==================== design 1
[src/rtl/syn_deser_if.sv]
// -----------------------------------------------------------------------------
// syn_deser_if
//   Bundle of the serial-input / parallel-output signals of syn_deser.
//
//   sin        serial data line, idles high
//   sin_en     bit strobe; sin only matters on clock edges where this is high
//   out        last correctly received word
//   out_valid  one-cycle pulse when out takes a new word
//   busy       high while a frame is being received
//   err        one-cycle pulse when a frame is rejected
//
//   master : the side that drives the serial line and watches the results
//   slave  : the deserializer itself
// -----------------------------------------------------------------------------
interface syn_deser_if #(
    parameter int WIDTH = 4
);
    logic             sin;
    logic             sin_en;
    logic [WIDTH-1:0] out;
    logic             out_valid;
    logic             busy;
    logic             err;

    modport master (
        output sin,
        output sin_en,
        input  out,
        input  out_valid,
        input  busy,
        input  err
    );

    modport slave (
        input  sin,
        input  sin_en,
        output out,
        output out_valid,
        output busy,
        output err
    );
endinterface

[src/rtl/syn_deser.sv]
// -----------------------------------------------------------------------------
// syn_deser
//   Strobed serial-to-parallel receiver. A frame is a 0 start bit, WIDTH data
//   bits MSB first, an optional even-parity bit, and a 1 stop bit. Only clock
//   edges with sin_en high advance the receiver.
//
//   Parameters
//     WIDTH      data bits per frame (2..16)
//     PARITY_EN  1 = an even-parity bit follows the data bits
//
//   Ports
//     clk        rising-edge clock
//     rst_n      synchronous active-low reset
//     bus        syn_deser_if.slave: sin, sin_en in; out, out_valid, busy,
//                err out (all outputs registered)
// -----------------------------------------------------------------------------
module syn_deser #(
    parameter int WIDTH     = 4,
    parameter bit PARITY_EN = 1'b0
) (
    input logic        clk,
    input logic        rst_n,
    syn_deser_if.slave bus
);

    localparam int CNT_W = (WIDTH > 1) ? $clog2(WIDTH) : 1;

    typedef enum logic [1:0] {
        IDLE   = 2'd0,
        DATA   = 2'd1,
        PARITY = 2'd2,
        STOP   = 2'd3
    } state_t;

    state_t           state;
    logic [CNT_W-1:0] bit_cnt;
    logic [WIDTH-1:0] shift_reg;
    logic             parity_bad;

    // Single-process FSM. The pulses default low every cycle, so an edge with
    // sin_en low drops them while every other register simply holds.
    // busy is kept as its own register and tracks state != IDLE exactly.
    always_ff @(posedge clk) begin
        if (!rst_n) begin
            state         <= IDLE;
            bit_cnt       <= '0;
            shift_reg     <= '0;
            parity_bad    <= 1'b0;
            bus.out       <= '0;
            bus.out_valid <= 1'b0;
            bus.err       <= 1'b0;
            bus.busy      <= 1'b0;
        end else begin
            bus.out_valid <= 1'b0;
            bus.err       <= 1'b0;
            if (bus.sin_en) begin
                case (state)
                    IDLE: begin
                        if (!bus.sin) begin
                            state      <= DATA;
                            bit_cnt    <= '0;
                            parity_bad <= 1'b0;
                            bus.busy   <= 1'b1;
                        end
                    end
                    DATA: begin
                        shift_reg <= {shift_reg[WIDTH-2:0], bus.sin};
                        bit_cnt   <= bit_cnt + 1'b1;
                        if (bit_cnt == CNT_W'(WIDTH - 1)) begin
                            state <= PARITY_EN ? PARITY : STOP;
                        end
                    end
                    PARITY: begin
                        // Even parity: data bits plus the parity bit must XOR to 0.
                        parity_bad <= (^shift_reg) ^ bus.sin;
                        state      <= STOP;
                    end
                    STOP: begin
                        if (bus.sin && !parity_bad) begin
                            bus.out       <= shift_reg;
                            bus.out_valid <= 1'b1;
                        end else begin
                            bus.err <= 1'b1;
                        end
                        parity_bad <= 1'b0;
                        state      <= IDLE;
                        bus.busy   <= 1'b0;
                    end
                    default: begin
                        state    <= IDLE;
                        bus.busy <= 1'b0;
                    end
                endcase
            end
        end
    end

endmodule

[src/flat_wrapper.sv]
// flat-port wrapper written by rule: the top's interface ports become plain ports
module syn_deser_flat 
#(
    parameter int WIDTH     = 4,
    parameter bit PARITY_EN = 1'b0
)
  (clk, rst_n, bus_sin, bus_sin_en, bus_out, bus_out_valid, bus_busy, bus_err);
  syn_deser_if #(.WIDTH(WIDTH)) bus_i ();
  input logic clk;
  input logic rst_n;
  input wire logic [$bits(bus_i.sin)-1:0] bus_sin;
  input wire logic [$bits(bus_i.sin_en)-1:0] bus_sin_en;
  output wire logic [$bits(bus_i.out)-1:0] bus_out;
  output wire logic [$bits(bus_i.out_valid)-1:0] bus_out_valid;
  output wire logic [$bits(bus_i.busy)-1:0] bus_busy;
  output wire logic [$bits(bus_i.err)-1:0] bus_err;
  assign bus_i.sin = bus_sin;
  assign bus_i.sin_en = bus_sin_en;
  assign bus_out = bus_i.out;
  assign bus_out_valid = bus_i.out_valid;
  assign bus_busy = bus_i.busy;
  assign bus_err = bus_i.err;
  syn_deser #(.WIDTH(WIDTH), .PARITY_EN(PARITY_EN)) u_core (.clk(clk), .rst_n(rst_n), .bus(bus_i));
endmodule
[config.mk]
export PLATFORM = sky130hd
export DESIGN_NAME = syn_deser_flat
export DESIGN_NICKNAME = d
export VERILOG_FILES = /design/src/rtl/syn_deser_if.sv /design/src/rtl/syn_deser.sv /design/src/flat_wrapper.sv
export SDC_FILE = /design/constraint.sdc
export NUM_CORES = 1
export LEC_CHECK = 0
export ABC_AREA = 1
export CAP_MARGIN = 15
export CORE_UTILIZATION = 30
export CTS_BUF_LIST = sky130_fd_sc_hd__clkbuf_4 sky130_fd_sc_hd__clkbuf_8
export CTS_CLUSTER_DIAMETER = 80
export CTS_CLUSTER_SIZE = 24
export DETAILED_ROUTE_END_ITERATION = 10
export PLACE_DENSITY_LB_ADDON = 0.12
export SLEW_MARGIN = 20
export SYNTH_ARGS = -nofsm -noshare
export SYNTH_HDL_FRONTEND = slang
export SYNTH_SLANG_ARGS = --single-unit
[constraint.sdc]
create_clock -name clk -period 1.32 [get_ports clk]
set_clock_uncertainty 0.15 [all_clocks]
set_input_delay 0.264 -clock clk [delete_from_list [all_inputs] [get_ports clk]]
set_output_delay 0.264 -clock clk [all_outputs]
set_load 0.01 [all_outputs]
==================== design 2
--- config.mk ---
export PLATFORM = sky130hd
export DESIGN_NAME = instr_stream_loader
export DESIGN_NICKNAME = d
export VERILOG_FILES = /design/src/rtl/params_pkg.sv /design/src/rtl/instr_stream_loader.sv
export SDC_FILE = /design/constraint.sdc
export NUM_CORES = 1
export LEC_CHECK = 0
export CAP_MARGIN = 0
export CORE_MARGIN = 2
export CORE_UTILIZATION = 35
export CTS_BUF_LIST = sky130_fd_sc_hd__clkbuf_8
export DETAILED_ROUTE_END_ITERATION = 10
export GPL_TIMING_DRIVEN = 0
export PLACE_DENSITY = 0.69
export SYNTH_ARGS = -nofsm -noshare
export SYNTH_HDL_FRONTEND = slang
export SYNTH_SLANG_ARGS = --single-unit
--- constraint.sdc ---
create_clock -name clk -period 3 [get_ports clk]
set_clock_uncertainty 0.15 [all_clocks]
set_input_delay 0.3 -clock clk [delete_from_list [all_inputs] [get_ports clk]]
set_output_delay 0.3 -clock clk [all_outputs]
set_load 0.05 [all_outputs]
--- src/rtl/params_pkg.sv ---
// rtl/params_pkg.sv - shared instruction-format widths, types and helpers
package params_pkg;

    localparam int OPCODE_WIDTH   = 4;
    localparam int REGISTER_WIDTH = 5;
    localparam int ADDR_WIDTH     = 32;
    localparam int INSTR_WIDTH    = 32;
    localparam int unsigned MEM_SIZE = 4096;

    typedef enum logic [OPCODE_WIDTH-1:0] {
        OP_ADD  = 4'h0,
        OP_ADDC = 4'h1,
        OP_AND  = 4'h2,
        OP_SUB  = 4'h3,
        OP_OR   = 4'h4,
        OP_XOR  = 4'h5,
        OP_SHL  = 4'h6,
        OP_SHR  = 4'h7,
        OP_LD   = 4'h8,
        OP_ST   = 4'h9,
        OP_LDI  = 4'hA,
        OP_BEQ  = 4'hB,
        OP_BNE  = 4'hC,
        OP_JMP  = 4'hD
    } opcode_t;

    // Instruction word layout, MSB first; free bits are always zero.
    typedef struct packed {
        logic [12:0]               free;
        logic [REGISTER_WIDTH-1:0] ra;
        logic [REGISTER_WIDTH-1:0] rb;
        logic [REGISTER_WIDTH-1:0] rd;
        logic [OPCODE_WIDTH-1:0]   opcode;
    } instruction_t;

    typedef enum logic [1:0] {
        LD_IDLE   = 2'd0,
        LD_ACCEPT = 2'd1,
        LD_WRITE  = 2'd2,
        LD_DONE   = 2'd3
    } loader_state_t;

    function automatic instruction_t pack_instr(
        input logic [OPCODE_WIDTH-1:0]   opcode,
        input logic [REGISTER_WIDTH-1:0] rd,
        input logic [REGISTER_WIDTH-1:0] rb,
        input logic [REGISTER_WIDTH-1:0] ra
    );
        instruction_t w;
        w        = '0;
        w.opcode = opcode;
        w.rd     = rd;
        w.rb     = rb;
        w.ra     = ra;
        return w;
    endfunction

    function automatic logic is_legal_opcode(input logic [OPCODE_WIDTH-1:0] op);
        return op <= OP_JMP;
    endfunction

endpackage

--- src/rtl/instr_stream_loader.sv ---
// rtl/instr_stream_loader.sv - packs instruction fields and writes them to imem
module instr_stream_loader
    import params_pkg::*;
#(
    parameter logic [ADDR_WIDTH-1:0] BASE_ADDR = '0,
    parameter int unsigned           MEM_SIZE  = params_pkg::MEM_SIZE
) (
    input  logic                      clk,
    input  logic                      rst,
    input  logic                      start,
    input  logic                      s_valid,
    output logic                      s_ready,
    input  logic [OPCODE_WIDTH-1:0]   s_opcode,
    input  logic [REGISTER_WIDTH-1:0] s_rd,
    input  logic [REGISTER_WIDTH-1:0] s_rb,
    input  logic [REGISTER_WIDTH-1:0] s_ra,
    input  logic                      s_last,
    output logic                      mem_we,
    output logic [ADDR_WIDTH-1:0]     mem_addr,
    output logic [INSTR_WIDTH-1:0]    mem_wdata,
    input  logic                      mem_ack,
    output logic                      busy,
    output logic                      done,
    output logic                      err_illegal,
    output logic                      err_overflow,
    output logic [31:0]               count
);

    localparam logic [1:0] S_IDLE   = LD_IDLE;
    localparam logic [1:0] S_ACCEPT = LD_ACCEPT;
    localparam logic [1:0] S_WRITE  = LD_WRITE;
    localparam logic [1:0] S_DONE   = LD_DONE;

    // Highest byte address that may still receive a word.
    localparam logic [ADDR_WIDTH-1:0] LAST_ADDR = ADDR_WIDTH'(MEM_SIZE - 4);

    logic [1:0] state;
    logic       last_q;

    // Handshake and status outputs are pure decodes of the state so they
    // take their idle values the instant reset asserts.
    always_comb begin
        s_ready = (state == S_ACCEPT);
        mem_we  = (state == S_WRITE);
        busy    = (state == S_ACCEPT) || (state == S_WRITE);
        done    = (state == S_DONE);
    end

    // Session sequencing: accept a bundle, screen it, then hold the write until acked.
    always_ff @(posedge clk or posedge rst) begin
        if (rst) begin
            state        <= S_IDLE;
            last_q       <= 1'b0;
            mem_addr     <= BASE_ADDR;
            mem_wdata    <= '0;
            err_illegal  <= 1'b0;
            err_overflow <= 1'b0;
            count        <= '0;
        end else begin
            case (state)
                S_IDLE: begin
                    if (start) begin
                        count        <= '0;
                        err_illegal  <= 1'b0;
                        err_overflow <= 1'b0;
                        mem_addr     <= BASE_ADDR;
                        state        <= S_ACCEPT;
                    end
                end
                S_ACCEPT: begin
                    if (s_valid) begin
                        if (!is_legal_opcode(s_opcode)) begin
                            // Bundle is dropped; a dropped last bundle still ends the session.
                            err_illegal <= 1'b1;
                            if (s_last) state <= S_DONE;
                        end else if (mem_addr > LAST_ADDR) begin
                            err_overflow <= 1'b1;
                            if (s_last) state <= S_DONE;
                        end else begin
                            mem_wdata <= pack_instr(s_opcode, s_rd, s_rb, s_ra);
                            last_q    <= s_last;
                            state     <= S_WRITE;
                        end
                    end
                end
                S_WRITE: begin
                    // Address and data stay frozen through any number of wait states.
                    if (mem_ack) begin
                        mem_addr <= mem_addr + ADDR_WIDTH'(4);
                        count    <= count + 32'd1;
                        state    <= last_q ? S_DONE : S_ACCEPT;
                    end
                end
                S_DONE: begin
                    state <= S_IDLE;
                end
                default: begin
                    state <= S_IDLE;
                end
            endcase
        end
    end

endmodule

**Design 1: I/O pins on the die edge**

Bar = 20 um. Pins as bars across the die edge, other pins in grey.
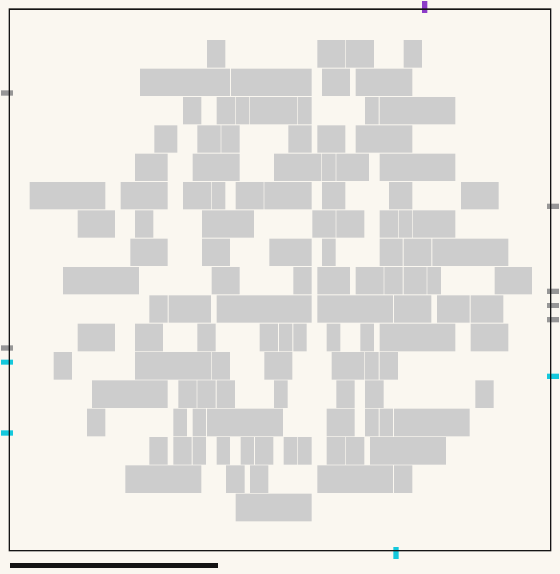
[cyan] `bus_out` | pins: 4 | direction: output | edge: 2 left, 1 right, 1 bottom
[purple] `bus_busy` | pins: 1 | direction: output | edge: top
all pins by edge: 5 right, 4 left, 1 top, 1 bottom
Vert. Die Dim: 51.8 um
Die W: 51.8 um
I/O Buffers: 10

==> impl_metrics.yaml, design 1 <==
# physical design summary
status:
  run_status: "finished, violations left"
  violations: "setup timing"
critical_path:
  timing.reg2reg.worst_path_depth: 6
  critPathMostFrequentCell: "nor2_4"
  worstSetupPathDepth: 6
  setup.worst_path.class: "register to register"
  worst-path-buf-inv: 2
  cp_data_required_time_ps: 1360
  ff2ff_setup_slack_ps: -60
  cp_data_arrival_time_ps: 1420
  crit_path_max_fanout: 6
  worst_setup_path_startpoint: "u_core.state[0]"
layout:
  layout.cells.largest_class: "logic gates"
  post_route_cells_drive_above_1_share: 0.385
  finish.cell_count_without_fillers: 145
  antennaDiodeCount: 0
  seq_cell_count: 16
  layout.cells.most_common: "dfxtp_1"
  area_delta_synth_final_pct: 42.4
  non_clock_inverter_count: 13
cts:
  clk_pin_slew_ps: 100
  cts.root.buffer_cell: "clkbuf_4"
grt:
  grt_most_used_layer: "met1"
  grt_start_max_net_pins: 10
  globalRouteMet1Util: 0.193
  grt_antenna_before_repair: 0
  grt.total_usage: 0.135
run:
  stage_log_warnings: 33
pwr:
  clkPwrFrac: 0.289
  clockNetworkPower_uw: 333
  vdd_ir_drop_max_mv: 0.537
  p_leak_uw: 0.000459
  sequentialPower_uw: 533
  top_power_group: "sequential cells"
synthesis:
  synthMostInstantiatedCell: "dfxtp_1"
  asyncSetResetFlopFracSynth: 0
  synth-simple-area-share: 0.195
  mapped_cell_area_sq_um: 744
  yosys_area_sq_um: 744
  yosys.stat.seqShare: 0.430
  post-synth-top-area-cell: "dfxtp_1"
  synth.top_cells.by_count: "dfxtp_1 (16), nand2_1 (11), inv_1 (10), a21oi_1 (9), nor2_1 (9)"
  synth.avg_cell_area_sq_um: 8.00
  comb_area_leader: "simple AND/OR/NAND/NOR gates"
sta:
  setup_viol: 7
  worst_slack_ps: -64.0
  setup_tns_ps: -234
  share_of_the_clock_period_used_by_the_worst_path_after_layout: 1.05
  slew_headroom: 0.764
drt:
  wire_length_on_met1_um: 805
  totalWireLength_um: 1590
  antenna_left: 0
  firstDrtPassIters: 4
  detail_route.iter0.violations: 7
placement:
  dpl_cell_area_sq_um: 957
  place_hpwl_um: 1160
  dp_slack_ps: -305
floorplan:
  ios: 11
min_path:
  hold_depth: 2
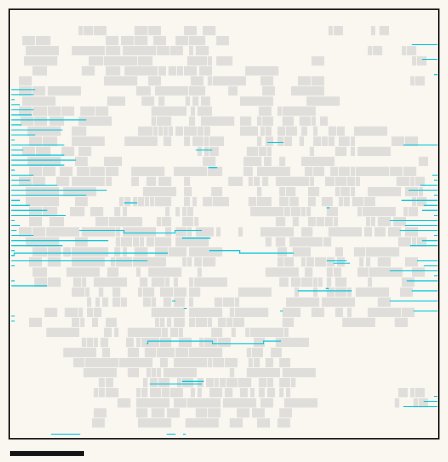
**Above:** design 2 (the metal 3 layer).
Bar = 20 um.
share of all routed wire: 6.4%
main direction: horizontal
wire length on this layer: 707 um
longest straight run: 41.4 um
nets with wire on the layer: 83
total number of vias: 3,705
final routed wirelength across all metal layers: 11,000 um
met3 routing resource usage after global routing: 0.0554

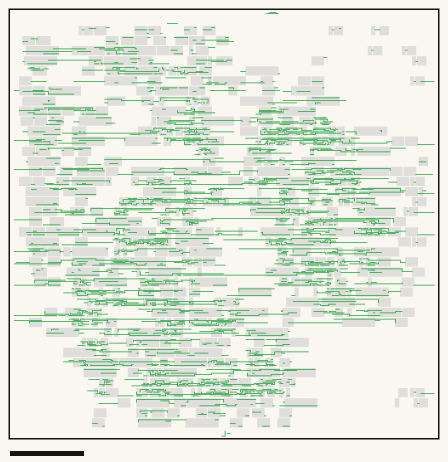
**Above:** design 2 (M1 wires).
Bar = 20 um.
wire length on this layer: 4,860 um
nets with wire on the layer: 522

==> impl_metrics.yaml, design 2 <==
# physical design summary
floorplan:
  ios: 127
  chipArea_sq_mm: 0.0134
  core_sq_mm: 0.0121
  tap_cells: 168
sta:
  worst_slack_ps: 165
  setup_viol: 0
  share_of_the_clock_period_used_by_the_worst_path_after_layout: 0.945
  setup_tns_ps: 0
  slew_headroom: 0.476
  timing_max_transition_violations_final: 0
grt:
  grt.total_usage: 0.169
  grt_overflow: 0
  grt_start_max_net_pins: 52
  first_global_vias: 3605
  grt_antenna_before_repair: 0
  globalRouteMet1Util: 0.210
  use_met2: 0.278
status:
  run_status: "completed"
pwr:
  sequentialPower_uw: 1480
  post-layout-total-power_uw: 4180
  pg_comb_uw: 1930
cts:
  clk_sinks: 86
  cts.root.buffer_cell: "clkbuf_8"
  worstSkewPairLatency_ps: 360
  cts-buffers-inserted: 9
  post-cts-setup-buffers: 0
synthesis:
  synth.avg_cell_area_sq_um: 9.95
  mapped_cell_area_sq_mm: 0.00437
  synth-simple-area-share: 0.231
  synth_cell_types: 42
  synthMostInstantiatedCell: "dfrtp_1"
  yosys.stat.seqShare: 0.493
  netlist_instances: 439
placement:
  i_o_buffers: 111
  numPlacedInstances: 733
layout:
  clock_buffers: 10
  final_cell_area_sq_mm: 0.00598
  fin_nets: 608
  number_of_flip_flops_under_the_largest_register_name: 32
critical_path:
  worst_r2r_startpoint: "state[1]"
  cp_data_required_time_ps: 3130
  worst-path-buf-inv: 4
  worst_path_dominant_cell_family: "simple AND/OR/NAND/NOR gates"
  critical_path.endpoint: "mem_addr[31]"
  crit_path_max_incr_delay_ps: 500
drt:
  detail_route.iter0.violations: 197
  routed_via_density: 4.94
  wire_length_on_met1_um: 4860
min_path:
  worstHoldPathType: "input port to async pin"
run:
  max_cap_violations: 0

==> gallery <==
Metal 2.
Bar = 20 um.
picture 1
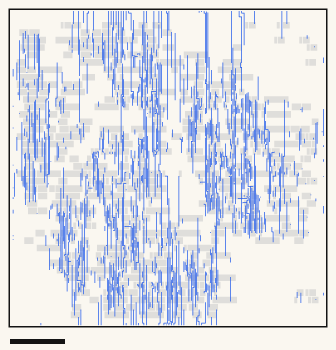
picture 2
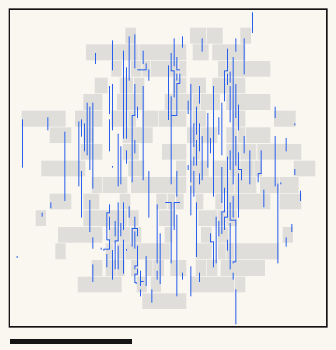
| from | picture |
|---|---|
| design 2 | picture 1 |
| design 1 | picture 2 |
Of these, largest die: picture 1


==================== design 3
**Design 3: M1 wires**

Bar = 20 um.
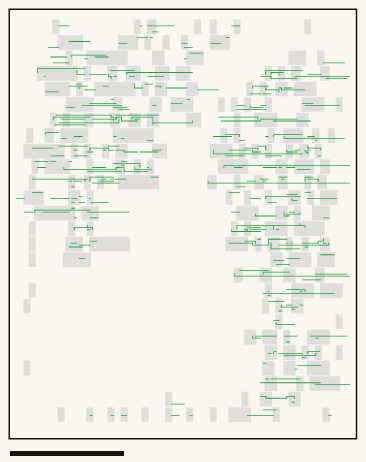

File: src/rtl/pipe_stall_ctrl_if.sv
`default_nettype none
// ============================================================================
//  Module      : pipe_stall_ctrl_if
//  Description : Hazard/stall sequencer bundle. Carries the ID/EX hazard
//                operands, the MEM-stage data-memory handshake, the branch
//                resolution flag and the stall/flush controls returned to the
//                pipeline.
//                master : pipeline / memory side (drives hazard and handshake
//                         inputs, consumes stall and flush controls)
//                slave  : the stall controller
//  Revision    : 1.0 - initial release
// ============================================================================
interface pipe_stall_ctrl_if #(
    parameter int REG_ADDR_W = 5,
    parameter int PERF_W     = 32
);
    logic [REG_ADDR_W-1:0] id_rs_addr;
    logic [REG_ADDR_W-1:0] id_rt_addr;
    logic                  id_rs_used;
    logic                  id_rt_used;
    logic                  ex_is_load;
    logic                  ex_we;
    logic [REG_ADDR_W-1:0] ex_reg_waddr;
    logic                  mem_req;
    logic                  mem_ack;
    logic                  branch_taken;
    logic                  dm_req;
    logic [1:0]            stall;
    logic                  flush_if_id;
    logic                  flush_id_ex;
    logic                  mem_err;
    logic [PERF_W-1:0]     perf_stall_cyc;

    modport master (
        output id_rs_addr, id_rt_addr, id_rs_used, id_rt_used,
        output ex_is_load, ex_we, ex_reg_waddr,
        output mem_req, mem_ack, branch_taken,
        input  dm_req, stall, flush_if_id, flush_id_ex, mem_err, perf_stall_cyc
    );

    modport slave (
        input  id_rs_addr, id_rt_addr, id_rs_used, id_rt_used,
        input  ex_is_load, ex_we, ex_reg_waddr,
        input  mem_req, mem_ack, branch_taken,
        output dm_req, stall, flush_if_id, flush_id_ex, mem_err, perf_stall_cyc
    );
endinterface
`default_nettype wire

File: src/rtl/pipe_stall_ctrl.sv
`default_nettype none
// ============================================================================
//  Module      : pipe_stall_ctrl
//  Description : Central hazard/stall sequencer for the 5-stage pipeline.
//                Load-use bubbles, taken-branch flushes and the data-memory
//                wait-state handshake with timeout abort.
//                Optional feature macro: STALL_PERF_CNT_EN (stall-cycle
//                performance counter; tied to zero when undefined).
//  Revision    : 1.0 - initial release
// ============================================================================
module pipe_stall_ctrl #(
    parameter int REG_ADDR_W  = 5,
    parameter int MEM_TIMEOUT = 16,
    parameter int PERF_W      = 32
) (
    input  wire              clk,
    input  wire              rst,     // synchronous, active-low
    pipe_stall_ctrl_if.slave bus
);

    localparam int                 c_CNT_W    = $clog2(MEM_TIMEOUT + 1);
    localparam logic [c_CNT_W-1:0] c_CNT_ONE  = c_CNT_W'(1);
    localparam logic [c_CNT_W-1:0] c_CNT_LAST = c_CNT_W'(MEM_TIMEOUT - 1);

    typedef enum logic [1:0] {
        ST_IDLE = 2'd0,
        ST_WAIT = 2'd1,
        ST_ERR  = 2'd2
    } state_t;

    state_t             r_state;
    logic [c_CNT_W-1:0] r_cnt;
    logic               r_mem_err;

    logic w_mem_stall;
    logic w_hit;
    logic w_dm_req;

    // Memory wait-state sequencer; the abort pulse is registered on entry to ERR
    always_ff @(posedge clk) begin
        if (!rst) begin
            r_state   <= ST_IDLE;
            r_cnt     <= '0;
            r_mem_err <= 1'b0;
        end else begin
            case (r_state)
                ST_IDLE: begin
                    r_mem_err <= 1'b0;
                    if (bus.mem_req && !bus.mem_ack) begin
                        r_state <= ST_WAIT;
                        r_cnt   <= c_CNT_ONE;
                    end else begin
                        r_cnt   <= '0;
                    end
                end
                ST_WAIT: begin
                    if (bus.mem_ack) begin
                        r_state <= ST_IDLE;
                        r_cnt   <= '0;
                    end else if (r_cnt == c_CNT_LAST) begin
                        r_state   <= ST_ERR;
                        r_mem_err <= 1'b1;
                    end else begin
                        r_cnt <= r_cnt + c_CNT_ONE;
                    end
                end
                ST_ERR: begin
                    r_state   <= ST_IDLE;
                    r_cnt     <= '0;
                    r_mem_err <= 1'b0;
                end
                default: begin
                    r_state   <= ST_IDLE;
                    r_cnt     <= '0;
                    r_mem_err <= 1'b0;
                end
            endcase
        end
    end

    // Memory request/stall decode: the access holds the pipe until the ack cycle
    always_comb begin
        w_mem_stall = 1'b0;
        w_dm_req    = 1'b0;
        case (r_state)
            ST_IDLE: begin
                w_dm_req    = bus.mem_req;
                w_mem_stall = bus.mem_req & ~bus.mem_ack;
            end
            ST_WAIT: begin
                w_dm_req    = 1'b1;
                w_mem_stall = ~bus.mem_ack;
            end
            default: begin
                w_dm_req    = 1'b0;
                w_mem_stall = 1'b0;
            end
        endcase
    end

    // Load-use hazard: a load in EX targeting a register the ID instruction reads
    always_comb begin
        w_hit = bus.ex_is_load & bus.ex_we & (bus.ex_reg_waddr != '0) &
                ((bus.id_rs_used & (bus.id_rs_addr == bus.ex_reg_waddr)) |
                 (bus.id_rt_used & (bus.id_rt_addr == bus.ex_reg_waddr)));
    end

    // Priority merge: memory stall > branch flush > load-use bubble
    always_comb begin
        bus.stall[1]    = w_mem_stall;
        bus.stall[0]    = w_mem_stall | (w_hit & ~bus.branch_taken);
        bus.flush_if_id = ~w_mem_stall & bus.branch_taken;
        bus.flush_id_ex = ~w_mem_stall & (bus.branch_taken | w_hit);
        bus.dm_req      = w_dm_req;
        bus.mem_err     = r_mem_err;
    end

`ifdef STALL_PERF_CNT_EN
    logic [PERF_W-1:0] r_perf;

    // Saturating count of every cycle in which any stage is held
    always_ff @(posedge clk) begin
        if (!rst) begin
            r_perf <= '0;
        end else if ((w_mem_stall | (w_hit & ~bus.branch_taken)) && (r_perf != {PERF_W{1'b1}})) begin
            r_perf <= r_perf + {{(PERF_W-1){1'b0}}, 1'b1};
        end
    end

    assign bus.perf_stall_cyc = r_perf;
`else
    assign bus.perf_stall_cyc = '0;
`endif

endmodule
`default_nettype wire

File: src/flat_wrapper.sv
// flat-port wrapper written by rule: the top's interface ports become plain ports
module pipe_stall_ctrl_flat 
#(
    parameter int REG_ADDR_W  = 5,
    parameter int MEM_TIMEOUT = 16,
    parameter int PERF_W      = 32
)
  (clk, rst, bus_id_rs_addr, bus_id_rt_addr, bus_id_rs_used, bus_id_rt_used, bus_ex_is_load, bus_ex_we, bus_ex_reg_waddr, bus_mem_req, bus_mem_ack, bus_branch_taken, bus_dm_req, bus_stall, bus_flush_if_id, bus_flush_id_ex, bus_mem_err, bus_perf_stall_cyc);
  pipe_stall_ctrl_if #(.REG_ADDR_W(REG_ADDR_W), .PERF_W(PERF_W)) bus_i ();
  input  wire clk;
  input  wire rst;
  input wire logic [$bits(bus_i.id_rs_addr)-1:0] bus_id_rs_addr;
  input wire logic [$bits(bus_i.id_rt_addr)-1:0] bus_id_rt_addr;
  input wire logic [$bits(bus_i.id_rs_used)-1:0] bus_id_rs_used;
  input wire logic [$bits(bus_i.id_rt_used)-1:0] bus_id_rt_used;
  input wire logic [$bits(bus_i.ex_is_load)-1:0] bus_ex_is_load;
  input wire logic [$bits(bus_i.ex_we)-1:0] bus_ex_we;
  input wire logic [$bits(bus_i.ex_reg_waddr)-1:0] bus_ex_reg_waddr;
  input wire logic [$bits(bus_i.mem_req)-1:0] bus_mem_req;
  input wire logic [$bits(bus_i.mem_ack)-1:0] bus_mem_ack;
  input wire logic [$bits(bus_i.branch_taken)-1:0] bus_branch_taken;
  output wire logic [$bits(bus_i.dm_req)-1:0] bus_dm_req;
  output wire logic [$bits(bus_i.stall)-1:0] bus_stall;
  output wire logic [$bits(bus_i.flush_if_id)-1:0] bus_flush_if_id;
  output wire logic [$bits(bus_i.flush_id_ex)-1:0] bus_flush_id_ex;
  output wire logic [$bits(bus_i.mem_err)-1:0] bus_mem_err;
  output wire logic [$bits(bus_i.perf_stall_cyc)-1:0] bus_perf_stall_cyc;
  assign bus_i.id_rs_addr = bus_id_rs_addr;
  assign bus_i.id_rt_addr = bus_id_rt_addr;
  assign bus_i.id_rs_used = bus_id_rs_used;
  assign bus_i.id_rt_used = bus_id_rt_used;
  assign bus_i.ex_is_load = bus_ex_is_load;
  assign bus_i.ex_we = bus_ex_we;
  assign bus_i.ex_reg_waddr = bus_ex_reg_waddr;
  assign bus_i.mem_req = bus_mem_req;
  assign bus_i.mem_ack = bus_mem_ack;
  assign bus_i.branch_taken = bus_branch_taken;
  assign bus_dm_req = bus_i.dm_req;
  assign bus_stall = bus_i.stall;
  assign bus_flush_if_id = bus_i.flush_if_id;
  assign bus_flush_id_ex = bus_i.flush_id_ex;
  assign bus_mem_err = bus_i.mem_err;
  assign bus_perf_stall_cyc = bus_i.perf_stall_cyc;
  pipe_stall_ctrl #(.REG_ADDR_W(REG_ADDR_W), .MEM_TIMEOUT(MEM_TIMEOUT), .PERF_W(PERF_W)) u_core (.clk(clk), .rst(rst), .bus(bus_i));
endmodule
File: config.mk
export PLATFORM = sky130hd
export DESIGN_NAME = pipe_stall_ctrl_flat
export DESIGN_NICKNAME = d
export VERILOG_FILES = /design/src/rtl/pipe_stall_ctrl_if.sv /design/src/rtl/pipe_stall_ctrl.sv /design/src/flat_wrapper.sv
export SDC_FILE = /design/constraint.sdc
export NUM_CORES = 1
export LEC_CHECK = 0
export ABC_AREA = 1
export CAP_MARGIN = 20
export CELL_PAD_IN_SITES_DETAIL_PLACEMENT = 1
export CELL_PAD_IN_SITES_GLOBAL_PLACEMENT = 1
export CORE_ASPECT_RATIO = 1.25
export CORE_MARGIN = 1.5
export CORE_UTILIZATION = 21
export DETAILED_ROUTE_END_ITERATION = 10
export GPL_ROUTABILITY_DRIVEN = 0
export PLACE_DENSITY = 0.76
export SYNTH_ARGS = -nofsm -noshare
export SYNTH_HDL_FRONTEND = slang
export SYNTH_SLANG_ARGS = --single-unit
File: constraint.sdc
create_clock -name clk -period 2.08 [get_ports clk]
set_clock_uncertainty 0.2 [all_clocks]
set_input_delay 0.624 -clock clk [delete_from_list [all_inputs] [get_ports clk]]
set_output_delay 0.624 -clock clk [all_outputs]
set_load 0.005 [all_outputs]
==================== design 4
File: config.mk
export PLATFORM = sky130hd
export DESIGN_NAME = fetch_unit
export DESIGN_NICKNAME = d
export VERILOG_FILES = /design/src/rtl/cpu_pkg.sv /design/src/rtl/fetch_fifo.sv /design/src/rtl/fetch_unit.sv
export SDC_FILE = /design/constraint.sdc
export NUM_CORES = 1
export LEC_CHECK = 0
export CORE_ASPECT_RATIO = 0.9
export CORE_MARGIN = 3
export CORE_UTILIZATION = 35
export CTS_CLUSTER_DIAMETER = 120
export DETAILED_ROUTE_END_ITERATION = 6
export PLACE_DENSITY_LB_ADDON = 0.12
export SLEW_MARGIN = 20
export SYNTH_ARGS = -nofsm -noshare
export SYNTH_HDL_FRONTEND = slang
export SYNTH_HIERARCHICAL = 1
export SYNTH_SLANG_ARGS = --single-unit
File: constraint.sdc
create_clock -name clk -period 3.38 [get_ports clk]
set_clock_uncertainty 0.2 [all_clocks]
set_input_delay 0.676 -clock clk [delete_from_list [all_inputs] [get_ports clk]]
set_output_delay 0.676 -clock clk [all_outputs]
set_load 0.01 [all_outputs]
File: src/rtl/cpu_pkg.sv
// cpu_pkg: shared widths, defaults and types for the CPU front end.
//   ADDR_W / DATA_W       : program ROM address and data widths
//   RESET_VECTOR_DEFAULT  : default first fetch address after reset
//   fetch_entry_t         : one prefetched byte tagged with its ROM address
//   next_addr()           : sequential fetch address (wraps modulo 2^ADDR_W)
package cpu_pkg;

  localparam int unsigned ADDR_W = 16;
  localparam int unsigned DATA_W = 8;

  localparam logic [ADDR_W-1:0] RESET_VECTOR_DEFAULT = 16'h0000;

  typedef struct packed {
    logic [ADDR_W-1:0] pc;
    logic [DATA_W-1:0] data;
  } fetch_entry_t;

  // Plain increment; 16'hFFFF rolls over to 16'h0000 without any flag.
  function automatic logic [ADDR_W-1:0] next_addr(input logic [ADDR_W-1:0] a);
    return a + 16'd1;
  endfunction

endpackage

File: src/rtl/fetch_fifo.sv
// fetch_fifo: synchronous prefetch FIFO of fetch_entry_t.
//   clk, rst    : clock, synchronous active-high reset
//   push, entry : write entry at the tail
//   pop         : drop the head entry
//   flush       : discard all contents (same effect as reset on pointers/count)
//   full, empty : occupancy flags, decoded from the registered count
//   count       : number of valid entries, 0..DEPTH
//   head        : entry at the read pointer (raw storage; meaningless when empty)
// The caller guarantees no push when full without a simultaneous pop, and no
// pop when empty. Push and pop in the same cycle while full is legal.
module fetch_fifo
  import cpu_pkg::*;
#(
  parameter int unsigned DEPTH = 4,
  localparam int unsigned PTR_W = (DEPTH > 1) ? $clog2(DEPTH) : 1,
  localparam int unsigned CNT_W = $clog2(DEPTH) + 1
) (
  input  logic               clk,
  input  logic               rst,
  input  logic               push,
  input  fetch_entry_t       entry,
  input  logic               pop,
  input  logic               flush,
  output logic               full,
  output logic               empty,
  output logic [CNT_W-1:0]   count,
  output fetch_entry_t       head
);

  fetch_entry_t     mem [DEPTH];
  logic [PTR_W-1:0] rd_ptr;
  logic [PTR_W-1:0] wr_ptr;

  // DEPTH is a power of two, so the pointers wrap by natural overflow.
  always_ff @(posedge clk) begin
    if (rst || flush) begin
      rd_ptr <= '0;
      wr_ptr <= '0;
      count  <= '0;
    end else begin
      if (push) begin
        wr_ptr <= wr_ptr + 1'b1;
      end
      if (pop) begin
        rd_ptr <= rd_ptr + 1'b1;
      end
      unique case ({push, pop})
        2'b10:   count <= count + 1'b1;
        2'b01:   count <= count - 1'b1;
        default: count <= count;
      endcase
    end
  end

  // Storage needs no reset: contents are only observed while count != 0.
  always_ff @(posedge clk) begin
    if (push) begin
      mem[wr_ptr] <= entry;
    end
  end

  always_comb begin
    full  = (count == CNT_W'(DEPTH));
    empty = (count == '0);
    head  = mem[rd_ptr];
  end

endmodule

File: src/rtl/fetch_unit.sv
// fetch_unit: instruction-fetch initiator on the program ROM read port.
//   clk, rst        : clock, synchronous active-high reset
//   rom_addr        : ROM address, straight from the fetch_addr register
//   rom_data        : combinational ROM data for rom_addr (same cycle)
//   fetch_en        : 1 = fetching permitted; 0 = no pushes, pops continue
//   redirect_valid  : one-cycle pulse, flush and restart at redirect_addr
//   redirect_addr   : new fetch address
//   out_valid       : prefetch buffer non-empty
//   out_ready       : decoder accepts the head byte
//   out_data        : head byte (0 while out_valid=0)
//   out_pc          : ROM address of the head byte (0 while out_valid=0)
// Redirect latency is two cycles: the redirect cycle loads fetch_addr, the
// next cycle pushes ROM[redirect_addr], and the one after presents it.
module fetch_unit
  import cpu_pkg::*;
#(
  parameter int unsigned       DEPTH        = 4,
  parameter logic [ADDR_W-1:0] RESET_VECTOR = RESET_VECTOR_DEFAULT
) (
  input  logic              clk,
  input  logic              rst,
  output logic [ADDR_W-1:0] rom_addr,
  input  logic [DATA_W-1:0] rom_data,
  input  logic              fetch_en,
  input  logic              redirect_valid,
  input  logic [ADDR_W-1:0] redirect_addr,
  output logic              out_valid,
  input  logic              out_ready,
  output logic [DATA_W-1:0] out_data,
  output logic [ADDR_W-1:0] out_pc
);

  logic [ADDR_W-1:0]      fetch_addr;
  logic                   push;
  logic                   pop;
  logic                   fifo_full;
  logic                   fifo_empty;
  logic [$clog2(DEPTH):0] fifo_count;
  fetch_entry_t           wr_entry;
  fetch_entry_t           head;

  // out_valid/out_data/out_pc depend only on registered FIFO state, so the
  // decoder-side inputs never reach them combinationally.
  always_comb begin
    out_valid = (fifo_count != '0);
    out_data  = fifo_empty ? '0 : head.data;
    out_pc    = fifo_empty ? '0 : head.pc;
  end

  // A pop in a full cycle frees the slot the push is about to fill.
  always_comb begin
    pop      = out_valid & out_ready;
    push     = fetch_en & ~redirect_valid & (~fifo_full | pop);
    wr_entry = '{pc: fetch_addr, data: rom_data};
    rom_addr = fetch_addr;
  end

  always_ff @(posedge clk) begin
    if (rst) begin
      fetch_addr <= RESET_VECTOR;
    end else if (redirect_valid) begin
      fetch_addr <= redirect_addr;
    end else if (push) begin
      fetch_addr <= next_addr(fetch_addr);
    end
  end

  // A pop coinciding with a redirect is still consumed by the decoder; the
  // flush then discards whatever remains.
  fetch_fifo #(
    .DEPTH (DEPTH)
  ) u_fifo (
    .clk   (clk),
    .rst   (rst),
    .push  (push),
    .entry (wr_entry),
    .pop   (pop),
    .flush (redirect_valid),
    .full  (fifo_full),
    .empty (fifo_empty),
    .count (fifo_count),
    .head  (head)
  );

endmodule

==================== design 5
$ cat config.mk
export PLATFORM = sky130hd
export DESIGN_NAME = l1_port_arbiter_flat
export DESIGN_NICKNAME = d
export VERILOG_FILES = /design/src/rtl/l1_port_arbiter_if.sv /design/src/rtl/l1_port_arbiter.sv /design/src/flat_wrapper.sv
export SDC_FILE = /design/constraint.sdc
export NUM_CORES = 1
export LEC_CHECK = 0
export ABC_AREA = 0
export CAP_MARGIN = 20
export CORE_AREA = 2 2 307 309
export CTS_CLUSTER_DIAMETER = 120
export CTS_CLUSTER_SIZE = 8
export DETAILED_ROUTE_END_ITERATION = 6
export DIE_AREA = 0 0 309 311
export HOLD_SLACK_MARGIN = 0.03
export RECOVER_POWER = 50
export SLEW_MARGIN = 0
export SYNTH_ARGS = -nofsm -noshare
export SYNTH_HDL_FRONTEND = slang
export SYNTH_SLANG_ARGS = --single-unit
$ cat constraint.sdc
create_clock -name clk -period 4.45 [get_ports clk]
set_clock_uncertainty 0.05 [all_clocks]
set_input_delay 0.89 -clock clk [delete_from_list [all_inputs] [get_ports clk]]
set_output_delay 0.89 -clock clk [all_outputs]
set_load 0.01 [all_outputs]
$ cat src/rtl/l1_port_arbiter_if.sv
// rtl/l1_port_arbiter_if.sv - requester, L1 and status signals of the L1 port arbiter
// slave is the arbiter's view; master is the view of whatever drives the requesters and L1.
interface l1_port_arbiter_if;
   logic         rq0_valid;
   logic         rq0_write;
   logic [63:0]  rq0_addr;
   logic [63:0]  rq0_wdata;
   logic [2:0]   rq0_size;
   logic         rq0_ready;
   logic         rq0_done;
   logic [127:0] rq0_rdata;
   logic         rq0_err;

   logic         rq1_valid;
   logic         rq1_write;
   logic [63:0]  rq1_addr;
   logic [63:0]  rq1_wdata;
   logic [2:0]   rq1_size;
   logic         rq1_ready;
   logic         rq1_done;
   logic [127:0] rq1_rdata;
   logic         rq1_err;

   logic         c_read_in;
   logic         c_write_enable;
   logic [63:0]  c_addr;
   logic [63:0]  c_write_data;
   logic [2:0]   c_write_size;
   logic         c_done;
   logic [127:0] c_data;

   logic         busy;

   modport slave (
      input  rq0_valid, rq0_write, rq0_addr, rq0_wdata, rq0_size,
      output rq0_ready, rq0_done, rq0_rdata, rq0_err,
      input  rq1_valid, rq1_write, rq1_addr, rq1_wdata, rq1_size,
      output rq1_ready, rq1_done, rq1_rdata, rq1_err,
      output c_read_in, c_write_enable, c_addr, c_write_data, c_write_size,
      input  c_done, c_data,
      output busy
   );

   modport master (
      output rq0_valid, rq0_write, rq0_addr, rq0_wdata, rq0_size,
      input  rq0_ready, rq0_done, rq0_rdata, rq0_err,
      output rq1_valid, rq1_write, rq1_addr, rq1_wdata, rq1_size,
      input  rq1_ready, rq1_done, rq1_rdata, rq1_err,
      input  c_read_in, c_write_enable, c_addr, c_write_data, c_write_size,
      output c_done, c_data,
      input  busy
   );
endinterface

$ cat src/rtl/l1_port_arbiter.sv
// rtl/l1_port_arbiter.sv - round-robin arbiter between instruction fetch (0) and data (1) ports into one L1 port
// One op in flight: IDLE accepts, ISSUE strobes L1, WAIT collects completion or times out, RESP reports.
module l1_port_arbiter #(
   parameter int TIMEOUT = 64
) (
   input  logic               clk,
   input  logic               rst,
   l1_port_arbiter_if.slave   bus
);
   typedef enum logic [1:0] {IDLE, ISSUE, WAIT, RESP} state_t;

   localparam logic [7:0] LastWaitCount = 8'(TIMEOUT - 1);

   state_t        state_q;
   logic          last_grant_q;
   logic          id_q;
   logic [7:0]    cnt_q;
   logic [127:0]  rdata_q;
   logic          err_q;
   logic          write_q;
   logic [63:0]   addr_q;
   logic [63:0]   wdata_q;
   logic [2:0]    size_q;

   logic          gnt0;
   logic          gnt1;
   logic          write_d;
   logic [63:0]   addr_d;
   logic [63:0]   wdata_d;
   logic [2:0]    size_d;

   // Under contention the port not served last wins.
   always_comb begin
      gnt0 = 1'b0;
      gnt1 = 1'b0;
      if (state_q == IDLE && !rst) begin
         gnt0 = bus.rq0_valid & (~bus.rq1_valid | last_grant_q);
         gnt1 = bus.rq1_valid & (~bus.rq0_valid | ~last_grant_q);
      end
      write_d = gnt1 ? bus.rq1_write : bus.rq0_write;
      addr_d  = gnt1 ? bus.rq1_addr  : bus.rq0_addr;
      wdata_d = gnt1 ? bus.rq1_wdata : bus.rq0_wdata;
      size_d  = gnt1 ? bus.rq1_size  : bus.rq0_size;
   end

   always_ff @(posedge clk) begin
      if (rst) begin
         state_q      <= IDLE;
         last_grant_q <= 1'b1;
         id_q         <= 1'b0;
         cnt_q        <= 8'd0;
         rdata_q      <= 128'd0;
         err_q        <= 1'b0;
         write_q      <= 1'b0;
         addr_q       <= 64'd0;
         wdata_q      <= 64'd0;
         size_q       <= 3'd0;
      end else begin
         case (state_q)
            IDLE: begin
               if (gnt0 || gnt1) begin
                  write_q      <= write_d;
                  addr_q       <= addr_d;
                  wdata_q      <= wdata_d;
                  size_q       <= size_d;
                  id_q         <= gnt1;
                  last_grant_q <= gnt1;
                  state_q      <= ISSUE;
               end
            end
            ISSUE: begin
               cnt_q   <= 8'd0;
               state_q <= WAIT;
            end
            WAIT: begin
               // A completion on the final allowed cycle still counts as success.
               if (bus.c_done) begin
                  rdata_q <= bus.c_data;
                  err_q   <= 1'b0;
                  state_q <= RESP;
               end else if (cnt_q == LastWaitCount) begin
                  rdata_q <= 128'd0;
                  err_q   <= 1'b1;
                  state_q <= RESP;
               end else begin
                  cnt_q <= cnt_q + 8'd1;
               end
            end
            RESP: begin
               state_q <= IDLE;
            end
            default: begin
               state_q <= IDLE;
            end
         endcase
      end
   end

   assign bus.rq0_ready      = gnt0;
   assign bus.rq1_ready      = gnt1;
   assign bus.rq0_done       = (state_q == RESP) & ~id_q & ~rst;
   assign bus.rq1_done       = (state_q == RESP) &  id_q & ~rst;
   assign bus.rq0_err        = bus.rq0_done & err_q;
   assign bus.rq1_err        = bus.rq1_done & err_q;
   assign bus.rq0_rdata      = rdata_q;
   assign bus.rq1_rdata      = rdata_q;
   assign bus.c_read_in      = (state_q == ISSUE) & ~rst;
   assign bus.c_write_enable = write_q;
   assign bus.c_addr         = addr_q;
   assign bus.c_write_data   = wdata_q;
   assign bus.c_write_size   = size_q;
   assign bus.busy           = (state_q != IDLE) & ~rst;
endmodule

$ cat src/flat_wrapper.sv
// flat-port wrapper written by rule: the top's interface ports become plain ports
module l1_port_arbiter_flat 
#(
   parameter int TIMEOUT = 64
)
  (clk, rst, bus_rq0_valid, bus_rq0_write, bus_rq0_addr, bus_rq0_wdata, bus_rq0_size, bus_rq0_ready, bus_rq0_done, bus_rq0_rdata, bus_rq0_err, bus_rq1_valid, bus_rq1_write, bus_rq1_addr, bus_rq1_wdata, bus_rq1_size, bus_rq1_ready, bus_rq1_done, bus_rq1_rdata, bus_rq1_err, bus_c_read_in, bus_c_write_enable, bus_c_addr, bus_c_write_data, bus_c_write_size, bus_c_done, bus_c_data, bus_busy);
  l1_port_arbiter_if bus_i ();
  input  logic clk;
  input  logic rst;
  input wire logic [$bits(bus_i.rq0_valid)-1:0] bus_rq0_valid;
  input wire logic [$bits(bus_i.rq0_write)-1:0] bus_rq0_write;
  input wire logic [$bits(bus_i.rq0_addr)-1:0] bus_rq0_addr;
  input wire logic [$bits(bus_i.rq0_wdata)-1:0] bus_rq0_wdata;
  input wire logic [$bits(bus_i.rq0_size)-1:0] bus_rq0_size;
  output wire logic [$bits(bus_i.rq0_ready)-1:0] bus_rq0_ready;
  output wire logic [$bits(bus_i.rq0_done)-1:0] bus_rq0_done;
  output wire logic [$bits(bus_i.rq0_rdata)-1:0] bus_rq0_rdata;
  output wire logic [$bits(bus_i.rq0_err)-1:0] bus_rq0_err;
  input wire logic [$bits(bus_i.rq1_valid)-1:0] bus_rq1_valid;
  input wire logic [$bits(bus_i.rq1_write)-1:0] bus_rq1_write;
  input wire logic [$bits(bus_i.rq1_addr)-1:0] bus_rq1_addr;
  input wire logic [$bits(bus_i.rq1_wdata)-1:0] bus_rq1_wdata;
  input wire logic [$bits(bus_i.rq1_size)-1:0] bus_rq1_size;
  output wire logic [$bits(bus_i.rq1_ready)-1:0] bus_rq1_ready;
  output wire logic [$bits(bus_i.rq1_done)-1:0] bus_rq1_done;
  output wire logic [$bits(bus_i.rq1_rdata)-1:0] bus_rq1_rdata;
  output wire logic [$bits(bus_i.rq1_err)-1:0] bus_rq1_err;
  output wire logic [$bits(bus_i.c_read_in)-1:0] bus_c_read_in;
  output wire logic [$bits(bus_i.c_write_enable)-1:0] bus_c_write_enable;
  output wire logic [$bits(bus_i.c_addr)-1:0] bus_c_addr;
  output wire logic [$bits(bus_i.c_write_data)-1:0] bus_c_write_data;
  output wire logic [$bits(bus_i.c_write_size)-1:0] bus_c_write_size;
  input wire logic [$bits(bus_i.c_done)-1:0] bus_c_done;
  input wire logic [$bits(bus_i.c_data)-1:0] bus_c_data;
  output wire logic [$bits(bus_i.busy)-1:0] bus_busy;
  assign bus_i.rq0_valid = bus_rq0_valid;
  assign bus_i.rq0_write = bus_rq0_write;
  assign bus_i.rq0_addr = bus_rq0_addr;
  assign bus_i.rq0_wdata = bus_rq0_wdata;
  assign bus_i.rq0_size = bus_rq0_size;
  assign bus_rq0_ready = bus_i.rq0_ready;
  assign bus_rq0_done = bus_i.rq0_done;
  assign bus_rq0_rdata = bus_i.rq0_rdata;
  assign bus_rq0_err = bus_i.rq0_err;
  assign bus_i.rq1_valid = bus_rq1_valid;
  assign bus_i.rq1_write = bus_rq1_write;
  assign bus_i.rq1_addr = bus_rq1_addr;
  assign bus_i.rq1_wdata = bus_rq1_wdata;
  assign bus_i.rq1_size = bus_rq1_size;
  assign bus_rq1_ready = bus_i.rq1_ready;
  assign bus_rq1_done = bus_i.rq1_done;
  assign bus_rq1_rdata = bus_i.rq1_rdata;
  assign bus_rq1_err = bus_i.rq1_err;
  assign bus_c_read_in = bus_i.c_read_in;
  assign bus_c_write_enable = bus_i.c_write_enable;
  assign bus_c_addr = bus_i.c_addr;
  assign bus_c_write_data = bus_i.c_write_data;
  assign bus_c_write_size = bus_i.c_write_size;
  assign bus_i.c_done = bus_c_done;
  assign bus_i.c_data = bus_c_data;
  assign bus_busy = bus_i.busy;
  l1_port_arbiter #(.TIMEOUT(TIMEOUT)) u_core (.clk(clk), .rst(rst), .bus(bus_i));
endmodule
**Design 5: metal 4**

Bar = 100 um.
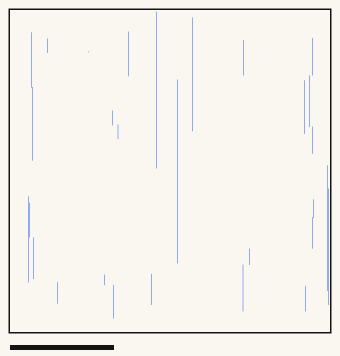
longest straight run: 178 um
wire length on this layer: 1,460 um

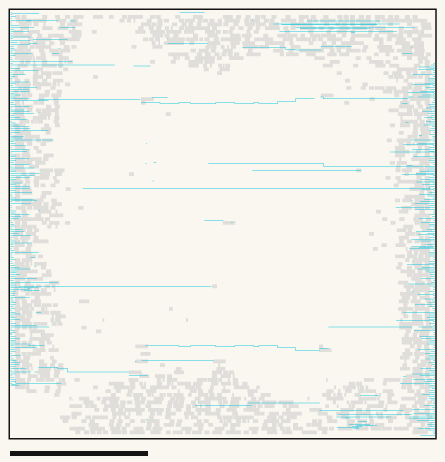
**Above:** design 5 (the metal 3 layer).
Bar = 100 um.
share of all routed wire: 9.6%
nets with wire on the layer: 431
wire length on this layer: 5,180 um
final routed wirelength across all metal layers: 54,000 um
met3 routing resource usage after global routing: 0.0366

==> impl_metrics.yaml, design 5 <==
# physical design summary
status:
  run_status: "finished, violations left"
  violations: "capacitance limit, slew limit"
placement:
  i_o_buffers: 792
  place_hpwl_um: 42900
  gpl.final_weighted_congestion: 0.847
  dpl_cell_area_sq_mm: 0.0198
sta:
  setup_repair_after_global_routing_missed_its_margin: "no"
  whs_ps: 419
  number_of_hold_violations_in_the_final_report: 0
  timing_max_transition_violations_final: 66
run:
  stage_log_warnings: 36
  max_cap_violations: 3
drt:
  wire_length_on_met1_um: 21800
  top_signal_layer_used: "met5"
  firstDrtPassIters: 4
floorplan:
  core_sq_mm: 0.0928
synthesis:
  netlist_instances: 1097
  yosys-top-cells-area: "dfxtp_1 (48%), mux2i_1 (12%), a22o_1 (9.8%)"
  synth-xor-area-share: 0
  synthAoiAreaFrac: 0.202
cts:
  h_tree_depth: 2
  cts.repair.resized: 0
  clockBufferDepth: 3
pwr:
  share_comb_of_total_power: 0.326
  post-layout-total-power_uw: 8650
  pg_comb_uw: 2820
  sequentialPower_uw: 3090
  clkPwrFrac: 0.317
layout:
  non_clock_inverter_count: 7
  layout.buffer.nonclock.area_share: 0.393
  seq_cell_count: 273
  layout.cells.largest_class: "buffers"
critical_path:
  worst_path_dominant_cell_family: "buffers and inverters"
  worstSetupPathDepth: 4
grt:
  grt_start_max_net_pins: 139
min_path:
  endpoint_worst_hold: "u_core.id_q"
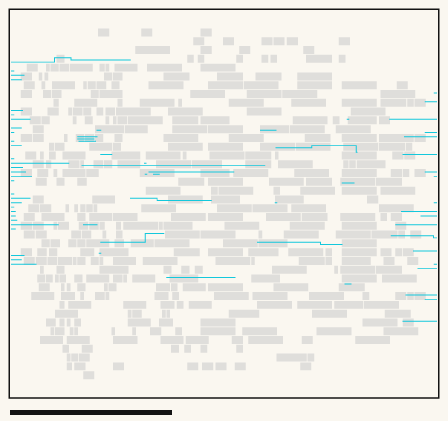
**Above:** design 4 (the metal 3 layer).
Bar = 50 um.
nets with wire on the layer: 59
longest straight run: 56.6 um
share of all routed wire: 5.1%

==> impl_metrics.yaml, design 4 <==
# physical design summary
critical_path:
  ff2ff_setup_slack_ps: 630
  crit_path_max_incr_delay_ps: 580
  setup.worst_path.class: "register to primary output"
  regToRegEndpoint: "u_fifo/count[2]"
  worst_r2r_startpoint: "u_fifo/count[0]"
  worstPathCellList: "buf_12, mux4_1, nor2b_1, clkdlybuf4s50_1"
  worst_path_dominant_cell_family: "buffers and inverters"
sta:
  share_of_the_clock_period_used_by_the_worst_path_after_layout: 0.918
  setup_repair_after_global_routing_missed_its_margin: "no"
  setup_tns_ps: 0
  slew_headroom: 0.461
cts:
  post-cts-setup-buffers: 0
  cts-buffers-inserted: 17
pwr:
  switching_share: 0.195
  pg_comb_uw: 213
  clockNetworkPower_uw: 1800
  post-layout-total-power_uw: 3710
  share_comb_of_total_power: 0.058
min_path:
  hold_depth: 2
synthesis:
  fraction_of_post_synthesis_cell_area_in_the_top_cell_type_by_area: 0.572
  synth-xor-area-share: 0.0156
  yosys_area_sq_mm: 0.00504
  synth-simple-area-share: 0.0943
  adder_cell_fraction_of_synth_area: 0.0189
  edff_count_synth: 96
  yosys_warnings: 6
  yosys.stat.seqShare: 0.671
grt:
  first_global_vias: 3005
  grt_overflow: 0
status:
  run_status: "completed"
placement:
  dpl_cell_area_sq_mm: 0.00600
drt:
  top_signal_layer_used: "met4"
  antenna_left: 0
  wire_length_on_met1_um: 4760
layout:
  number_of_flip_flops_under_the_largest_register_name: 96
  fillCellCount: 1242
  fin_nets: 427
  finish.cell_count_without_fillers: 593
  register_area_sq_mm: 0.00338
  seq_cell_count: 121
  postLayoutCoreUtil: 0.480
  antennaDiodeCount: 0
  layout.buffer.nonclock.area_share: 0.126
floorplan:
  core_sq_mm: 0.0137
  initial_core_util: 0.368
  row_count: 40
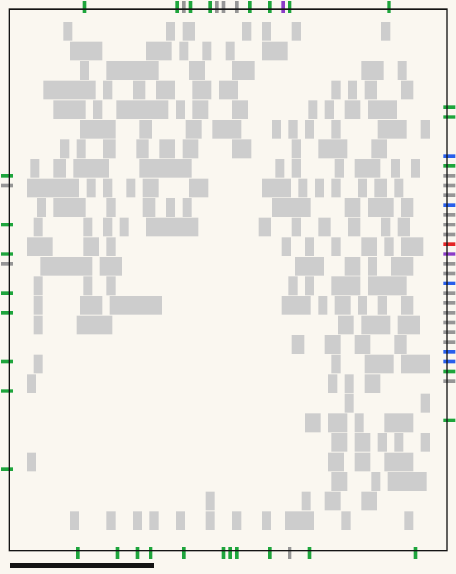
**Above:** design 3 (I/O pins on the die edge).
Bar = 20 um. Pins as bars across the die edge, other pins in grey.
[green] `bus_perf_stall_cyc` | pins: 32 | direction: output | edge: 11 bottom, 8 top, 8 left, 5 right
[blue] `bus_ex_reg_waddr` | pins: 5 | direction: input | edge: right
[red] `bus_branch_taken` | pins: 1 | direction: input | edge: right
[purple] `bus_stall` | pins: 2 | direction: output | edge: 1 right, 1 top
I/O Buffers: 29
Vert. Die Dim: 75.1 um
Die W: 60.6 um

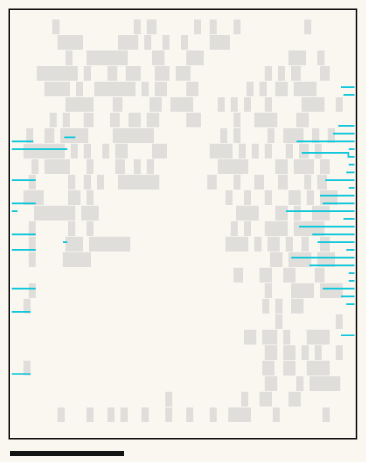
**Above:** design 3 (the metal 3 layer).
Bar = 20 um.
wire length on this layer: 157 um
longest straight run: 11.7 um
share of all routed wire: 6.9%
nets with wire on the layer: 38

About 'M1 wires' of design 3:
share of all routed wire: 36%
main direction: horizontal
wire length on this layer: 817 um

==> impl_metrics.yaml, design 3 <==
# physical design summary
status:
  run_status: "finished, violations left"
  violations: "setup timing"
floorplan:
  ios: 62
min_path:
  endpoint_worst_hold: "u_core.r_cnt[4]"
  worst_hold_path_startpoint: "u_core.r_cnt[4]"
layout:
  fillCellCount: 547
  layout.cells.largest_class: "logic gates"
  combAreaFraction: 0.430
  area_delta_synth_final_pct: 44.8
cts:
  cts-buffers-inserted: 3
placement:
  place_hpwl_um: 1850
critical_path:
  worst_path_max_delay_cell: "nor2_2"
sta:
  worst_slack_ps: -110
  setup_viol: 2
synthesis:
  yosys-top-cells-area: "buf_4 (28%), dfxtp_1 (18%), nand2_1 (18%)"
pwr:
  clockNetworkPower_uw: 186

==> notes/layouts.md <==
Pictures saved along the way, in no particular order.

Track usage over the die.
shot_01.png
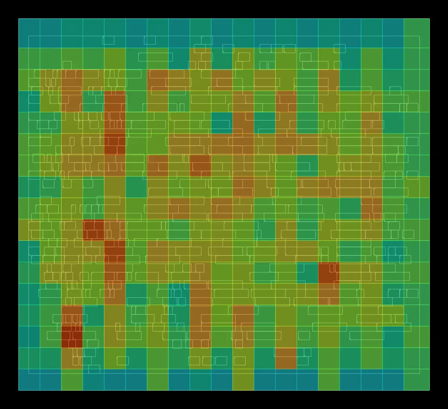
shot_02.png
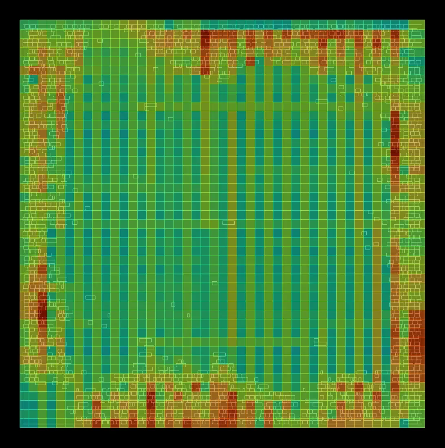
shot_03.png
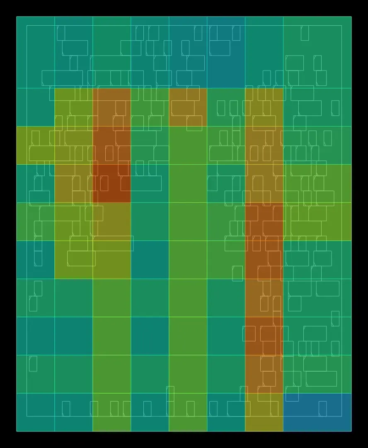
- highest utilization: shot_01.png
- least wire per cell: shot_03.png
Design 4 is shot_01.png.
Design 3 is shot_03.png.
Design 5 is shot_02.png.


==================== design 6
**Design 6: the metal 3 layer**

Bar = 50 um.
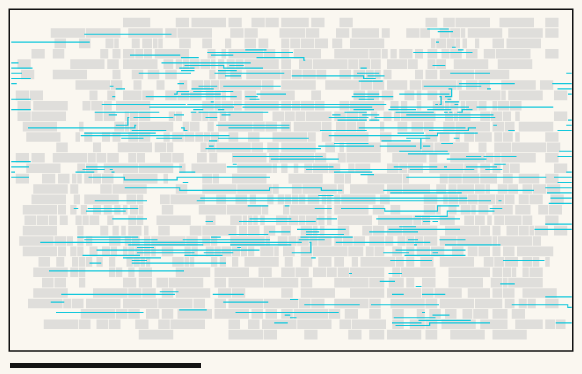

[src/rtl/gpr_pkg.sv]
// gpr_pkg: shared defaults and types for the general-purpose register file.
//   GPR_DATA_W   default register width
//   GPR_NUM_REGS default register count
//   gpr_state_t  clear-engine state encoding
package gpr_pkg;

    localparam int GPR_DATA_W   = 10;
    localparam int GPR_NUM_REGS = 10;

    typedef enum logic {
        GPR_IDLE,
        GPR_CLEAR
    } gpr_state_t;

endpackage

[src/rtl/gpr_file_if.sv]
// gpr_file_if: request/response bundle of the register file.
//   wr_en/wr_addr/wr_data            write port
//   rd0_en/rd0_addr -> rd0_data/rd0_valid   read port 0 (ALU operand A)
//   rd1_en/rd1_addr -> rd1_data/rd1_valid   read port 1 (ALU operand B)
//   clr_req -> busy                  clear-all sweep
//   addr_err                         sticky out-of-range access flag
// Modports: master (datapath side), slave (register file side).
interface gpr_file_if #(
    parameter int DATA_W = 10,
    parameter int ADDR_W = 4
);
    logic              wr_en;
    logic [ADDR_W-1:0] wr_addr;
    logic [DATA_W-1:0] wr_data;
    logic              rd0_en;
    logic [ADDR_W-1:0] rd0_addr;
    logic [DATA_W-1:0] rd0_data;
    logic              rd0_valid;
    logic              rd1_en;
    logic [ADDR_W-1:0] rd1_addr;
    logic [DATA_W-1:0] rd1_data;
    logic              rd1_valid;
    logic              clr_req;
    logic              busy;
    logic              addr_err;

    modport master (
        output wr_en, wr_addr, wr_data,
        output rd0_en, rd0_addr, rd1_en, rd1_addr,
        output clr_req,
        input  rd0_data, rd0_valid, rd1_data, rd1_valid,
        input  busy, addr_err
    );

    modport slave (
        input  wr_en, wr_addr, wr_data,
        input  rd0_en, rd0_addr, rd1_en, rd1_addr,
        input  clr_req,
        output rd0_data, rd0_valid, rd1_data, rd1_valid,
        output busy, addr_err
    );
endinterface

[src/rtl/gpr_read_port.sv]
// gpr_read_port: one registered read port of gpr_file.
//   en/addr        read request (ignored while busy)
//   regs           flattened register array
//   wr_acc/wr_addr/wr_data  accepted write this cycle (forwarding source)
//   data/valid     registered read data and 1-cycle valid pulse
//   oor            accepted request with address >= NUM_REGS (combinational)
// Optional feature: GPR_BYPASS_EN enables write-to-read forwarding.
module gpr_read_port
    import gpr_pkg::*;
#(
    parameter int DATA_W   = GPR_DATA_W,
    parameter int NUM_REGS = GPR_NUM_REGS,
    parameter int ADDR_W   = $clog2(NUM_REGS)
) (
    input  logic                             clk,
    input  logic                             rst_n,
    input  logic                             busy,
    input  logic                             en,
    input  logic [ADDR_W-1:0]                addr,
    input  logic [NUM_REGS-1:0][DATA_W-1:0]  regs,
    input  logic                             wr_acc,
    input  logic [ADDR_W-1:0]                wr_addr,
    input  logic [DATA_W-1:0]                wr_data,
    output logic [DATA_W-1:0]                data,
    output logic                             valid,
    output logic                             oor
);

`ifdef GPR_BYPASS_EN
    localparam bit BYPASS = 1'b1;
`else
    localparam bit BYPASS = 1'b0;
`endif

    logic              accept;
    logic              in_range;
    logic              fwd_hit;
    logic [DATA_W-1:0] mem_val;
    logic [DATA_W-1:0] sel_val;

    assign accept   = en && !busy;
    assign in_range = int'(addr) < NUM_REGS;
    assign oor      = accept && !in_range;
    assign fwd_hit  = BYPASS && wr_acc && (wr_addr == addr);

    // Decoded select keeps out-of-range addresses from indexing the array.
    always_comb begin
        mem_val = '0;
        for (int unsigned i = 0; i < NUM_REGS; i++) begin
            if (addr == ADDR_W'(i)) begin
                mem_val = regs[i];
            end
        end
    end

    always_comb begin
        sel_val = '0;
        if (in_range) begin
            sel_val = fwd_hit ? wr_data : mem_val;
        end
    end

    always_ff @(posedge clk or negedge rst_n) begin
        if (!rst_n) begin
            data  <= '0;
            valid <= 1'b0;
        end else begin
            valid <= accept;
            if (accept) begin
                data <= sel_val;
            end
        end
    end

endmodule

[src/rtl/gpr_file.sv]
// gpr_file: NUM_REGS x DATA_W register file, one write port, two registered
// read ports and a sequenced clear-all engine.
//   clk    clock, rising edge
//   rst_n  asynchronous active-low reset
//   bus    gpr_file_if.slave: write, two reads, clr_req/busy, addr_err
// Optional feature: GPR_BYPASS_EN (write-to-read forwarding in the read ports).
module gpr_file
    import gpr_pkg::*;
#(
    parameter  int DATA_W   = GPR_DATA_W,
    parameter  int NUM_REGS = GPR_NUM_REGS,
    localparam int ADDR_W   = $clog2(NUM_REGS)
) (
    input logic       clk,
    input logic       rst_n,
    gpr_file_if.slave bus
);

    logic [NUM_REGS-1:0][DATA_W-1:0] regs_q;

    gpr_state_t        state_q, state_d;
    logic [ADDR_W-1:0] idx_q, idx_d;
    logic              clr_we;
    logic              clr_done;

    logic              busy;
    logic              wr_in_range;
    logic              wr_acc;
    logic              rd0_oor;
    logic              rd1_oor;
    logic              err_set;
    logic              addr_err_q;

    assign busy        = (state_q == GPR_CLEAR);
    assign wr_in_range = int'(bus.wr_addr) < NUM_REGS;
    assign wr_acc      = bus.wr_en && !busy && wr_in_range;
    assign err_set     = (bus.wr_en && !busy && !wr_in_range) || rd0_oor || rd1_oor;

    assign bus.busy     = busy;
    assign bus.addr_err = addr_err_q;

    // Clear engine
    always_ff @(posedge clk or negedge rst_n) begin
        if (!rst_n) begin
            state_q <= GPR_IDLE;
            idx_q   <= '0;
        end else begin
            state_q <= state_d;
            idx_q   <= idx_d;
        end
    end

    always_comb begin
        state_d  = state_q;
        idx_d    = idx_q;
        clr_we   = 1'b0;
        clr_done = 1'b0;
        unique case (state_q)
            GPR_IDLE: begin
                if (bus.clr_req) begin
                    state_d = GPR_CLEAR;
                    idx_d   = '0;
                end
            end
            GPR_CLEAR: begin
                clr_we = 1'b1;
                if (idx_q == ADDR_W'(NUM_REGS - 1)) begin
                    state_d  = GPR_IDLE;
                    idx_d    = '0;
                    clr_done = 1'b1;
                end else begin
                    idx_d = idx_q + ADDR_W'(1);
                end
            end
            default: begin
                state_d = GPR_IDLE;
                idx_d   = '0;
            end
        endcase
    end

    // Storage: sweep and host writes are mutually exclusive because wr_acc
    // already excludes busy.
    always_ff @(posedge clk or negedge rst_n) begin
        if (!rst_n) begin
            regs_q <= '0;
        end else begin
            for (int unsigned i = 0; i < NUM_REGS; i++) begin
                if (clr_we && idx_q == ADDR_W'(i)) begin
                    regs_q[i] <= '0;
                end else if (wr_acc && bus.wr_addr == ADDR_W'(i)) begin
                    regs_q[i] <= bus.wr_data;
                end
            end
        end
    end

    always_ff @(posedge clk or negedge rst_n) begin
        if (!rst_n) begin
            addr_err_q <= 1'b0;
        end else if (clr_done) begin
            addr_err_q <= 1'b0;
        end else if (err_set) begin
            addr_err_q <= 1'b1;
        end
    end

    gpr_read_port #(
        .DATA_W  (DATA_W),
        .NUM_REGS(NUM_REGS),
        .ADDR_W  (ADDR_W)
    ) u_rd0 (
        .clk    (clk),
        .rst_n  (rst_n),
        .busy   (busy),
        .en     (bus.rd0_en),
        .addr   (bus.rd0_addr),
        .regs   (regs_q),
        .wr_acc (wr_acc),
        .wr_addr(bus.wr_addr),
        .wr_data(bus.wr_data),
        .data   (bus.rd0_data),
        .valid  (bus.rd0_valid),
        .oor    (rd0_oor)
    );

    gpr_read_port #(
        .DATA_W  (DATA_W),
        .NUM_REGS(NUM_REGS),
        .ADDR_W  (ADDR_W)
    ) u_rd1 (
        .clk    (clk),
        .rst_n  (rst_n),
        .busy   (busy),
        .en     (bus.rd1_en),
        .addr   (bus.rd1_addr),
        .regs   (regs_q),
        .wr_acc (wr_acc),
        .wr_addr(bus.wr_addr),
        .wr_data(bus.wr_data),
        .data   (bus.rd1_data),
        .valid  (bus.rd1_valid),
        .oor    (rd1_oor)
    );

endmodule

[src/flat_wrapper.sv]
// flat-port wrapper written by rule: the top's interface ports become plain ports
module gpr_file_flat import gpr_pkg::*;
#(
    parameter  int DATA_W   = GPR_DATA_W,
    parameter  int NUM_REGS = GPR_NUM_REGS,
    localparam int ADDR_W   = $clog2(NUM_REGS)
)
  (clk, rst_n, bus_wr_en, bus_wr_addr, bus_wr_data, bus_rd0_en, bus_rd0_addr, bus_rd1_en, bus_rd1_addr, bus_clr_req, bus_rd0_data, bus_rd0_valid, bus_rd1_data, bus_rd1_valid, bus_busy, bus_addr_err);
  gpr_file_if #(.DATA_W(DATA_W), .ADDR_W(4)) bus_i ();
  input logic clk;
  input logic rst_n;
  input wire logic [$bits(bus_i.wr_en)-1:0] bus_wr_en;
  input wire logic [$bits(bus_i.wr_addr)-1:0] bus_wr_addr;
  input wire logic [$bits(bus_i.wr_data)-1:0] bus_wr_data;
  input wire logic [$bits(bus_i.rd0_en)-1:0] bus_rd0_en;
  input wire logic [$bits(bus_i.rd0_addr)-1:0] bus_rd0_addr;
  input wire logic [$bits(bus_i.rd1_en)-1:0] bus_rd1_en;
  input wire logic [$bits(bus_i.rd1_addr)-1:0] bus_rd1_addr;
  input wire logic [$bits(bus_i.clr_req)-1:0] bus_clr_req;
  output wire logic [$bits(bus_i.rd0_data)-1:0] bus_rd0_data;
  output wire logic [$bits(bus_i.rd0_valid)-1:0] bus_rd0_valid;
  output wire logic [$bits(bus_i.rd1_data)-1:0] bus_rd1_data;
  output wire logic [$bits(bus_i.rd1_valid)-1:0] bus_rd1_valid;
  output wire logic [$bits(bus_i.busy)-1:0] bus_busy;
  output wire logic [$bits(bus_i.addr_err)-1:0] bus_addr_err;
  assign bus_i.wr_en = bus_wr_en;
  assign bus_i.wr_addr = bus_wr_addr;
  assign bus_i.wr_data = bus_wr_data;
  assign bus_i.rd0_en = bus_rd0_en;
  assign bus_i.rd0_addr = bus_rd0_addr;
  assign bus_i.rd1_en = bus_rd1_en;
  assign bus_i.rd1_addr = bus_rd1_addr;
  assign bus_i.clr_req = bus_clr_req;
  assign bus_rd0_data = bus_i.rd0_data;
  assign bus_rd0_valid = bus_i.rd0_valid;
  assign bus_rd1_data = bus_i.rd1_data;
  assign bus_rd1_valid = bus_i.rd1_valid;
  assign bus_busy = bus_i.busy;
  assign bus_addr_err = bus_i.addr_err;
  gpr_file #(.DATA_W(DATA_W), .NUM_REGS(NUM_REGS)) u_core (.clk(clk), .rst_n(rst_n), .bus(bus_i));
endmodule
[config.mk]
export PLATFORM = sky130hd
export DESIGN_NAME = gpr_file_flat
export DESIGN_NICKNAME = d
export VERILOG_FILES = /design/src/rtl/gpr_pkg.sv /design/src/rtl/gpr_file_if.sv /design/src/rtl/gpr_read_port.sv /design/src/rtl/gpr_file.sv /design/src/flat_wrapper.sv
export SDC_FILE = /design/constraint.sdc
export NUM_CORES = 1
export LEC_CHECK = 0
export CAP_MARGIN = 0
export CORE_ASPECT_RATIO = 0.6
export CORE_MARGIN = 1
export CORE_UTILIZATION = 56
export CTS_CLUSTER_SIZE = 30
export DETAILED_ROUTE_END_ITERATION = 10
export PLACE_DENSITY_LB_ADDON = 0.3
export SLEW_MARGIN = 20
export SYNTH_ARGS = -nofsm -noshare
export SYNTH_HDL_FRONTEND = slang
export SYNTH_HIERARCHICAL = 1
export SYNTH_SLANG_ARGS = --single-unit
[constraint.sdc]
create_clock -name clk -period 2 [get_ports clk]
set_input_delay 0.4 -clock clk [delete_from_list [all_inputs] [get_ports clk]]
set_output_delay 0.4 -clock clk [all_outputs]
set_load 0.02 [all_outputs]
==================== design 7
==> src/rtl/stall_ctrl.sv <==
// Hazard/stall controller: detects Tuse/Tnew data hazards, sequences the multiply/divide unit,
// and drives pipeline enables, bubble insertion and a saturating stall-cycle counter.
module stall_ctrl #(
    parameter int MULT_CYCLES = 5,
    parameter int DIV_CYCLES  = 10,
    parameter int CNT_W       = 4
) (
    input  logic        clk,
    input  logic        reset,
    input  logic [4:0]  rs_D,
    input  logic [4:0]  rt_D,
    input  logic [1:0]  tuse_rs_D,
    input  logic [1:0]  tuse_rt_D,
    input  logic        is_md_D,
    input  logic [4:0]  wdes_E,
    input  logic [1:0]  tnew_E,
    input  logic [4:0]  wdes_M,
    input  logic [1:0]  tnew_M,
    input  logic        md_start_E,
    input  logic        md_is_div_E,
    output logic        stall,
    output logic        pc_en,
    output logic        d_en,
    output logic        e_clr,
    output logic        mdu_start,
    output logic        mdu_busy,
    output logic        mdu_done,
    output logic        md_err,
    output logic [31:0] stall_cnt
);

    typedef enum logic {IDLE, BUSY} state_t;

    state_t           state, state_nxt;
    logic [CNT_W-1:0] count, count_nxt;
    logic             h_rs, h_rt, h_md;

    // A consumer stalls only when its producer's result arrives later than the consumer needs it.
    assign h_rs = (rs_D != 5'd0) &&
                  (((rs_D == wdes_E) && (tuse_rs_D < tnew_E)) ||
                   ((rs_D == wdes_M) && (tuse_rs_D < tnew_M)));
    assign h_rt = (rt_D != 5'd0) &&
                  (((rt_D == wdes_E) && (tuse_rt_D < tnew_E)) ||
                   ((rt_D == wdes_M) && (tuse_rt_D < tnew_M)));
    assign h_md = is_md_D && (mdu_busy || md_start_E);

    assign stall = !reset && (h_rs || h_rt || h_md);
    assign pc_en = !stall;
    assign d_en  = !stall;
    assign e_clr = stall;

    // NOTE: every output and next-state value gets a default first, so no path infers a latch.
    always_comb begin
        state_nxt = state;
        count_nxt = count;
        mdu_start = 1'b0;
        mdu_busy  = 1'b0;
        mdu_done  = 1'b0;
        case (state)
            IDLE: begin
                if (md_start_E) begin
                    mdu_start = 1'b1;
                    count_nxt = md_is_div_E ? CNT_W'(DIV_CYCLES) : CNT_W'(MULT_CYCLES);
                    state_nxt = BUSY;
                end
            end
            BUSY: begin
                mdu_busy = 1'b1;
                if (count == CNT_W'(1)) begin
                    mdu_done  = 1'b1;
                    count_nxt = '0;
                    state_nxt = IDLE;
                end else begin
                    count_nxt = count - CNT_W'(1);
                end
            end
            default: state_nxt = IDLE;
        endcase
        // A start request seen while reset is held must not reach the MDU.
        mdu_start = mdu_start && !reset;
    end

    // NOTE: sequential state uses non-blocking assignments so all registers update together.
    always_ff @(posedge clk or posedge reset) begin
        if (reset) begin
            state <= IDLE;
            count <= '0;
        end else begin
            state <= state_nxt;
            count <= count_nxt;
        end
    end

    // A start while BUSY is ignored by the FSM but latched here until reset.
    always_ff @(posedge clk or posedge reset) begin
        if (reset) begin
            md_err <= 1'b0;
        end else if (state == BUSY && md_start_E) begin
            md_err <= 1'b1;
        end
    end

    always_ff @(posedge clk or posedge reset) begin
        if (reset) begin
            stall_cnt <= '0;
        end else if (stall && stall_cnt != 32'hFFFF_FFFF) begin
            stall_cnt <= stall_cnt + 32'd1;
        end
    end

endmodule
==> config.mk <==
export PLATFORM = sky130hd
export DESIGN_NAME = stall_ctrl
export DESIGN_NICKNAME = d
export VERILOG_FILES = /design/src/rtl/stall_ctrl.sv
export SDC_FILE = /design/constraint.sdc
export NUM_CORES = 1
export LEC_CHECK = 0
export CORE_UTILIZATION = 40
export DETAILED_ROUTE_END_ITERATION = 7
export HOLD_SLACK_MARGIN = 0.05
export PLACE_DENSITY = 0.78
export SYNTH_ARGS = -nofsm -noshare
export SYNTH_HDL_FRONTEND = slang
export SYNTH_SLANG_ARGS = --single-unit
==> constraint.sdc <==
create_clock -name clk -period 2.5 [get_ports clk]
set_input_delay 0.5 -clock clk [delete_from_list [all_inputs] [get_ports clk]]
set_output_delay 0.5 -clock clk [all_outputs]
set_load 0.01 [all_outputs]
==================== design 8
--- src/rtl/comma_aligner_if.sv ---
`timescale 1ns/1ps
// Bundle between the deserializer/sync FSM side and the comma aligner.
// The master side supplies raw words and sync status and receives aligned code-groups.
interface comma_aligner_if #(
  parameter int CG_WIDTH = 10
);
  logic                rx_valid;
  logic [CG_WIDTH-1:0] rx_word;
  logic                code_sync_status;
  logic [CG_WIDTH-1:0] pudi;
  logic                indicate;
  logic [3:0]          align_offset;
  logic                aligned;
  logic [7:0]          realign_cnt;

  modport master (
    output rx_valid, rx_word, code_sync_status,
    input  pudi, indicate, align_offset, aligned, realign_cnt
  );

  modport slave (
    input  rx_valid, rx_word, code_sync_status,
    output pudi, indicate, align_offset, aligned, realign_cnt
  );
endinterface

--- src/rtl/comma_aligner.sv ---
`timescale 1ns/1ps
// 1000BASE-X receive word aligner: hunts all ten bit offsets for a comma,
// locks after repeated hits, and re-hunts on sync loss or sync timeout.
module comma_aligner #(
  parameter int CG_WIDTH     = 10,
  parameter int LOCK_COMMAS  = 3,
  parameter int SYNC_TIMEOUT = 255
) (
  input logic            clk,
  input logic            mr_main_reset_n,
  comma_aligner_if.slave bus
);
  typedef enum logic [1:0] {HUNT, CONFIRM, LOCKED} state_e;

  localparam logic [3:0] LOCK_N       = 4'(LOCK_COMMAS);
  localparam logic [7:0] TIMEOUT_LAST = 8'(SYNC_TIMEOUT - 1);
  localparam logic [7:0] MISS_LAST    = 8'd63;

  state_e              state_q, state_d;
  logic [CG_WIDTH-1:0] prev_word_q, prev_word_d;
  logic                primed_q, primed_d;
  logic [3:0]          hit_cnt_q, hit_cnt_d;
  logic [3:0]          cand_off_q, cand_off_d;
  logic [7:0]          wait_cnt_q, wait_cnt_d;
  logic [3:0]          align_offset_q, align_offset_d;
  logic                sync_seen_q, sync_seen_d;
  logic                sync_prev_q, sync_prev_d;
  logic [7:0]          realign_cnt_q, realign_cnt_d;
  logic [CG_WIDTH-1:0] pudi_q, pudi_d;
  logic                indicate_q, indicate_d;

  logic [2*CG_WIDTH-1:0] window;
  logic [CG_WIDTH-1:0]   cand [CG_WIDTH];
  logic [CG_WIDTH-1:0]   hit_vec;
  logic [CG_WIDTH-1:0]   aligned_word;
  logic [3:0]            low_off;
  logic                  any_hit, cand_hit;
  logic                  word_ok, sync_fall, lost;

  // Candidate k starts k bits into the oldest word of the two-word window.
  always_comb begin
    window       = {prev_word_q, bus.rx_word};
    hit_vec      = '0;
    low_off      = '0;
    cand_hit     = 1'b0;
    aligned_word = '0;
    for (int k = 0; k < CG_WIDTH; k++) begin
      cand[k]    = window[2*CG_WIDTH-1-k -: CG_WIDTH];
      hit_vec[k] = (cand[k][CG_WIDTH-1 -: 7] == 7'b0011111) ||
                   (cand[k][CG_WIDTH-1 -: 7] == 7'b1100000);
      if (cand_off_q == 4'(k))     cand_hit     = hit_vec[k];
      if (align_offset_q == 4'(k)) aligned_word = cand[k];
    end
    for (int k = CG_WIDTH - 1; k >= 0; k--) begin
      if (hit_vec[k]) low_off = 4'(k);
    end
    any_hit = |hit_vec;
  end

  always_comb begin
    // NOTE: every *_d gets its hold value first, so no branch can infer a latch.
    state_d        = state_q;
    prev_word_d    = prev_word_q;
    primed_d       = primed_q;
    hit_cnt_d      = hit_cnt_q;
    cand_off_d     = cand_off_q;
    wait_cnt_d     = wait_cnt_q;
    align_offset_d = align_offset_q;
    sync_seen_d    = sync_seen_q;
    sync_prev_d    = bus.code_sync_status;
    realign_cnt_d  = realign_cnt_q;
    pudi_d         = pudi_q;
    indicate_d     = 1'b0;
    lost           = 1'b0;
    word_ok        = bus.rx_valid && primed_q;
    sync_fall      = sync_prev_q && !bus.code_sync_status;

    if (bus.rx_valid) begin
      prev_word_d = bus.rx_word;
      primed_d    = 1'b1;
    end
    // The locking word itself still leaves at the old offset.
    if (word_ok) begin
      pudi_d     = aligned_word;
      indicate_d = 1'b1;
    end

    unique case (state_q)
      HUNT: begin
        if (word_ok && any_hit) begin
          cand_off_d = low_off;
          hit_cnt_d  = 4'd1;
          wait_cnt_d = '0;
          if (LOCK_N == 4'd1) begin
            state_d        = LOCKED;
            align_offset_d = low_off;
            sync_seen_d    = 1'b0;
          end else begin
            state_d = CONFIRM;
          end
        end
      end
      CONFIRM: begin
        if (word_ok) begin
          if (cand_hit) begin
            hit_cnt_d  = hit_cnt_q + 4'd1;
            wait_cnt_d = '0;
            if (hit_cnt_q + 4'd1 == LOCK_N) begin
              state_d        = LOCKED;
              align_offset_d = cand_off_q;
              sync_seen_d    = 1'b0;
            end
          end else if (any_hit) begin
            cand_off_d = low_off;
            hit_cnt_d  = 4'd1;
            wait_cnt_d = '0;
          end else if (wait_cnt_q == MISS_LAST) begin
            state_d    = HUNT;
            wait_cnt_d = '0;
          end else begin
            wait_cnt_d = wait_cnt_q + 8'd1;
          end
        end
      end
      LOCKED: begin
        if (bus.code_sync_status) sync_seen_d = 1'b1;
        if (word_ok && !sync_seen_q && !bus.code_sync_status) begin
          wait_cnt_d = wait_cnt_q + 8'd1;
          if (wait_cnt_q == TIMEOUT_LAST) lost = 1'b1;
        end
        if (sync_fall) lost = 1'b1;
        // A fall and a timeout together still count as a single loss.
        if (lost) begin
          state_d = HUNT;
          if (realign_cnt_q != 8'hFF) realign_cnt_d = realign_cnt_q + 8'd1;
        end
      end
      default: state_d = HUNT;
    endcase
  end

  always_ff @(posedge clk or negedge mr_main_reset_n) begin
    if (!mr_main_reset_n) begin
      state_q        <= HUNT;
      prev_word_q    <= '0;
      primed_q       <= 1'b0;
      hit_cnt_q      <= '0;
      cand_off_q     <= '0;
      wait_cnt_q     <= '0;
      align_offset_q <= '0;
      sync_seen_q    <= 1'b0;
      sync_prev_q    <= 1'b0;
      realign_cnt_q  <= '0;
      pudi_q         <= '0;
      indicate_q     <= 1'b0;
    end else begin
      // NOTE: non-blocking updates so every flop samples the pre-edge values.
      state_q        <= state_d;
      prev_word_q    <= prev_word_d;
      primed_q       <= primed_d;
      hit_cnt_q      <= hit_cnt_d;
      cand_off_q     <= cand_off_d;
      wait_cnt_q     <= wait_cnt_d;
      align_offset_q <= align_offset_d;
      sync_seen_q    <= sync_seen_d;
      sync_prev_q    <= sync_prev_d;
      realign_cnt_q  <= realign_cnt_d;
      pudi_q         <= pudi_d;
      indicate_q     <= indicate_d;
    end
  end

  assign bus.pudi         = pudi_q;
  assign bus.indicate     = indicate_q;
  assign bus.align_offset = align_offset_q;
  assign bus.aligned      = (state_q == LOCKED);
  assign bus.realign_cnt  = realign_cnt_q;
endmodule

--- src/flat_wrapper.sv ---
// flat-port wrapper written by rule: the top's interface ports become plain ports
module comma_aligner_flat 
#(
  parameter int CG_WIDTH     = 10,
  parameter int LOCK_COMMAS  = 3,
  parameter int SYNC_TIMEOUT = 255
)
  (clk, mr_main_reset_n, bus_rx_valid, bus_rx_word, bus_code_sync_status, bus_pudi, bus_indicate, bus_align_offset, bus_aligned, bus_realign_cnt);
  comma_aligner_if #(.CG_WIDTH(CG_WIDTH)) bus_i ();
  input logic clk;
  input logic mr_main_reset_n;
  input wire logic [$bits(bus_i.rx_valid)-1:0] bus_rx_valid;
  input wire logic [$bits(bus_i.rx_word)-1:0] bus_rx_word;
  input wire logic [$bits(bus_i.code_sync_status)-1:0] bus_code_sync_status;
  output wire logic [$bits(bus_i.pudi)-1:0] bus_pudi;
  output wire logic [$bits(bus_i.indicate)-1:0] bus_indicate;
  output wire logic [$bits(bus_i.align_offset)-1:0] bus_align_offset;
  output wire logic [$bits(bus_i.aligned)-1:0] bus_aligned;
  output wire logic [$bits(bus_i.realign_cnt)-1:0] bus_realign_cnt;
  assign bus_i.rx_valid = bus_rx_valid;
  assign bus_i.rx_word = bus_rx_word;
  assign bus_i.code_sync_status = bus_code_sync_status;
  assign bus_pudi = bus_i.pudi;
  assign bus_indicate = bus_i.indicate;
  assign bus_align_offset = bus_i.align_offset;
  assign bus_aligned = bus_i.aligned;
  assign bus_realign_cnt = bus_i.realign_cnt;
  comma_aligner #(.CG_WIDTH(CG_WIDTH), .LOCK_COMMAS(LOCK_COMMAS), .SYNC_TIMEOUT(SYNC_TIMEOUT)) u_core (.clk(clk), .mr_main_reset_n(mr_main_reset_n), .bus(bus_i));
endmodule
--- config.mk ---
export PLATFORM = sky130hd
export DESIGN_NAME = comma_aligner_flat
export DESIGN_NICKNAME = d
export VERILOG_FILES = /design/src/rtl/comma_aligner_if.sv /design/src/rtl/comma_aligner.sv /design/src/flat_wrapper.sv
export SDC_FILE = /design/constraint.sdc
export NUM_CORES = 1
export LEC_CHECK = 0
export ABC_AREA = 1
export CAP_MARGIN = 20
export CORE_ASPECT_RATIO = 0.9
export CORE_MARGIN = 2
export CORE_UTILIZATION = 55
export DETAILED_ROUTE_END_ITERATION = 16
export PLACE_DENSITY = 0.78
export REMOVE_ABC_BUFFERS = 1
export SETUP_SLACK_MARGIN = 0.1
export SYNTH_ARGS = -nofsm -noshare
export SYNTH_HDL_FRONTEND = slang
export SYNTH_SLANG_ARGS = --single-unit
--- constraint.sdc ---
create_clock -name clk -period 2.9 [get_ports clk]
set_input_delay 0.58 -clock clk [delete_from_list [all_inputs] [get_ports clk]]
set_output_delay 0.58 -clock clk [all_outputs]
set_load 0.03 [all_outputs]
**Design 6: M1 wires**

Bar = 50 um.
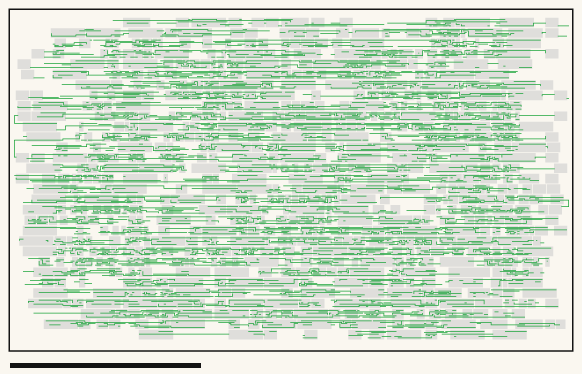
wire length on this layer: 10,100 um
share of all routed wire: 42%
M1 GR Usage: 0.519
total number of vias: 6,711
final routed wirelength across all metal layers: 23,900 um

About 'the metal 3 layer' of design 6:
main direction: horizontal
share of all routed wire: 12%

==> impl_metrics.yaml, design 6 <==
# physical design summary
critical_path:
  worst-path-buf-inv: 2
  crit_path_max_fanout: 21
  cp_data_arrival_time_ps: 2280
  critical_path.endpoint: "u_core/u_rd0/data[3]"
  setup.worst_path.class: "input port to register"
  worst_path_max_delay_cell: "clkdlybuf4s50_1"
sta:
  number_of_hold_violations_in_the_final_report: 0
  share_of_the_clock_period_used_by_the_worst_path_after_layout: 0.969
  setup_viol: 0
  fin_worst_skew_ps: 6.97
  setup_repair_after_global_routing_missed_its_margin: "no"
  setup_tns_ps: 0
run:
  max_cap_violations: 0
  stage_log_warnings: 26
drt:
  met3_wirelength_from_detailed_routing_um: 2820
cts:
  holdBufCountCts: 0
layout:
  area_delta_synth_final_pct: 25.7
  layout.cells.most_common: "dfrtp_1"
  regMostFlops: "u_core/regs_q"
  number_of_flip_flops_under_the_largest_register_name: 100
  layout.buffer.nonclock.area_share: 0.146
grt:
  grt_antenna_before_repair: 0
  use_met3: 0.103
placement:
  numPlacedInstances: 929
  dp_slack_ps: -263
synthesis:
  floorplan.nets: 712
  mapped_cell_area_sq_mm: 0.00706
pwr:
  sequentialPower_uw: 3890
status:
  run_status: "completed"
floorplan:
  core_sq_mm: 0.0122
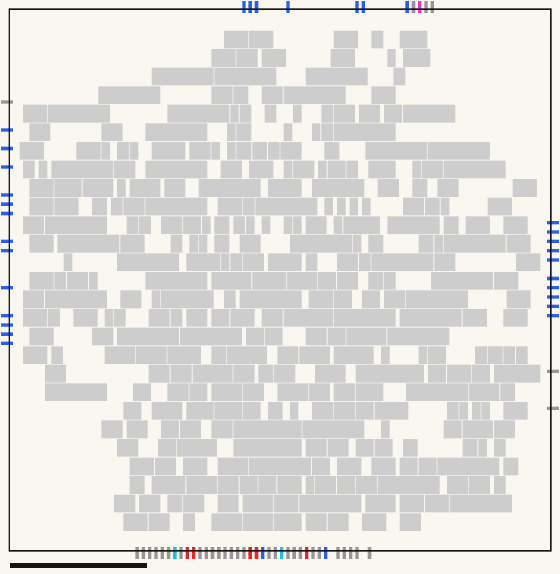
**Above:** design 7 (I/O pins on the die edge).
Bar = 20 um. Pins as bars across the die edge, other pins in grey.
[red] `wdes_M` | pins: 5 | direction: input | edge: bottom
[blue] `stall_cnt` | pins: 32 | direction: output | edge: 13 left, 10 right, 7 top, 2 bottom
[magenta] `e_clr` | pins: 1 | direction: output | edge: top
[cyan] `tuse_rt_D` | pins: 2 | direction: input | edge: bottom
all pins by edge: 36 bottom, 14 left, 12 right, 11 top

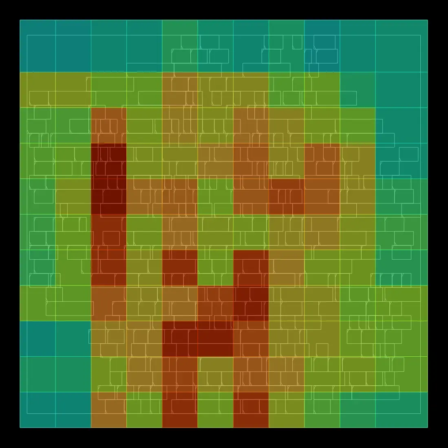
**Above:** design 7 (track usage over the die).
final standard cell utilization of the core: 0.646
layer with the highest usage: met2
average wire length per cell after detail routing: 15.5 um
met3 routing resource usage after global routing: 0.0437
global-route met2 utilization: 0.369

==> impl_metrics.yaml, design 7 <==
# physical design summary
sta:
  worst_slack_ps: 60.6
  slew_headroom: 0.546
  setup_viol: 0
  number_of_hold_violations_in_the_final_report: 0
  timing.fmax_mhz: 410
  timing_max_transition_violations_final: 0
  setup_tns_ps: 0
synthesis:
  synth_flop_count: 38
  floorplan.nets: 280
  synthAoiAreaFrac: 0.0784
  edff_count_synth: 0
  synth.avg_cell_area_sq_um: 9.91
  asyncSetResetFlopFracSynth: 1.00
  flop_cell: "dfrtp_1"
  synthMostInstantiatedCell: "xor2_1"
  fraction_of_post_synthesis_cell_area_in_the_top_cell_type_by_area: 0.400
  yosys.stat.seqShare: 0.400
  synth-simple-area-share: 0.245
cts:
  h_tree_depth: 2
  post-cts-setup-buffers: 3
  clk_sinks: 38
  cts.repair.resized: 61
  cts.root.buffer_cell: "clkbuf_8"
drt:
  firstDrtPassIters: 4
  drcViolationCount: 0
  totalWireLength_um: 6320
  routed_via_density: 5.20
  antenna_left: 0
pwr:
  post-layout-total-power_uw: 2060
  switching_share: 0.340
  clkPwrFrac: 0.217
  p_switching_uw: 701
  power.sequential.fraction: 0.412
  p_leak_uw: 0.00167
  share_comb_of_total_power: 0.371
  p_int_uw: 1360
  pg_comb_uw: 765
  vdd_ir_drop_max_mv: 0.450
layout:
  final_cell_area_sq_mm: 0.00362
  fin_nets: 375
  combAreaFraction: 0.421
  layout.cells.largest_class: "logic gates"
  clock_buffers: 6
  register_area_sq_um: 951
  number_of_flip_flops_under_the_largest_register_name: 32
  non_clock_inverter_count: 13
  mostFrequentLayoutCells: "clkdlybuf4s50_1 (40), dfrtp_1 (38), xor2_1 (36), buf_4 (22), nor2_1 (21)"
critical_path:
  crit_path_max_incr_delay_ps: 280
  worst_path_max_delay_cell: "nor4_2"
  worst_r2r_startpoint: "stall_cnt[0]"
  worstSetupPathDepth: 9
  cp_data_arrival_time_ps: 1940
  regToRegEndpoint: "stall_cnt[1]"
  ff2ff_setup_slack_ps: 260
  critical_path.endpoint: "stall"
  crit_path_max_fanout: 4
grt:
  first_pass_grt_wire_length_um: 10500
  first_global_vias: 2238
placement:
  dpl_cell_area_sq_mm: 0.00331
  gpl.final_weighted_congestion: 0.970
  numPlacedInstances: 397
status:
  run_status: "completed"
floorplan:
  core_sq_mm: 0.00561
  initial_core_util: 0.424
  chipArea_sq_mm: 0.00626
run:
  max_cap_violations: 0
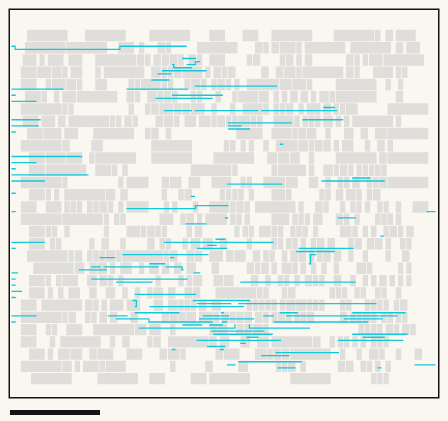
**Above:** design 8 (the metal 3 layer).
Bar = 20 um.
nets with wire on the layer: 93
main direction: horizontal
longest straight run: 30.4 um

==> impl_metrics.yaml, design 8 <==
# physical design summary
layout:
  fillCellCount: 665
  clock_buffers: 5
  layout.buffer.nonclock.area_share: 0.112
  combAreaFraction: 0.503
  logic_gates: 495
  finish.cell_count_without_fillers: 777
  fin_nets: 706
  flop_share_of_the_area: 0.285
  area_delta_synth_final_pct: 15.8
  antennaDiodeCount: 0
  comb_area_sq_mm: 0.00239
  layout.cells.most_common: "nand2_1"
  layout.cells.largest_class: "logic gates"
floorplan:
  vert_die_dim_um: 85.9
  chipArea_sq_mm: 0.00816
  core_sq_mm: 0.00715
pwr:
  clockNetworkPower_uw: 467
  sequentialPower_uw: 1130
  share_comb_of_total_power: 0.527
  p_leak_uw: 0.00220
  pg_comb_uw: 1780
  p_int_uw: 1760
cts:
  clk_pin_slew_ps: 110
  cts.root.buffer_cell: "clkbuf_8"
  cts-buffers-inserted: 5
  h_tree_depth: 2
  clockBufferDepth: 2
synthesis:
  synth-simple-area-share: 0.393
  adder_cell_fraction_of_synth_area: 0.0275
  yosys-top-cells-area: "dfrtp_1 (33%), nand2_1 (18%), nor2_1 (7.5%)"
  synth.top_cells.by_count: "nand2_1 (195), nor2_1 (82), inv_1 (58), dfrtp_1 (54), nand3_1 (46)"
  netlist_instances: 640
  edff_count_synth: 0
  synthAoiAreaFrac: 0.131
  yosys_area_sq_mm: 0.00410
drt:
  detail_route.wl_per_cell_um: 15.0
  antenna_left: 0
  wire_length_on_met1_um: 5470
  route.met2.wl_um: 5110
sta:
  setup_viol: 0
  slew_headroom: 0.367
  setup_repair_after_global_routing_missed_its_margin: "no"
  period_needed_ps: 2520
  worst_slack_ps: 376
  setup_tns_ps: 0
  number_of_hold_violations_in_the_final_report: 0
grt:
  grt.total_usage: 0.304
  use_met2: 0.457
  first_pass_grt_wire_length_um: 19800
  grt_overflow: 0
  use_met3: 0.0598
run:
  stage_log_warnings: 30
  max_cap_violations: 0
critical_path:
  ff2ff_setup_slack_ps: 540
  timing.reg2reg.worst_path_depth: 13
  worstSetupPathDepth: 15
  critical_path.endpoint: "u_core.bus.align_offset[3]"
  crit_path_max_fanout: 7
  cp_data_required_time_ps: 3150
  worst_r2r_startpoint: "u_core.prev_word_q[0]"
  worstPathCellList: "clkdlybuf4s50_1, nor2_1, nand3_1, nand3_1, nand2_1, nor2_1, nand2_1, inv_1, nand2_1, nand3_1, nand2_1, nor2_2, buf_4, nand3_1, nand2_1"
  worst_setup_path_startpoint: "bus_rx_word[8]"
  setup.worst_path.class: "input port to register"
status:
  run_status: "completed"

==================== design 9
**Design 9: track usage over the die**

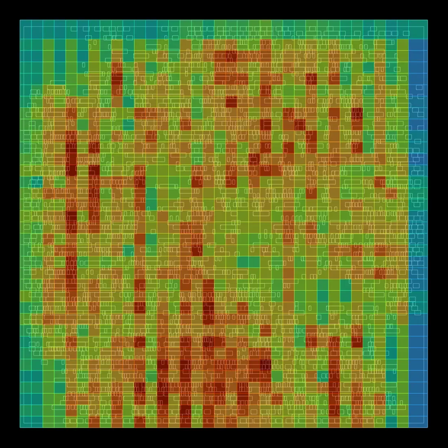

### src/rtl/crc_pkg.sv
// Shared types and CRC-32 (reflected) constants for the CRC engine slice.
package crc_pkg;

    typedef enum logic [1:0] {
        IDLE,
        COMPUTE,
        FINISH
    } state_t;

    localparam logic [31:0] CRC32_POLY_REFL = 32'hEDB88320;
    localparam logic [31:0] CRC32_INIT      = 32'hFFFFFFFF;
    localparam logic [31:0] CRC32_XOROUT    = 32'hFFFFFFFF;

endpackage

### src/rtl/crc_byte_step.sv
// One-byte reflected (LSb-first) CRC update; passes crc_in through when en is low.
module crc_byte_step
    import crc_pkg::*;
#(
    parameter logic [31:0] POLY = CRC32_POLY_REFL
) (
    input  logic [31:0] crc_in,
    input  logic [7:0]  byte_in,
    input  logic        en,
    output logic [31:0] crc_out
);

    logic [31:0] c;
    logic [7:0]  d;

    always_comb begin
        c = crc_in;
        d = byte_in;
        for (int unsigned i = 0; i < 8; i++) begin
            if (c[0] ^ d[0]) begin
                c = (c >> 1) ^ POLY;
            end else begin
                c = c >> 1;
            end
            d = d >> 1;
        end
        crc_out = en ? c : crc_in;
    end

endmodule

### src/rtl/crc_engine_param.sv
// Multicycle reflected CRC-32 engine: accepts a frame on valid&&ready, folds BPC bytes
// per cycle (byte 0 at the MSB end of data_raw), then reports crc/match with a done pulse.
module crc_engine_param
    import crc_pkg::*;
#(
    parameter int unsigned FRAME_BYTES = 40,
    parameter int unsigned BPC         = 1,
    parameter logic [31:0] POLY        = CRC32_POLY_REFL,
    parameter logic [31:0] INIT        = CRC32_INIT,
    parameter logic [31:0] XOROUT      = CRC32_XOROUT
) (
    input  logic                               clk,
    input  logic                               rst,
    input  logic                               valid,
    output logic                               ready,
    input  logic [8*FRAME_BYTES-1:0]           data_raw,
    input  logic [$clog2(FRAME_BYTES+1)-1:0]   len,
    input  logic                               check_en,
    input  logic [31:0]                        crc_expected,
    output logic [31:0]                        crc,
    output logic                               done,
    output logic                               match,
    output logic                               busy
);

    localparam int unsigned LW = $clog2(FRAME_BYTES + 1);
    localparam int unsigned CW = $clog2(FRAME_BYTES + BPC);

    state_t                   state, state_nx;
    logic [8*FRAME_BYTES-1:0] data_q;
    logic [LW-1:0]            len_q;
    logic [LW-1:0]            len_clamped;
    logic                     check_q;
    logic [31:0]              exp_q;
    logic [31:0]              crc_reg;
    logic [31:0]              crc_final;
    logic [CW-1:0]            byte_cnt;
    logic                     accept;
    logic                     last_beat;
    logic [31:0]              chain [0:BPC];

    assign ready       = (state == IDLE) && !rst;
    assign busy        = (state != IDLE);
    assign accept      = valid && ready;
    assign len_clamped = (32'(len) > FRAME_BYTES) ? LW'(FRAME_BYTES) : len;
    assign last_beat   = (32'(byte_cnt) + BPC) >= 32'(len_q);
    assign crc_final   = crc_reg ^ XOROUT;
    assign chain[0]    = crc_reg;

    // Lanes past len are bypassed, so the index is only guarded to keep the select in range.
    for (genvar g = 0; g < BPC; g++) begin : g_step
        logic [31:0] idx;
        logic [7:0]  lane_byte;
        logic        lane_en;

        assign idx       = 32'(byte_cnt) + g;
        assign lane_en   = idx < 32'(len_q);
        assign lane_byte = (idx < FRAME_BYTES) ? data_q[8*FRAME_BYTES-1-8*idx -: 8] : '0;

        crc_byte_step #(
            .POLY(POLY)
        ) u_step (
            .crc_in (chain[g]),
            .byte_in(lane_byte),
            .en     (lane_en),
            .crc_out(chain[g+1])
        );
    end

    always_ff @(posedge clk or posedge rst) begin
        if (rst) begin
            state <= IDLE;
        end else begin
            state <= state_nx;
        end
    end

    always_comb begin
        state_nx = state;
        unique case (state)
            IDLE: begin
                if (accept) begin
                    state_nx = (len_clamped == '0) ? FINISH : COMPUTE;
                end
            end
            COMPUTE: begin
                if (last_beat) begin
                    state_nx = FINISH;
                end
            end
            FINISH:  state_nx = IDLE;
            default: state_nx = IDLE;
        endcase
    end

    always_ff @(posedge clk or posedge rst) begin
        if (rst) begin
            data_q   <= '0;
            len_q    <= '0;
            check_q  <= 1'b0;
            exp_q    <= '0;
            crc_reg  <= INIT;
            byte_cnt <= '0;
            crc      <= '0;
            done     <= 1'b0;
            match    <= 1'b0;
        end else begin
            done <= 1'b0;
            unique case (state)
                IDLE: begin
                    if (accept) begin
                        data_q   <= data_raw;
                        len_q    <= len_clamped;
                        check_q  <= check_en;
                        exp_q    <= crc_expected;
                        crc_reg  <= INIT;
                        byte_cnt <= '0;
                    end
                end
                COMPUTE: begin
                    crc_reg  <= chain[BPC];
                    byte_cnt <= byte_cnt + CW'(BPC);
                end
                FINISH: begin
                    crc   <= crc_final;
                    match <= check_q && (crc_final == exp_q);
                    done  <= 1'b1;
                end
                default: ;
            endcase
        end
    end

endmodule

### config.mk
export PLATFORM = sky130hd
export DESIGN_NAME = crc_engine_param
export DESIGN_NICKNAME = d
export VERILOG_FILES = /design/src/rtl/crc_pkg.sv /design/src/rtl/crc_byte_step.sv /design/src/rtl/crc_engine_param.sv
export SDC_FILE = /design/constraint.sdc
export NUM_CORES = 1
export LEC_CHECK = 0
export ABC_AREA = 1
export CAP_MARGIN = 25
export CORE_MARGIN = 2
export CORE_UTILIZATION = 37
export DETAILED_ROUTE_END_ITERATION = 10
export SYNTH_ARGS = -nofsm -noshare
export SYNTH_HDL_FRONTEND = slang
export SYNTH_SLANG_ARGS = --single-unit
### constraint.sdc
create_clock -name clk -period 20.6 [get_ports clk]
set_input_delay 4.12 -clock clk [delete_from_list [all_inputs] [get_ports clk]]
set_output_delay 4.12 -clock clk [all_outputs]
set_load 0.03 [all_outputs]
==================== design 10
`config.mk`:
```
export PLATFORM = sky130hd
export DESIGN_NAME = byte_word_packer_flat
export DESIGN_NICKNAME = d
export VERILOG_FILES = /design/src/rtl/byte_word_packer_if.sv /design/src/rtl/byte_word_packer.sv /design/src/flat_wrapper.sv
export SDC_FILE = /design/constraint.sdc
export NUM_CORES = 1
export LEC_CHECK = 0
export CORE_ASPECT_RATIO = 0.8
export CORE_MARGIN = 4
export CORE_UTILIZATION = 55
export DETAILED_ROUTE_END_ITERATION = 8
export PLACE_DENSITY = 0.82
export SYNTH_ARGS = -nofsm -noshare
export SYNTH_HDL_FRONTEND = slang
export SYNTH_SLANG_ARGS = --single-unit
```
`constraint.sdc`:
```
create_clock -name clk -period 4.3 [get_ports clk]
set_input_delay 1.075 -clock clk [delete_from_list [all_inputs] [get_ports clk]]
set_output_delay 1.075 -clock clk [all_outputs]
set_load 0.03 [all_outputs]
```
`src/rtl/byte_word_packer_if.sv`:
```
// Byte-in / word-out handshake bundle for the byte_word_packer.
// master = upstream byte source plus downstream word sink; slave = the packer.
interface byte_word_packer_if #(
   parameter int BYTE_COUNT = 4,
   parameter int BYTE_SIZE  = 8
);
   logic                            big_endian;
   logic [BYTE_SIZE-1:0]            s_data;
   logic                            s_valid;
   logic                            s_last;
   logic                            s_ready;
   logic [BYTE_COUNT*BYTE_SIZE-1:0] m_data;
   logic [BYTE_COUNT-1:0]           m_keep;
   logic                            m_last;
   logic                            m_valid;
   logic                            m_ready;

   modport master (
      output big_endian, s_data, s_valid, s_last, m_ready,
      input  s_ready, m_data, m_keep, m_last, m_valid
   );

   modport slave (
      input  big_endian, s_data, s_valid, s_last, m_ready,
      output s_ready, m_data, m_keep, m_last, m_valid
   );
endinterface

```
`src/rtl/byte_word_packer.sv`:
```
// Packs a serial byte stream into BYTE_COUNT-byte words with per-lane keep
// and a last flag. Lane order is latched on each word's first byte.
// Completed words go to a single output register; the byte side is stalled
// whenever that register is full and not being drained.
module byte_word_packer #(
   parameter int BYTE_COUNT = 4,
   parameter int BYTE_SIZE  = 8
) (
   input  logic              clk,
   input  logic              rst_n,
   byte_word_packer_if.slave bus
);
   localparam int CW = $clog2(BYTE_COUNT);
   typedef logic [BYTE_COUNT-1:0][BYTE_SIZE-1:0] word_t;

   word_t                 acc, acc_nxt, word_out, m_data_q;
   logic [BYTE_COUNT-1:0] acc_keep, keep_nxt, m_keep_q;
   logic [CW-1:0]         cnt, lane;
   logic                  ord, eo, xfer, done, s_ready;
   logic                  m_last_q, m_valid_q;

   // Ready depends only on the output register state and m_ready, never on s_valid.
   assign s_ready = rst_n && (!m_valid_q || bus.m_ready);
   assign xfer    = bus.s_valid && s_ready;
   // First byte of a word uses the live order bit; later bytes use the latched one.
   assign eo      = (cnt == '0) ? bus.big_endian : ord;
   assign lane    = eo ? (CW'(BYTE_COUNT-1) - cnt) : cnt;
   assign done    = xfer && ((cnt == CW'(BYTE_COUNT-1)) || bus.s_last);

   // Accumulator and keep mask with the incoming byte merged into its lane.
   always_comb begin
      acc_nxt        = acc;
      acc_nxt[lane]  = bus.s_data;
      keep_nxt       = acc_keep;
      keep_nxt[lane] = 1'b1;
   end

   // Lanes not written in this word are forced to zero in the emitted word.
   for (genvar l = 0; l < BYTE_COUNT; l++) begin : g_lane
      assign word_out[l] = keep_nxt[l] ? acc_nxt[l] : '0;
   end

   // Accumulator, lane mask, byte counter and latched lane order.
   always_ff @(posedge clk or negedge rst_n) begin
      if (!rst_n) begin
         acc      <= '0;
         acc_keep <= '0;
         cnt      <= '0;
         ord      <= 1'b0;
      end else if (xfer) begin
         if (cnt == '0) ord <= bus.big_endian;
         if (done) begin
            acc      <= '0;
            acc_keep <= '0;
            cnt      <= '0;
         end else begin
            acc      <= acc_nxt;
            acc_keep <= keep_nxt;
            cnt      <= cnt + CW'(1);
         end
      end
   end

   // Output register: reload on word completion, otherwise drain on handshake.
   always_ff @(posedge clk or negedge rst_n) begin
      if (!rst_n) begin
         m_data_q  <= '0;
         m_keep_q  <= '0;
         m_last_q  <= 1'b0;
         m_valid_q <= 1'b0;
      end else if (done) begin
         m_data_q  <= word_out;
         m_keep_q  <= keep_nxt;
         m_last_q  <= bus.s_last;
         m_valid_q <= 1'b1;
      end else if (m_valid_q && bus.m_ready) begin
         m_valid_q <= 1'b0;
      end
   end

   assign bus.s_ready = s_ready;
   assign bus.m_data  = m_data_q;
   assign bus.m_keep  = m_keep_q;
   assign bus.m_last  = m_last_q;
   assign bus.m_valid = m_valid_q;
endmodule

```
`src/flat_wrapper.sv`:
```
// flat-port wrapper written by rule: the top's interface ports become plain ports
module byte_word_packer_flat 
#(
   parameter int BYTE_COUNT = 4,
   parameter int BYTE_SIZE  = 8
)
  (clk, rst_n, bus_big_endian, bus_s_data, bus_s_valid, bus_s_last, bus_m_ready, bus_s_ready, bus_m_data, bus_m_keep, bus_m_last, bus_m_valid);
  byte_word_packer_if #(.BYTE_COUNT(BYTE_COUNT), .BYTE_SIZE(BYTE_SIZE)) bus_i ();
  input  logic clk;
  input  logic rst_n;
  input wire logic [$bits(bus_i.big_endian)-1:0] bus_big_endian;
  input wire logic [$bits(bus_i.s_data)-1:0] bus_s_data;
  input wire logic [$bits(bus_i.s_valid)-1:0] bus_s_valid;
  input wire logic [$bits(bus_i.s_last)-1:0] bus_s_last;
  input wire logic [$bits(bus_i.m_ready)-1:0] bus_m_ready;
  output wire logic [$bits(bus_i.s_ready)-1:0] bus_s_ready;
  output wire logic [$bits(bus_i.m_data)-1:0] bus_m_data;
  output wire logic [$bits(bus_i.m_keep)-1:0] bus_m_keep;
  output wire logic [$bits(bus_i.m_last)-1:0] bus_m_last;
  output wire logic [$bits(bus_i.m_valid)-1:0] bus_m_valid;
  assign bus_i.big_endian = bus_big_endian;
  assign bus_i.s_data = bus_s_data;
  assign bus_i.s_valid = bus_s_valid;
  assign bus_i.s_last = bus_s_last;
  assign bus_i.m_ready = bus_m_ready;
  assign bus_s_ready = bus_i.s_ready;
  assign bus_m_data = bus_i.m_data;
  assign bus_m_keep = bus_i.m_keep;
  assign bus_m_last = bus_i.m_last;
  assign bus_m_valid = bus_i.m_valid;
  byte_word_packer #(.BYTE_COUNT(BYTE_COUNT), .BYTE_SIZE(BYTE_SIZE)) u_core (.clk(clk), .rst_n(rst_n), .bus(bus_i));
endmodule
```
==================== design 11
File: config.mk
export PLATFORM = sky130hd
export DESIGN_NAME = cla_adder_16
export DESIGN_NICKNAME = d
export VERILOG_FILES = /design/src/rtl/cla_adder_16_pkg.sv /design/src/rtl/cla_adder_16_cla_4bit.sv /design/src/rtl/cla_adder_16.sv
export SDC_FILE = /design/constraint.sdc
export NUM_CORES = 1
export LEC_CHECK = 0
export ABC_AREA = 1
export CAP_MARGIN = 0
export CORE_ASPECT_RATIO = 0.8
export CORE_MARGIN = 1
export CORE_UTILIZATION = 30
export DETAILED_ROUTE_END_ITERATION = 10
export GPL_TIMING_DRIVEN = 0
export PLACE_DENSITY_LB_ADDON = 0.08
export RECOVER_POWER = 100
export SYNTH_ARGS = -nofsm -noshare
export SYNTH_HDL_FRONTEND = slang
export SYNTH_SLANG_ARGS = --single-unit
File: constraint.sdc
create_clock -name clk -period 2.1 [get_ports clk]
set_input_delay 0.315 -clock clk [delete_from_list [all_inputs] [get_ports clk]]
set_output_delay 0.315 -clock clk [all_outputs]
set_load 0.1 [all_outputs]
File: src/rtl/cla_adder_16_pkg.sv
// Shared widths and bundle types for the 16-bit two-level
// carry-lookahead adder.
package cla_adder_16_pkg;

   localparam int DATA_W = 16;
   localparam int GRP_W  = 4;
   localparam int GRP_N  = DATA_W / GRP_W;

   // The adder has no carry input; the lookahead terms still carry it
   localparam logic CARRY_IN = 1'b0;

   typedef struct packed {
      logic g;
      logic p;
   } grp_pg_t;

endpackage

File: src/rtl/cla_adder_16_cla_4bit.sv
// One 4-bit lookahead group: sum bits plus group generate
// and propagate for the second-level carry unit.
module cla_4bit
   import cla_adder_16_pkg::*;
(
   input  logic [GRP_W-1:0] a,
   input  logic [GRP_W-1:0] b,
   input  logic             cin,
   output logic [GRP_W-1:0] s,
   output logic             G,
   output logic             P
);

   logic [GRP_W-1:0] g;
   logic [GRP_W-1:0] p;
   logic [GRP_W-1:0] c;

   always_comb begin
      g = a & b;
      p = a ^ b;
   end

   // Internal carries are flat lookahead terms, not a ripple chain
   always_comb begin
      c    = '0;
      c[0] = cin;
      c[1] = g[0]
           | (p[0] & cin);
      c[2] = g[1]
           | (p[1] & g[0])
           | (p[1] & p[0] & cin);
      c[3] = g[2]
           | (p[2] & g[1])
           | (p[2] & p[1] & g[0])
           | (p[2] & p[1] & p[0] & cin);
   end

   always_comb begin
      s = p ^ c;
      G = g[3]
        | (p[3] & g[2])
        | (p[3] & p[2] & g[1])
        | (p[3] & p[2] & p[1] & g[0]);
      P = &p;
   end

endmodule

File: src/rtl/cla_adder_16.sv
// 16-bit two-level CLA: four lookahead groups, second-level
// carry unit, signed overflow and a registered result copy.
module cla_adder_16
   import cla_adder_16_pkg::*;
(
   input  logic              clk,
   input  logic              rst,
   input  logic [DATA_W-1:0] A,
   input  logic [DATA_W-1:0] B,
   output logic [DATA_W-1:0] Sum,
   output logic              Cout,
   output logic              Ovfl,
   output logic [DATA_W-1:0] Sum_q,
   output logic              Cout_q,
   output logic              Ovfl_q
);

   grp_pg_t [GRP_N-1:0] pg;
   logic    [GRP_N-1:0] gc;
   logic    [DATA_W-1:0] sum_w;

   for (genvar i = 0; i < GRP_N; i++) begin : g_grp
      cla_4bit u_grp (
         .a   (A[i*GRP_W +: GRP_W]),
         .b   (B[i*GRP_W +: GRP_W]),
         .cin (gc[i]),
         .s   (sum_w[i*GRP_W +: GRP_W]),
         .G   (pg[i].g),
         .P   (pg[i].p)
      );
   end

   // Every group carry comes straight from group G/P terms
   always_comb begin
      gc    = '0;
      gc[0] = CARRY_IN;
      gc[1] = pg[0].g
            | (pg[0].p & CARRY_IN);
      gc[2] = pg[1].g
            | (pg[1].p & pg[0].g)
            | (pg[1].p & pg[0].p & CARRY_IN);
      gc[3] = pg[2].g
            | (pg[2].p & pg[1].g)
            | (pg[2].p & pg[1].p & pg[0].g)
            | (pg[2].p & pg[1].p & pg[0].p & CARRY_IN);
   end

   always_comb begin
      Sum  = sum_w;
      Cout = pg[3].g
           | (pg[3].p & pg[2].g)
           | (pg[3].p & pg[2].p & pg[1].g)
           | (pg[3].p & pg[2].p & pg[1].p & pg[0].g)
           | ((&{pg[3].p, pg[2].p, pg[1].p, pg[0].p}) & CARRY_IN);
      Ovfl = (A[DATA_W-1] == B[DATA_W-1])
           && (sum_w[DATA_W-1] != A[DATA_W-1]);
   end

   logic [DATA_W-1:0] sum_d;
   logic              cout_d;
   logic              ovfl_d;

   always_comb begin
      sum_d  = Sum;
      cout_d = Cout;
      ovfl_d = Ovfl;
   end

   always_ff @(posedge clk) begin
      if (rst) begin
         Sum_q  <= '0;
         Cout_q <= 1'b0;
         Ovfl_q <= 1'b0;
      end else begin
         Sum_q  <= sum_d;
         Cout_q <= cout_d;
         Ovfl_q <= ovfl_d;
      end
   end

endmodule

**Design 9: metal 2**

Bar = 50 um.
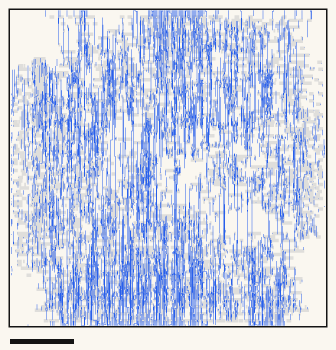
longest straight run: 89.8 um
main direction: vertical
wire length on this layer: 33.8 mm

About 'track usage over the die' of design 9:
global-route met2 utilization: 0.381
M1 GR Usage: 0.341
layer with the highest usage: met2
met3 routing resource usage after global routing: 0.0456
average wire length per cell after detail routing: 18.8 um

==> impl_metrics.yaml, design 9 <==
# physical design summary
status:
  run_status: "completed"
critical_path:
  critPathMostFrequentCell: "clkdlybuf4s50_1"
  setup.worst_path.start_class: "input port"
  crit_path_max_fanout: 2
  setup.worst_path.class: "input port to primary output"
layout:
  buffers: 415
  fillCellCount: 5689
  layout.cells.largest_class: "registers"
  antennaDiodeCount: 14
synthesis:
  netlist_instances: 2852
  edff_count_synth: 0
  synth.avg_cell_area_sq_um: 7.60
  yosys_area_sq_mm: 0.0217
run:
  stage_log_warnings: 44
floorplan:
  die_width_um: 246
  initial_core_util: 0.375
  ios: 398
pwr:
  top_power_group: "combinational cells"
  switching_share: 0.452
  pg_comb_uw: 2490
  p_int_uw: 2780
sta:
  whs_ps: 472
  worst_slack_ps: 10820
drt:
  detail_route.iter0.violations: 1542
  wire_length_on_met1_um: 33500
  drcViolationCount: 0
placement:
  gpl.final_weighted_congestion: 0.893
grt:
  grt_overflow: 0
  first_pass_grt_wire_length_um: 114000
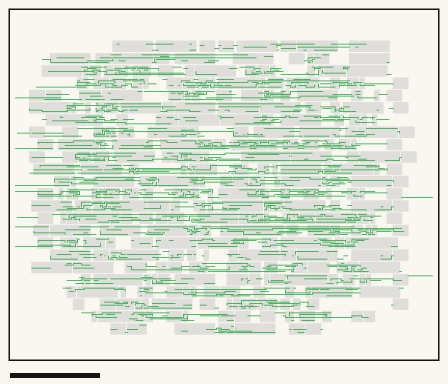
**Above:** design 10 (M1 wires).
Bar = 20 um.
share of all routed wire: 44%
longest straight run: 40.9 um
M1 GR Usage: 0.357
final routed wirelength across all metal layers: 8350 um

==> impl_metrics.yaml, design 10 <==
# physical design summary
status:
  run_status: "completed"
layout:
  post_route_cells_drive_above_1_share: 0.121
  buffers: 62
  comb_area_sq_mm: 0.00128
  seq_cell_count: 77
  combAreaFraction: 0.310
  logic_gates: 190
  final-clk-cell-share: 0.0545
critical_path:
  worst-path-buf-inv: 2
  critPathMostFrequentCell: "clkdlybuf4s50_1"
  worst_setup_path_startpoint: "bus_m_ready"
  cp_data_required_time_ps: 3220
  worstPathCellList: "clkdlybuf4s50_1, nand2b_1, and2_1, clkdlybuf4s50_1"
pwr:
  power.sequential.fraction: 0.415
  clkPwrFrac: 0.234
  share_comb_of_total_power: 0.350
  p_int_uw: 1640
sta:
  fin_worst_skew_ps: 10.1
  timing_max_transition_violations_final: 0
  number_of_hold_violations_in_the_final_report: 0
placement:
  numPlacedInstances: 409
  gpl.final_weighted_congestion: 0.833
synthesis:
  yosys-top-cells-area: "dfrtp_1 (58%), a32o_1 (9.7%), o211ai_1 (7.3%)"
  synth-simple-area-share: 0.151
  netlist_instances: 291
floorplan:
  chipArea_sq_mm: 0.00733
grt:
  use_met3: 0.0667
  grt_overflow: 0
  grt_antenna_before_repair: 0
drt:
  num_vias: 2671
  antenna_left: 0
min_path:
  worst_hold_path_startpoint: "u_core.acc[0]"
  endpoint_worst_hold: "u_core.acc[0]"
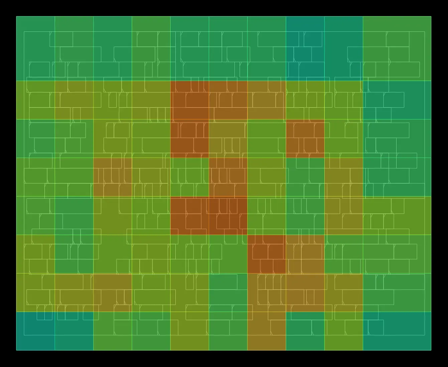
**Above:** design 11 (track usage over the die).
met3 routing resource usage after global routing: 0.0523
global-route met2 utilization: 0.253

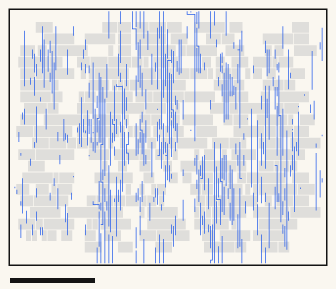
**Above:** design 11 (metal 2).
Bar = 20 um.
longest straight run: 29.8 um
nets with wire on the layer: 283
share of all routed wire: 49%
main direction: vertical

==> impl_metrics.yaml, design 11 <==
# physical design summary
sta:
  worst_slack_ps: -224
  timing.fmax_mhz: 430
  worst_pin_slew_ps: 996
  setup_viol: 10
  timing_max_transition_violations_final: 0
  period_needed_ps: 2320
  slew_headroom: 0.334
  whs_ps: 459
layout:
  postLayoutCoreUtil: 0.713
  layout.cells.largest_class: "logic gates"
  logic_gates: 120
  comb_area_sq_mm: 0.00109
  clock_buffers: 4
  area_delta_synth_final_pct: 122
  buffers: 99
  flop_share_of_the_area: 0.129
  register_area_sq_um: 360
  layout.cells.most_common: "buf_4"
  fin_nets: 331
critical_path:
  worstSetupPathDepth: 13
  worst_path_dominant_cell_family: "simple AND/OR/NAND/NOR gates"
  critical_path.endpoint: "Sum[13]"
  worst_path_max_delay_cell: "fa_2"
  setup.worst_path.class: "input port to primary output"
  worstPathCellList: "buf_6, ha_4, nand2_2, inv_2, nand2_2, nor2_2, nand2_2, nand3_2, inv_2, fa_2, or2_4, nand2_8, buf_12"
  critPathMostFrequentCell: "nand2_2"
  crit_path_max_fanout: 3
synthesis:
  yosys.stat.seqShare: 0.287
  netlist_instances: 175
  edff_count_synth: 0
  synthMostInstantiatedCell: "nand2_1"
  synthAoiAreaFrac: 0.0528
  comb_area_leader: "simple AND/OR/NAND/NOR gates"
  synth-simple-area-share: 0.312
  asyncSetResetFlopFracSynth: 0
  synth.avg_cell_area_sq_um: 7.17
  yosys_area_sq_mm: 0.00125
drt:
  met3_wirelength_from_detailed_routing_um: 270
  wire_length_on_met1_um: 1650
  top_signal_layer_used: "met4"
status:
  run_status: "finished, violations left"
  violations: "setup timing"
pwr:
  p_leak_uw: 0.00131
  power.sequential.fraction: 0.169
  clockNetworkPower_uw: 292
  sequentialPower_uw: 391
  switching_share: 0.522
  share_comb_of_total_power: 0.704
  clkPwrFrac: 0.127
  post-layout-total-power_uw: 2310
grt:
  grt.total_usage: 0.165
cts:
  tritoncts: "yes"
  post-cts-setup-buffers: 18
  clk_pin_slew_ps: 70
  cts.repair.resized: 266
  clockBufferDepth: 2
placement:
  dpl_cell_area_sq_mm: 0.00218
  dp_slack_ps: -1620
floorplan:
  initial_core_util: 0.321
  row_count: 20
  core_sq_mm: 0.00390
min_path:
  worst_hold_path_startpoint: "A[1]"
  endpoint_worst_hold: "Sum_q[1]"
run:
  max_cap_violations: 0
  stage_log_warnings: 29


==> notes/layouts.md <==
Pictures saved along the way, in no particular order.

I/O pins on the die edge.
Bar = 20 um. Pins as bars across the die edge, other pins in grey.
image #1
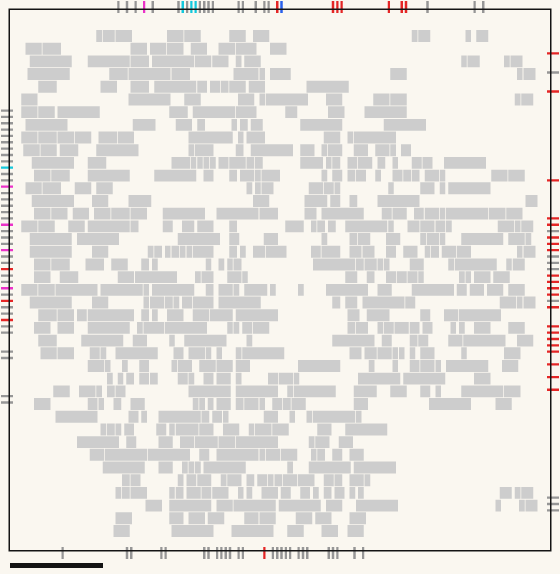
image #2
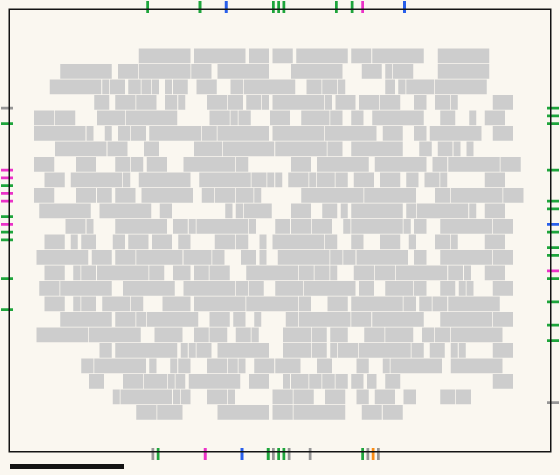
image #3
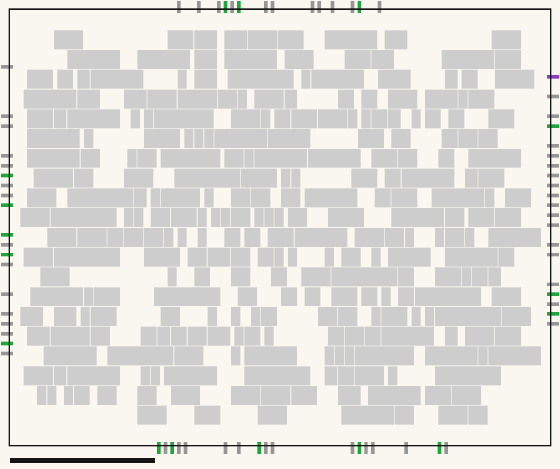
- fewest pins: image #2
- largest die: image #1
- design 2 = image #1
- design 10 = image #2
- design 11 = image #3


## Gallery

The metal 3 layer.
(a)
Bar = 20 um.
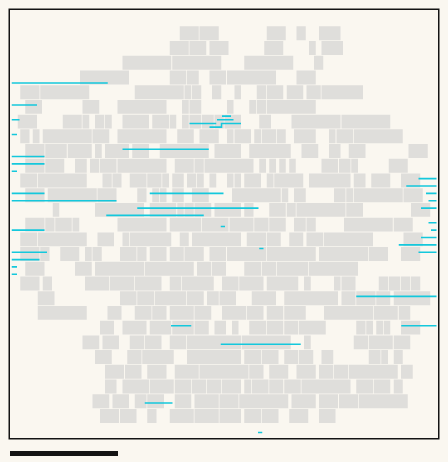
(b)
Bar = 20 um.
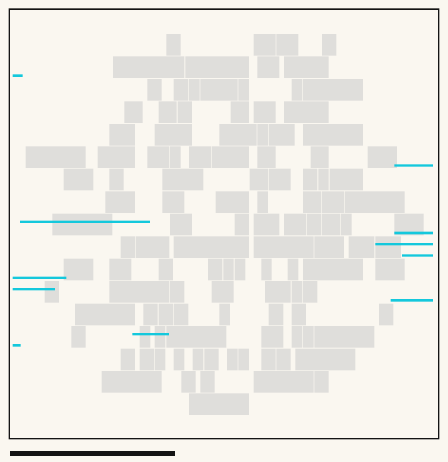
(c)
Bar = 20 um.
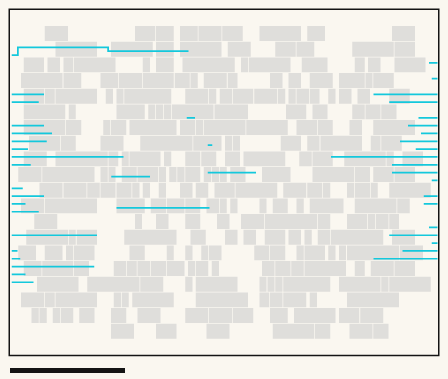
(d)
Bar = 50 um.
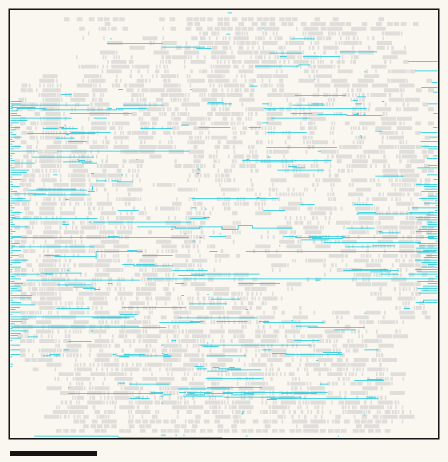
(e)
Bar = 20 um.
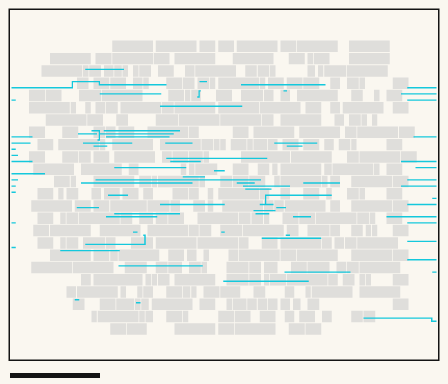
The one with the smallest die is (b).
The one with the largest die is (d).
(e) comes from design 10.
(a) comes from design 7.
(c) comes from design 11.
(d) comes from design 9.
(b) comes from design 1.

Key to (c):
longest straight run: 19.1 um
main direction: horizontal

Power figures rest on the tool's default switching activity, not on a simulated workload.
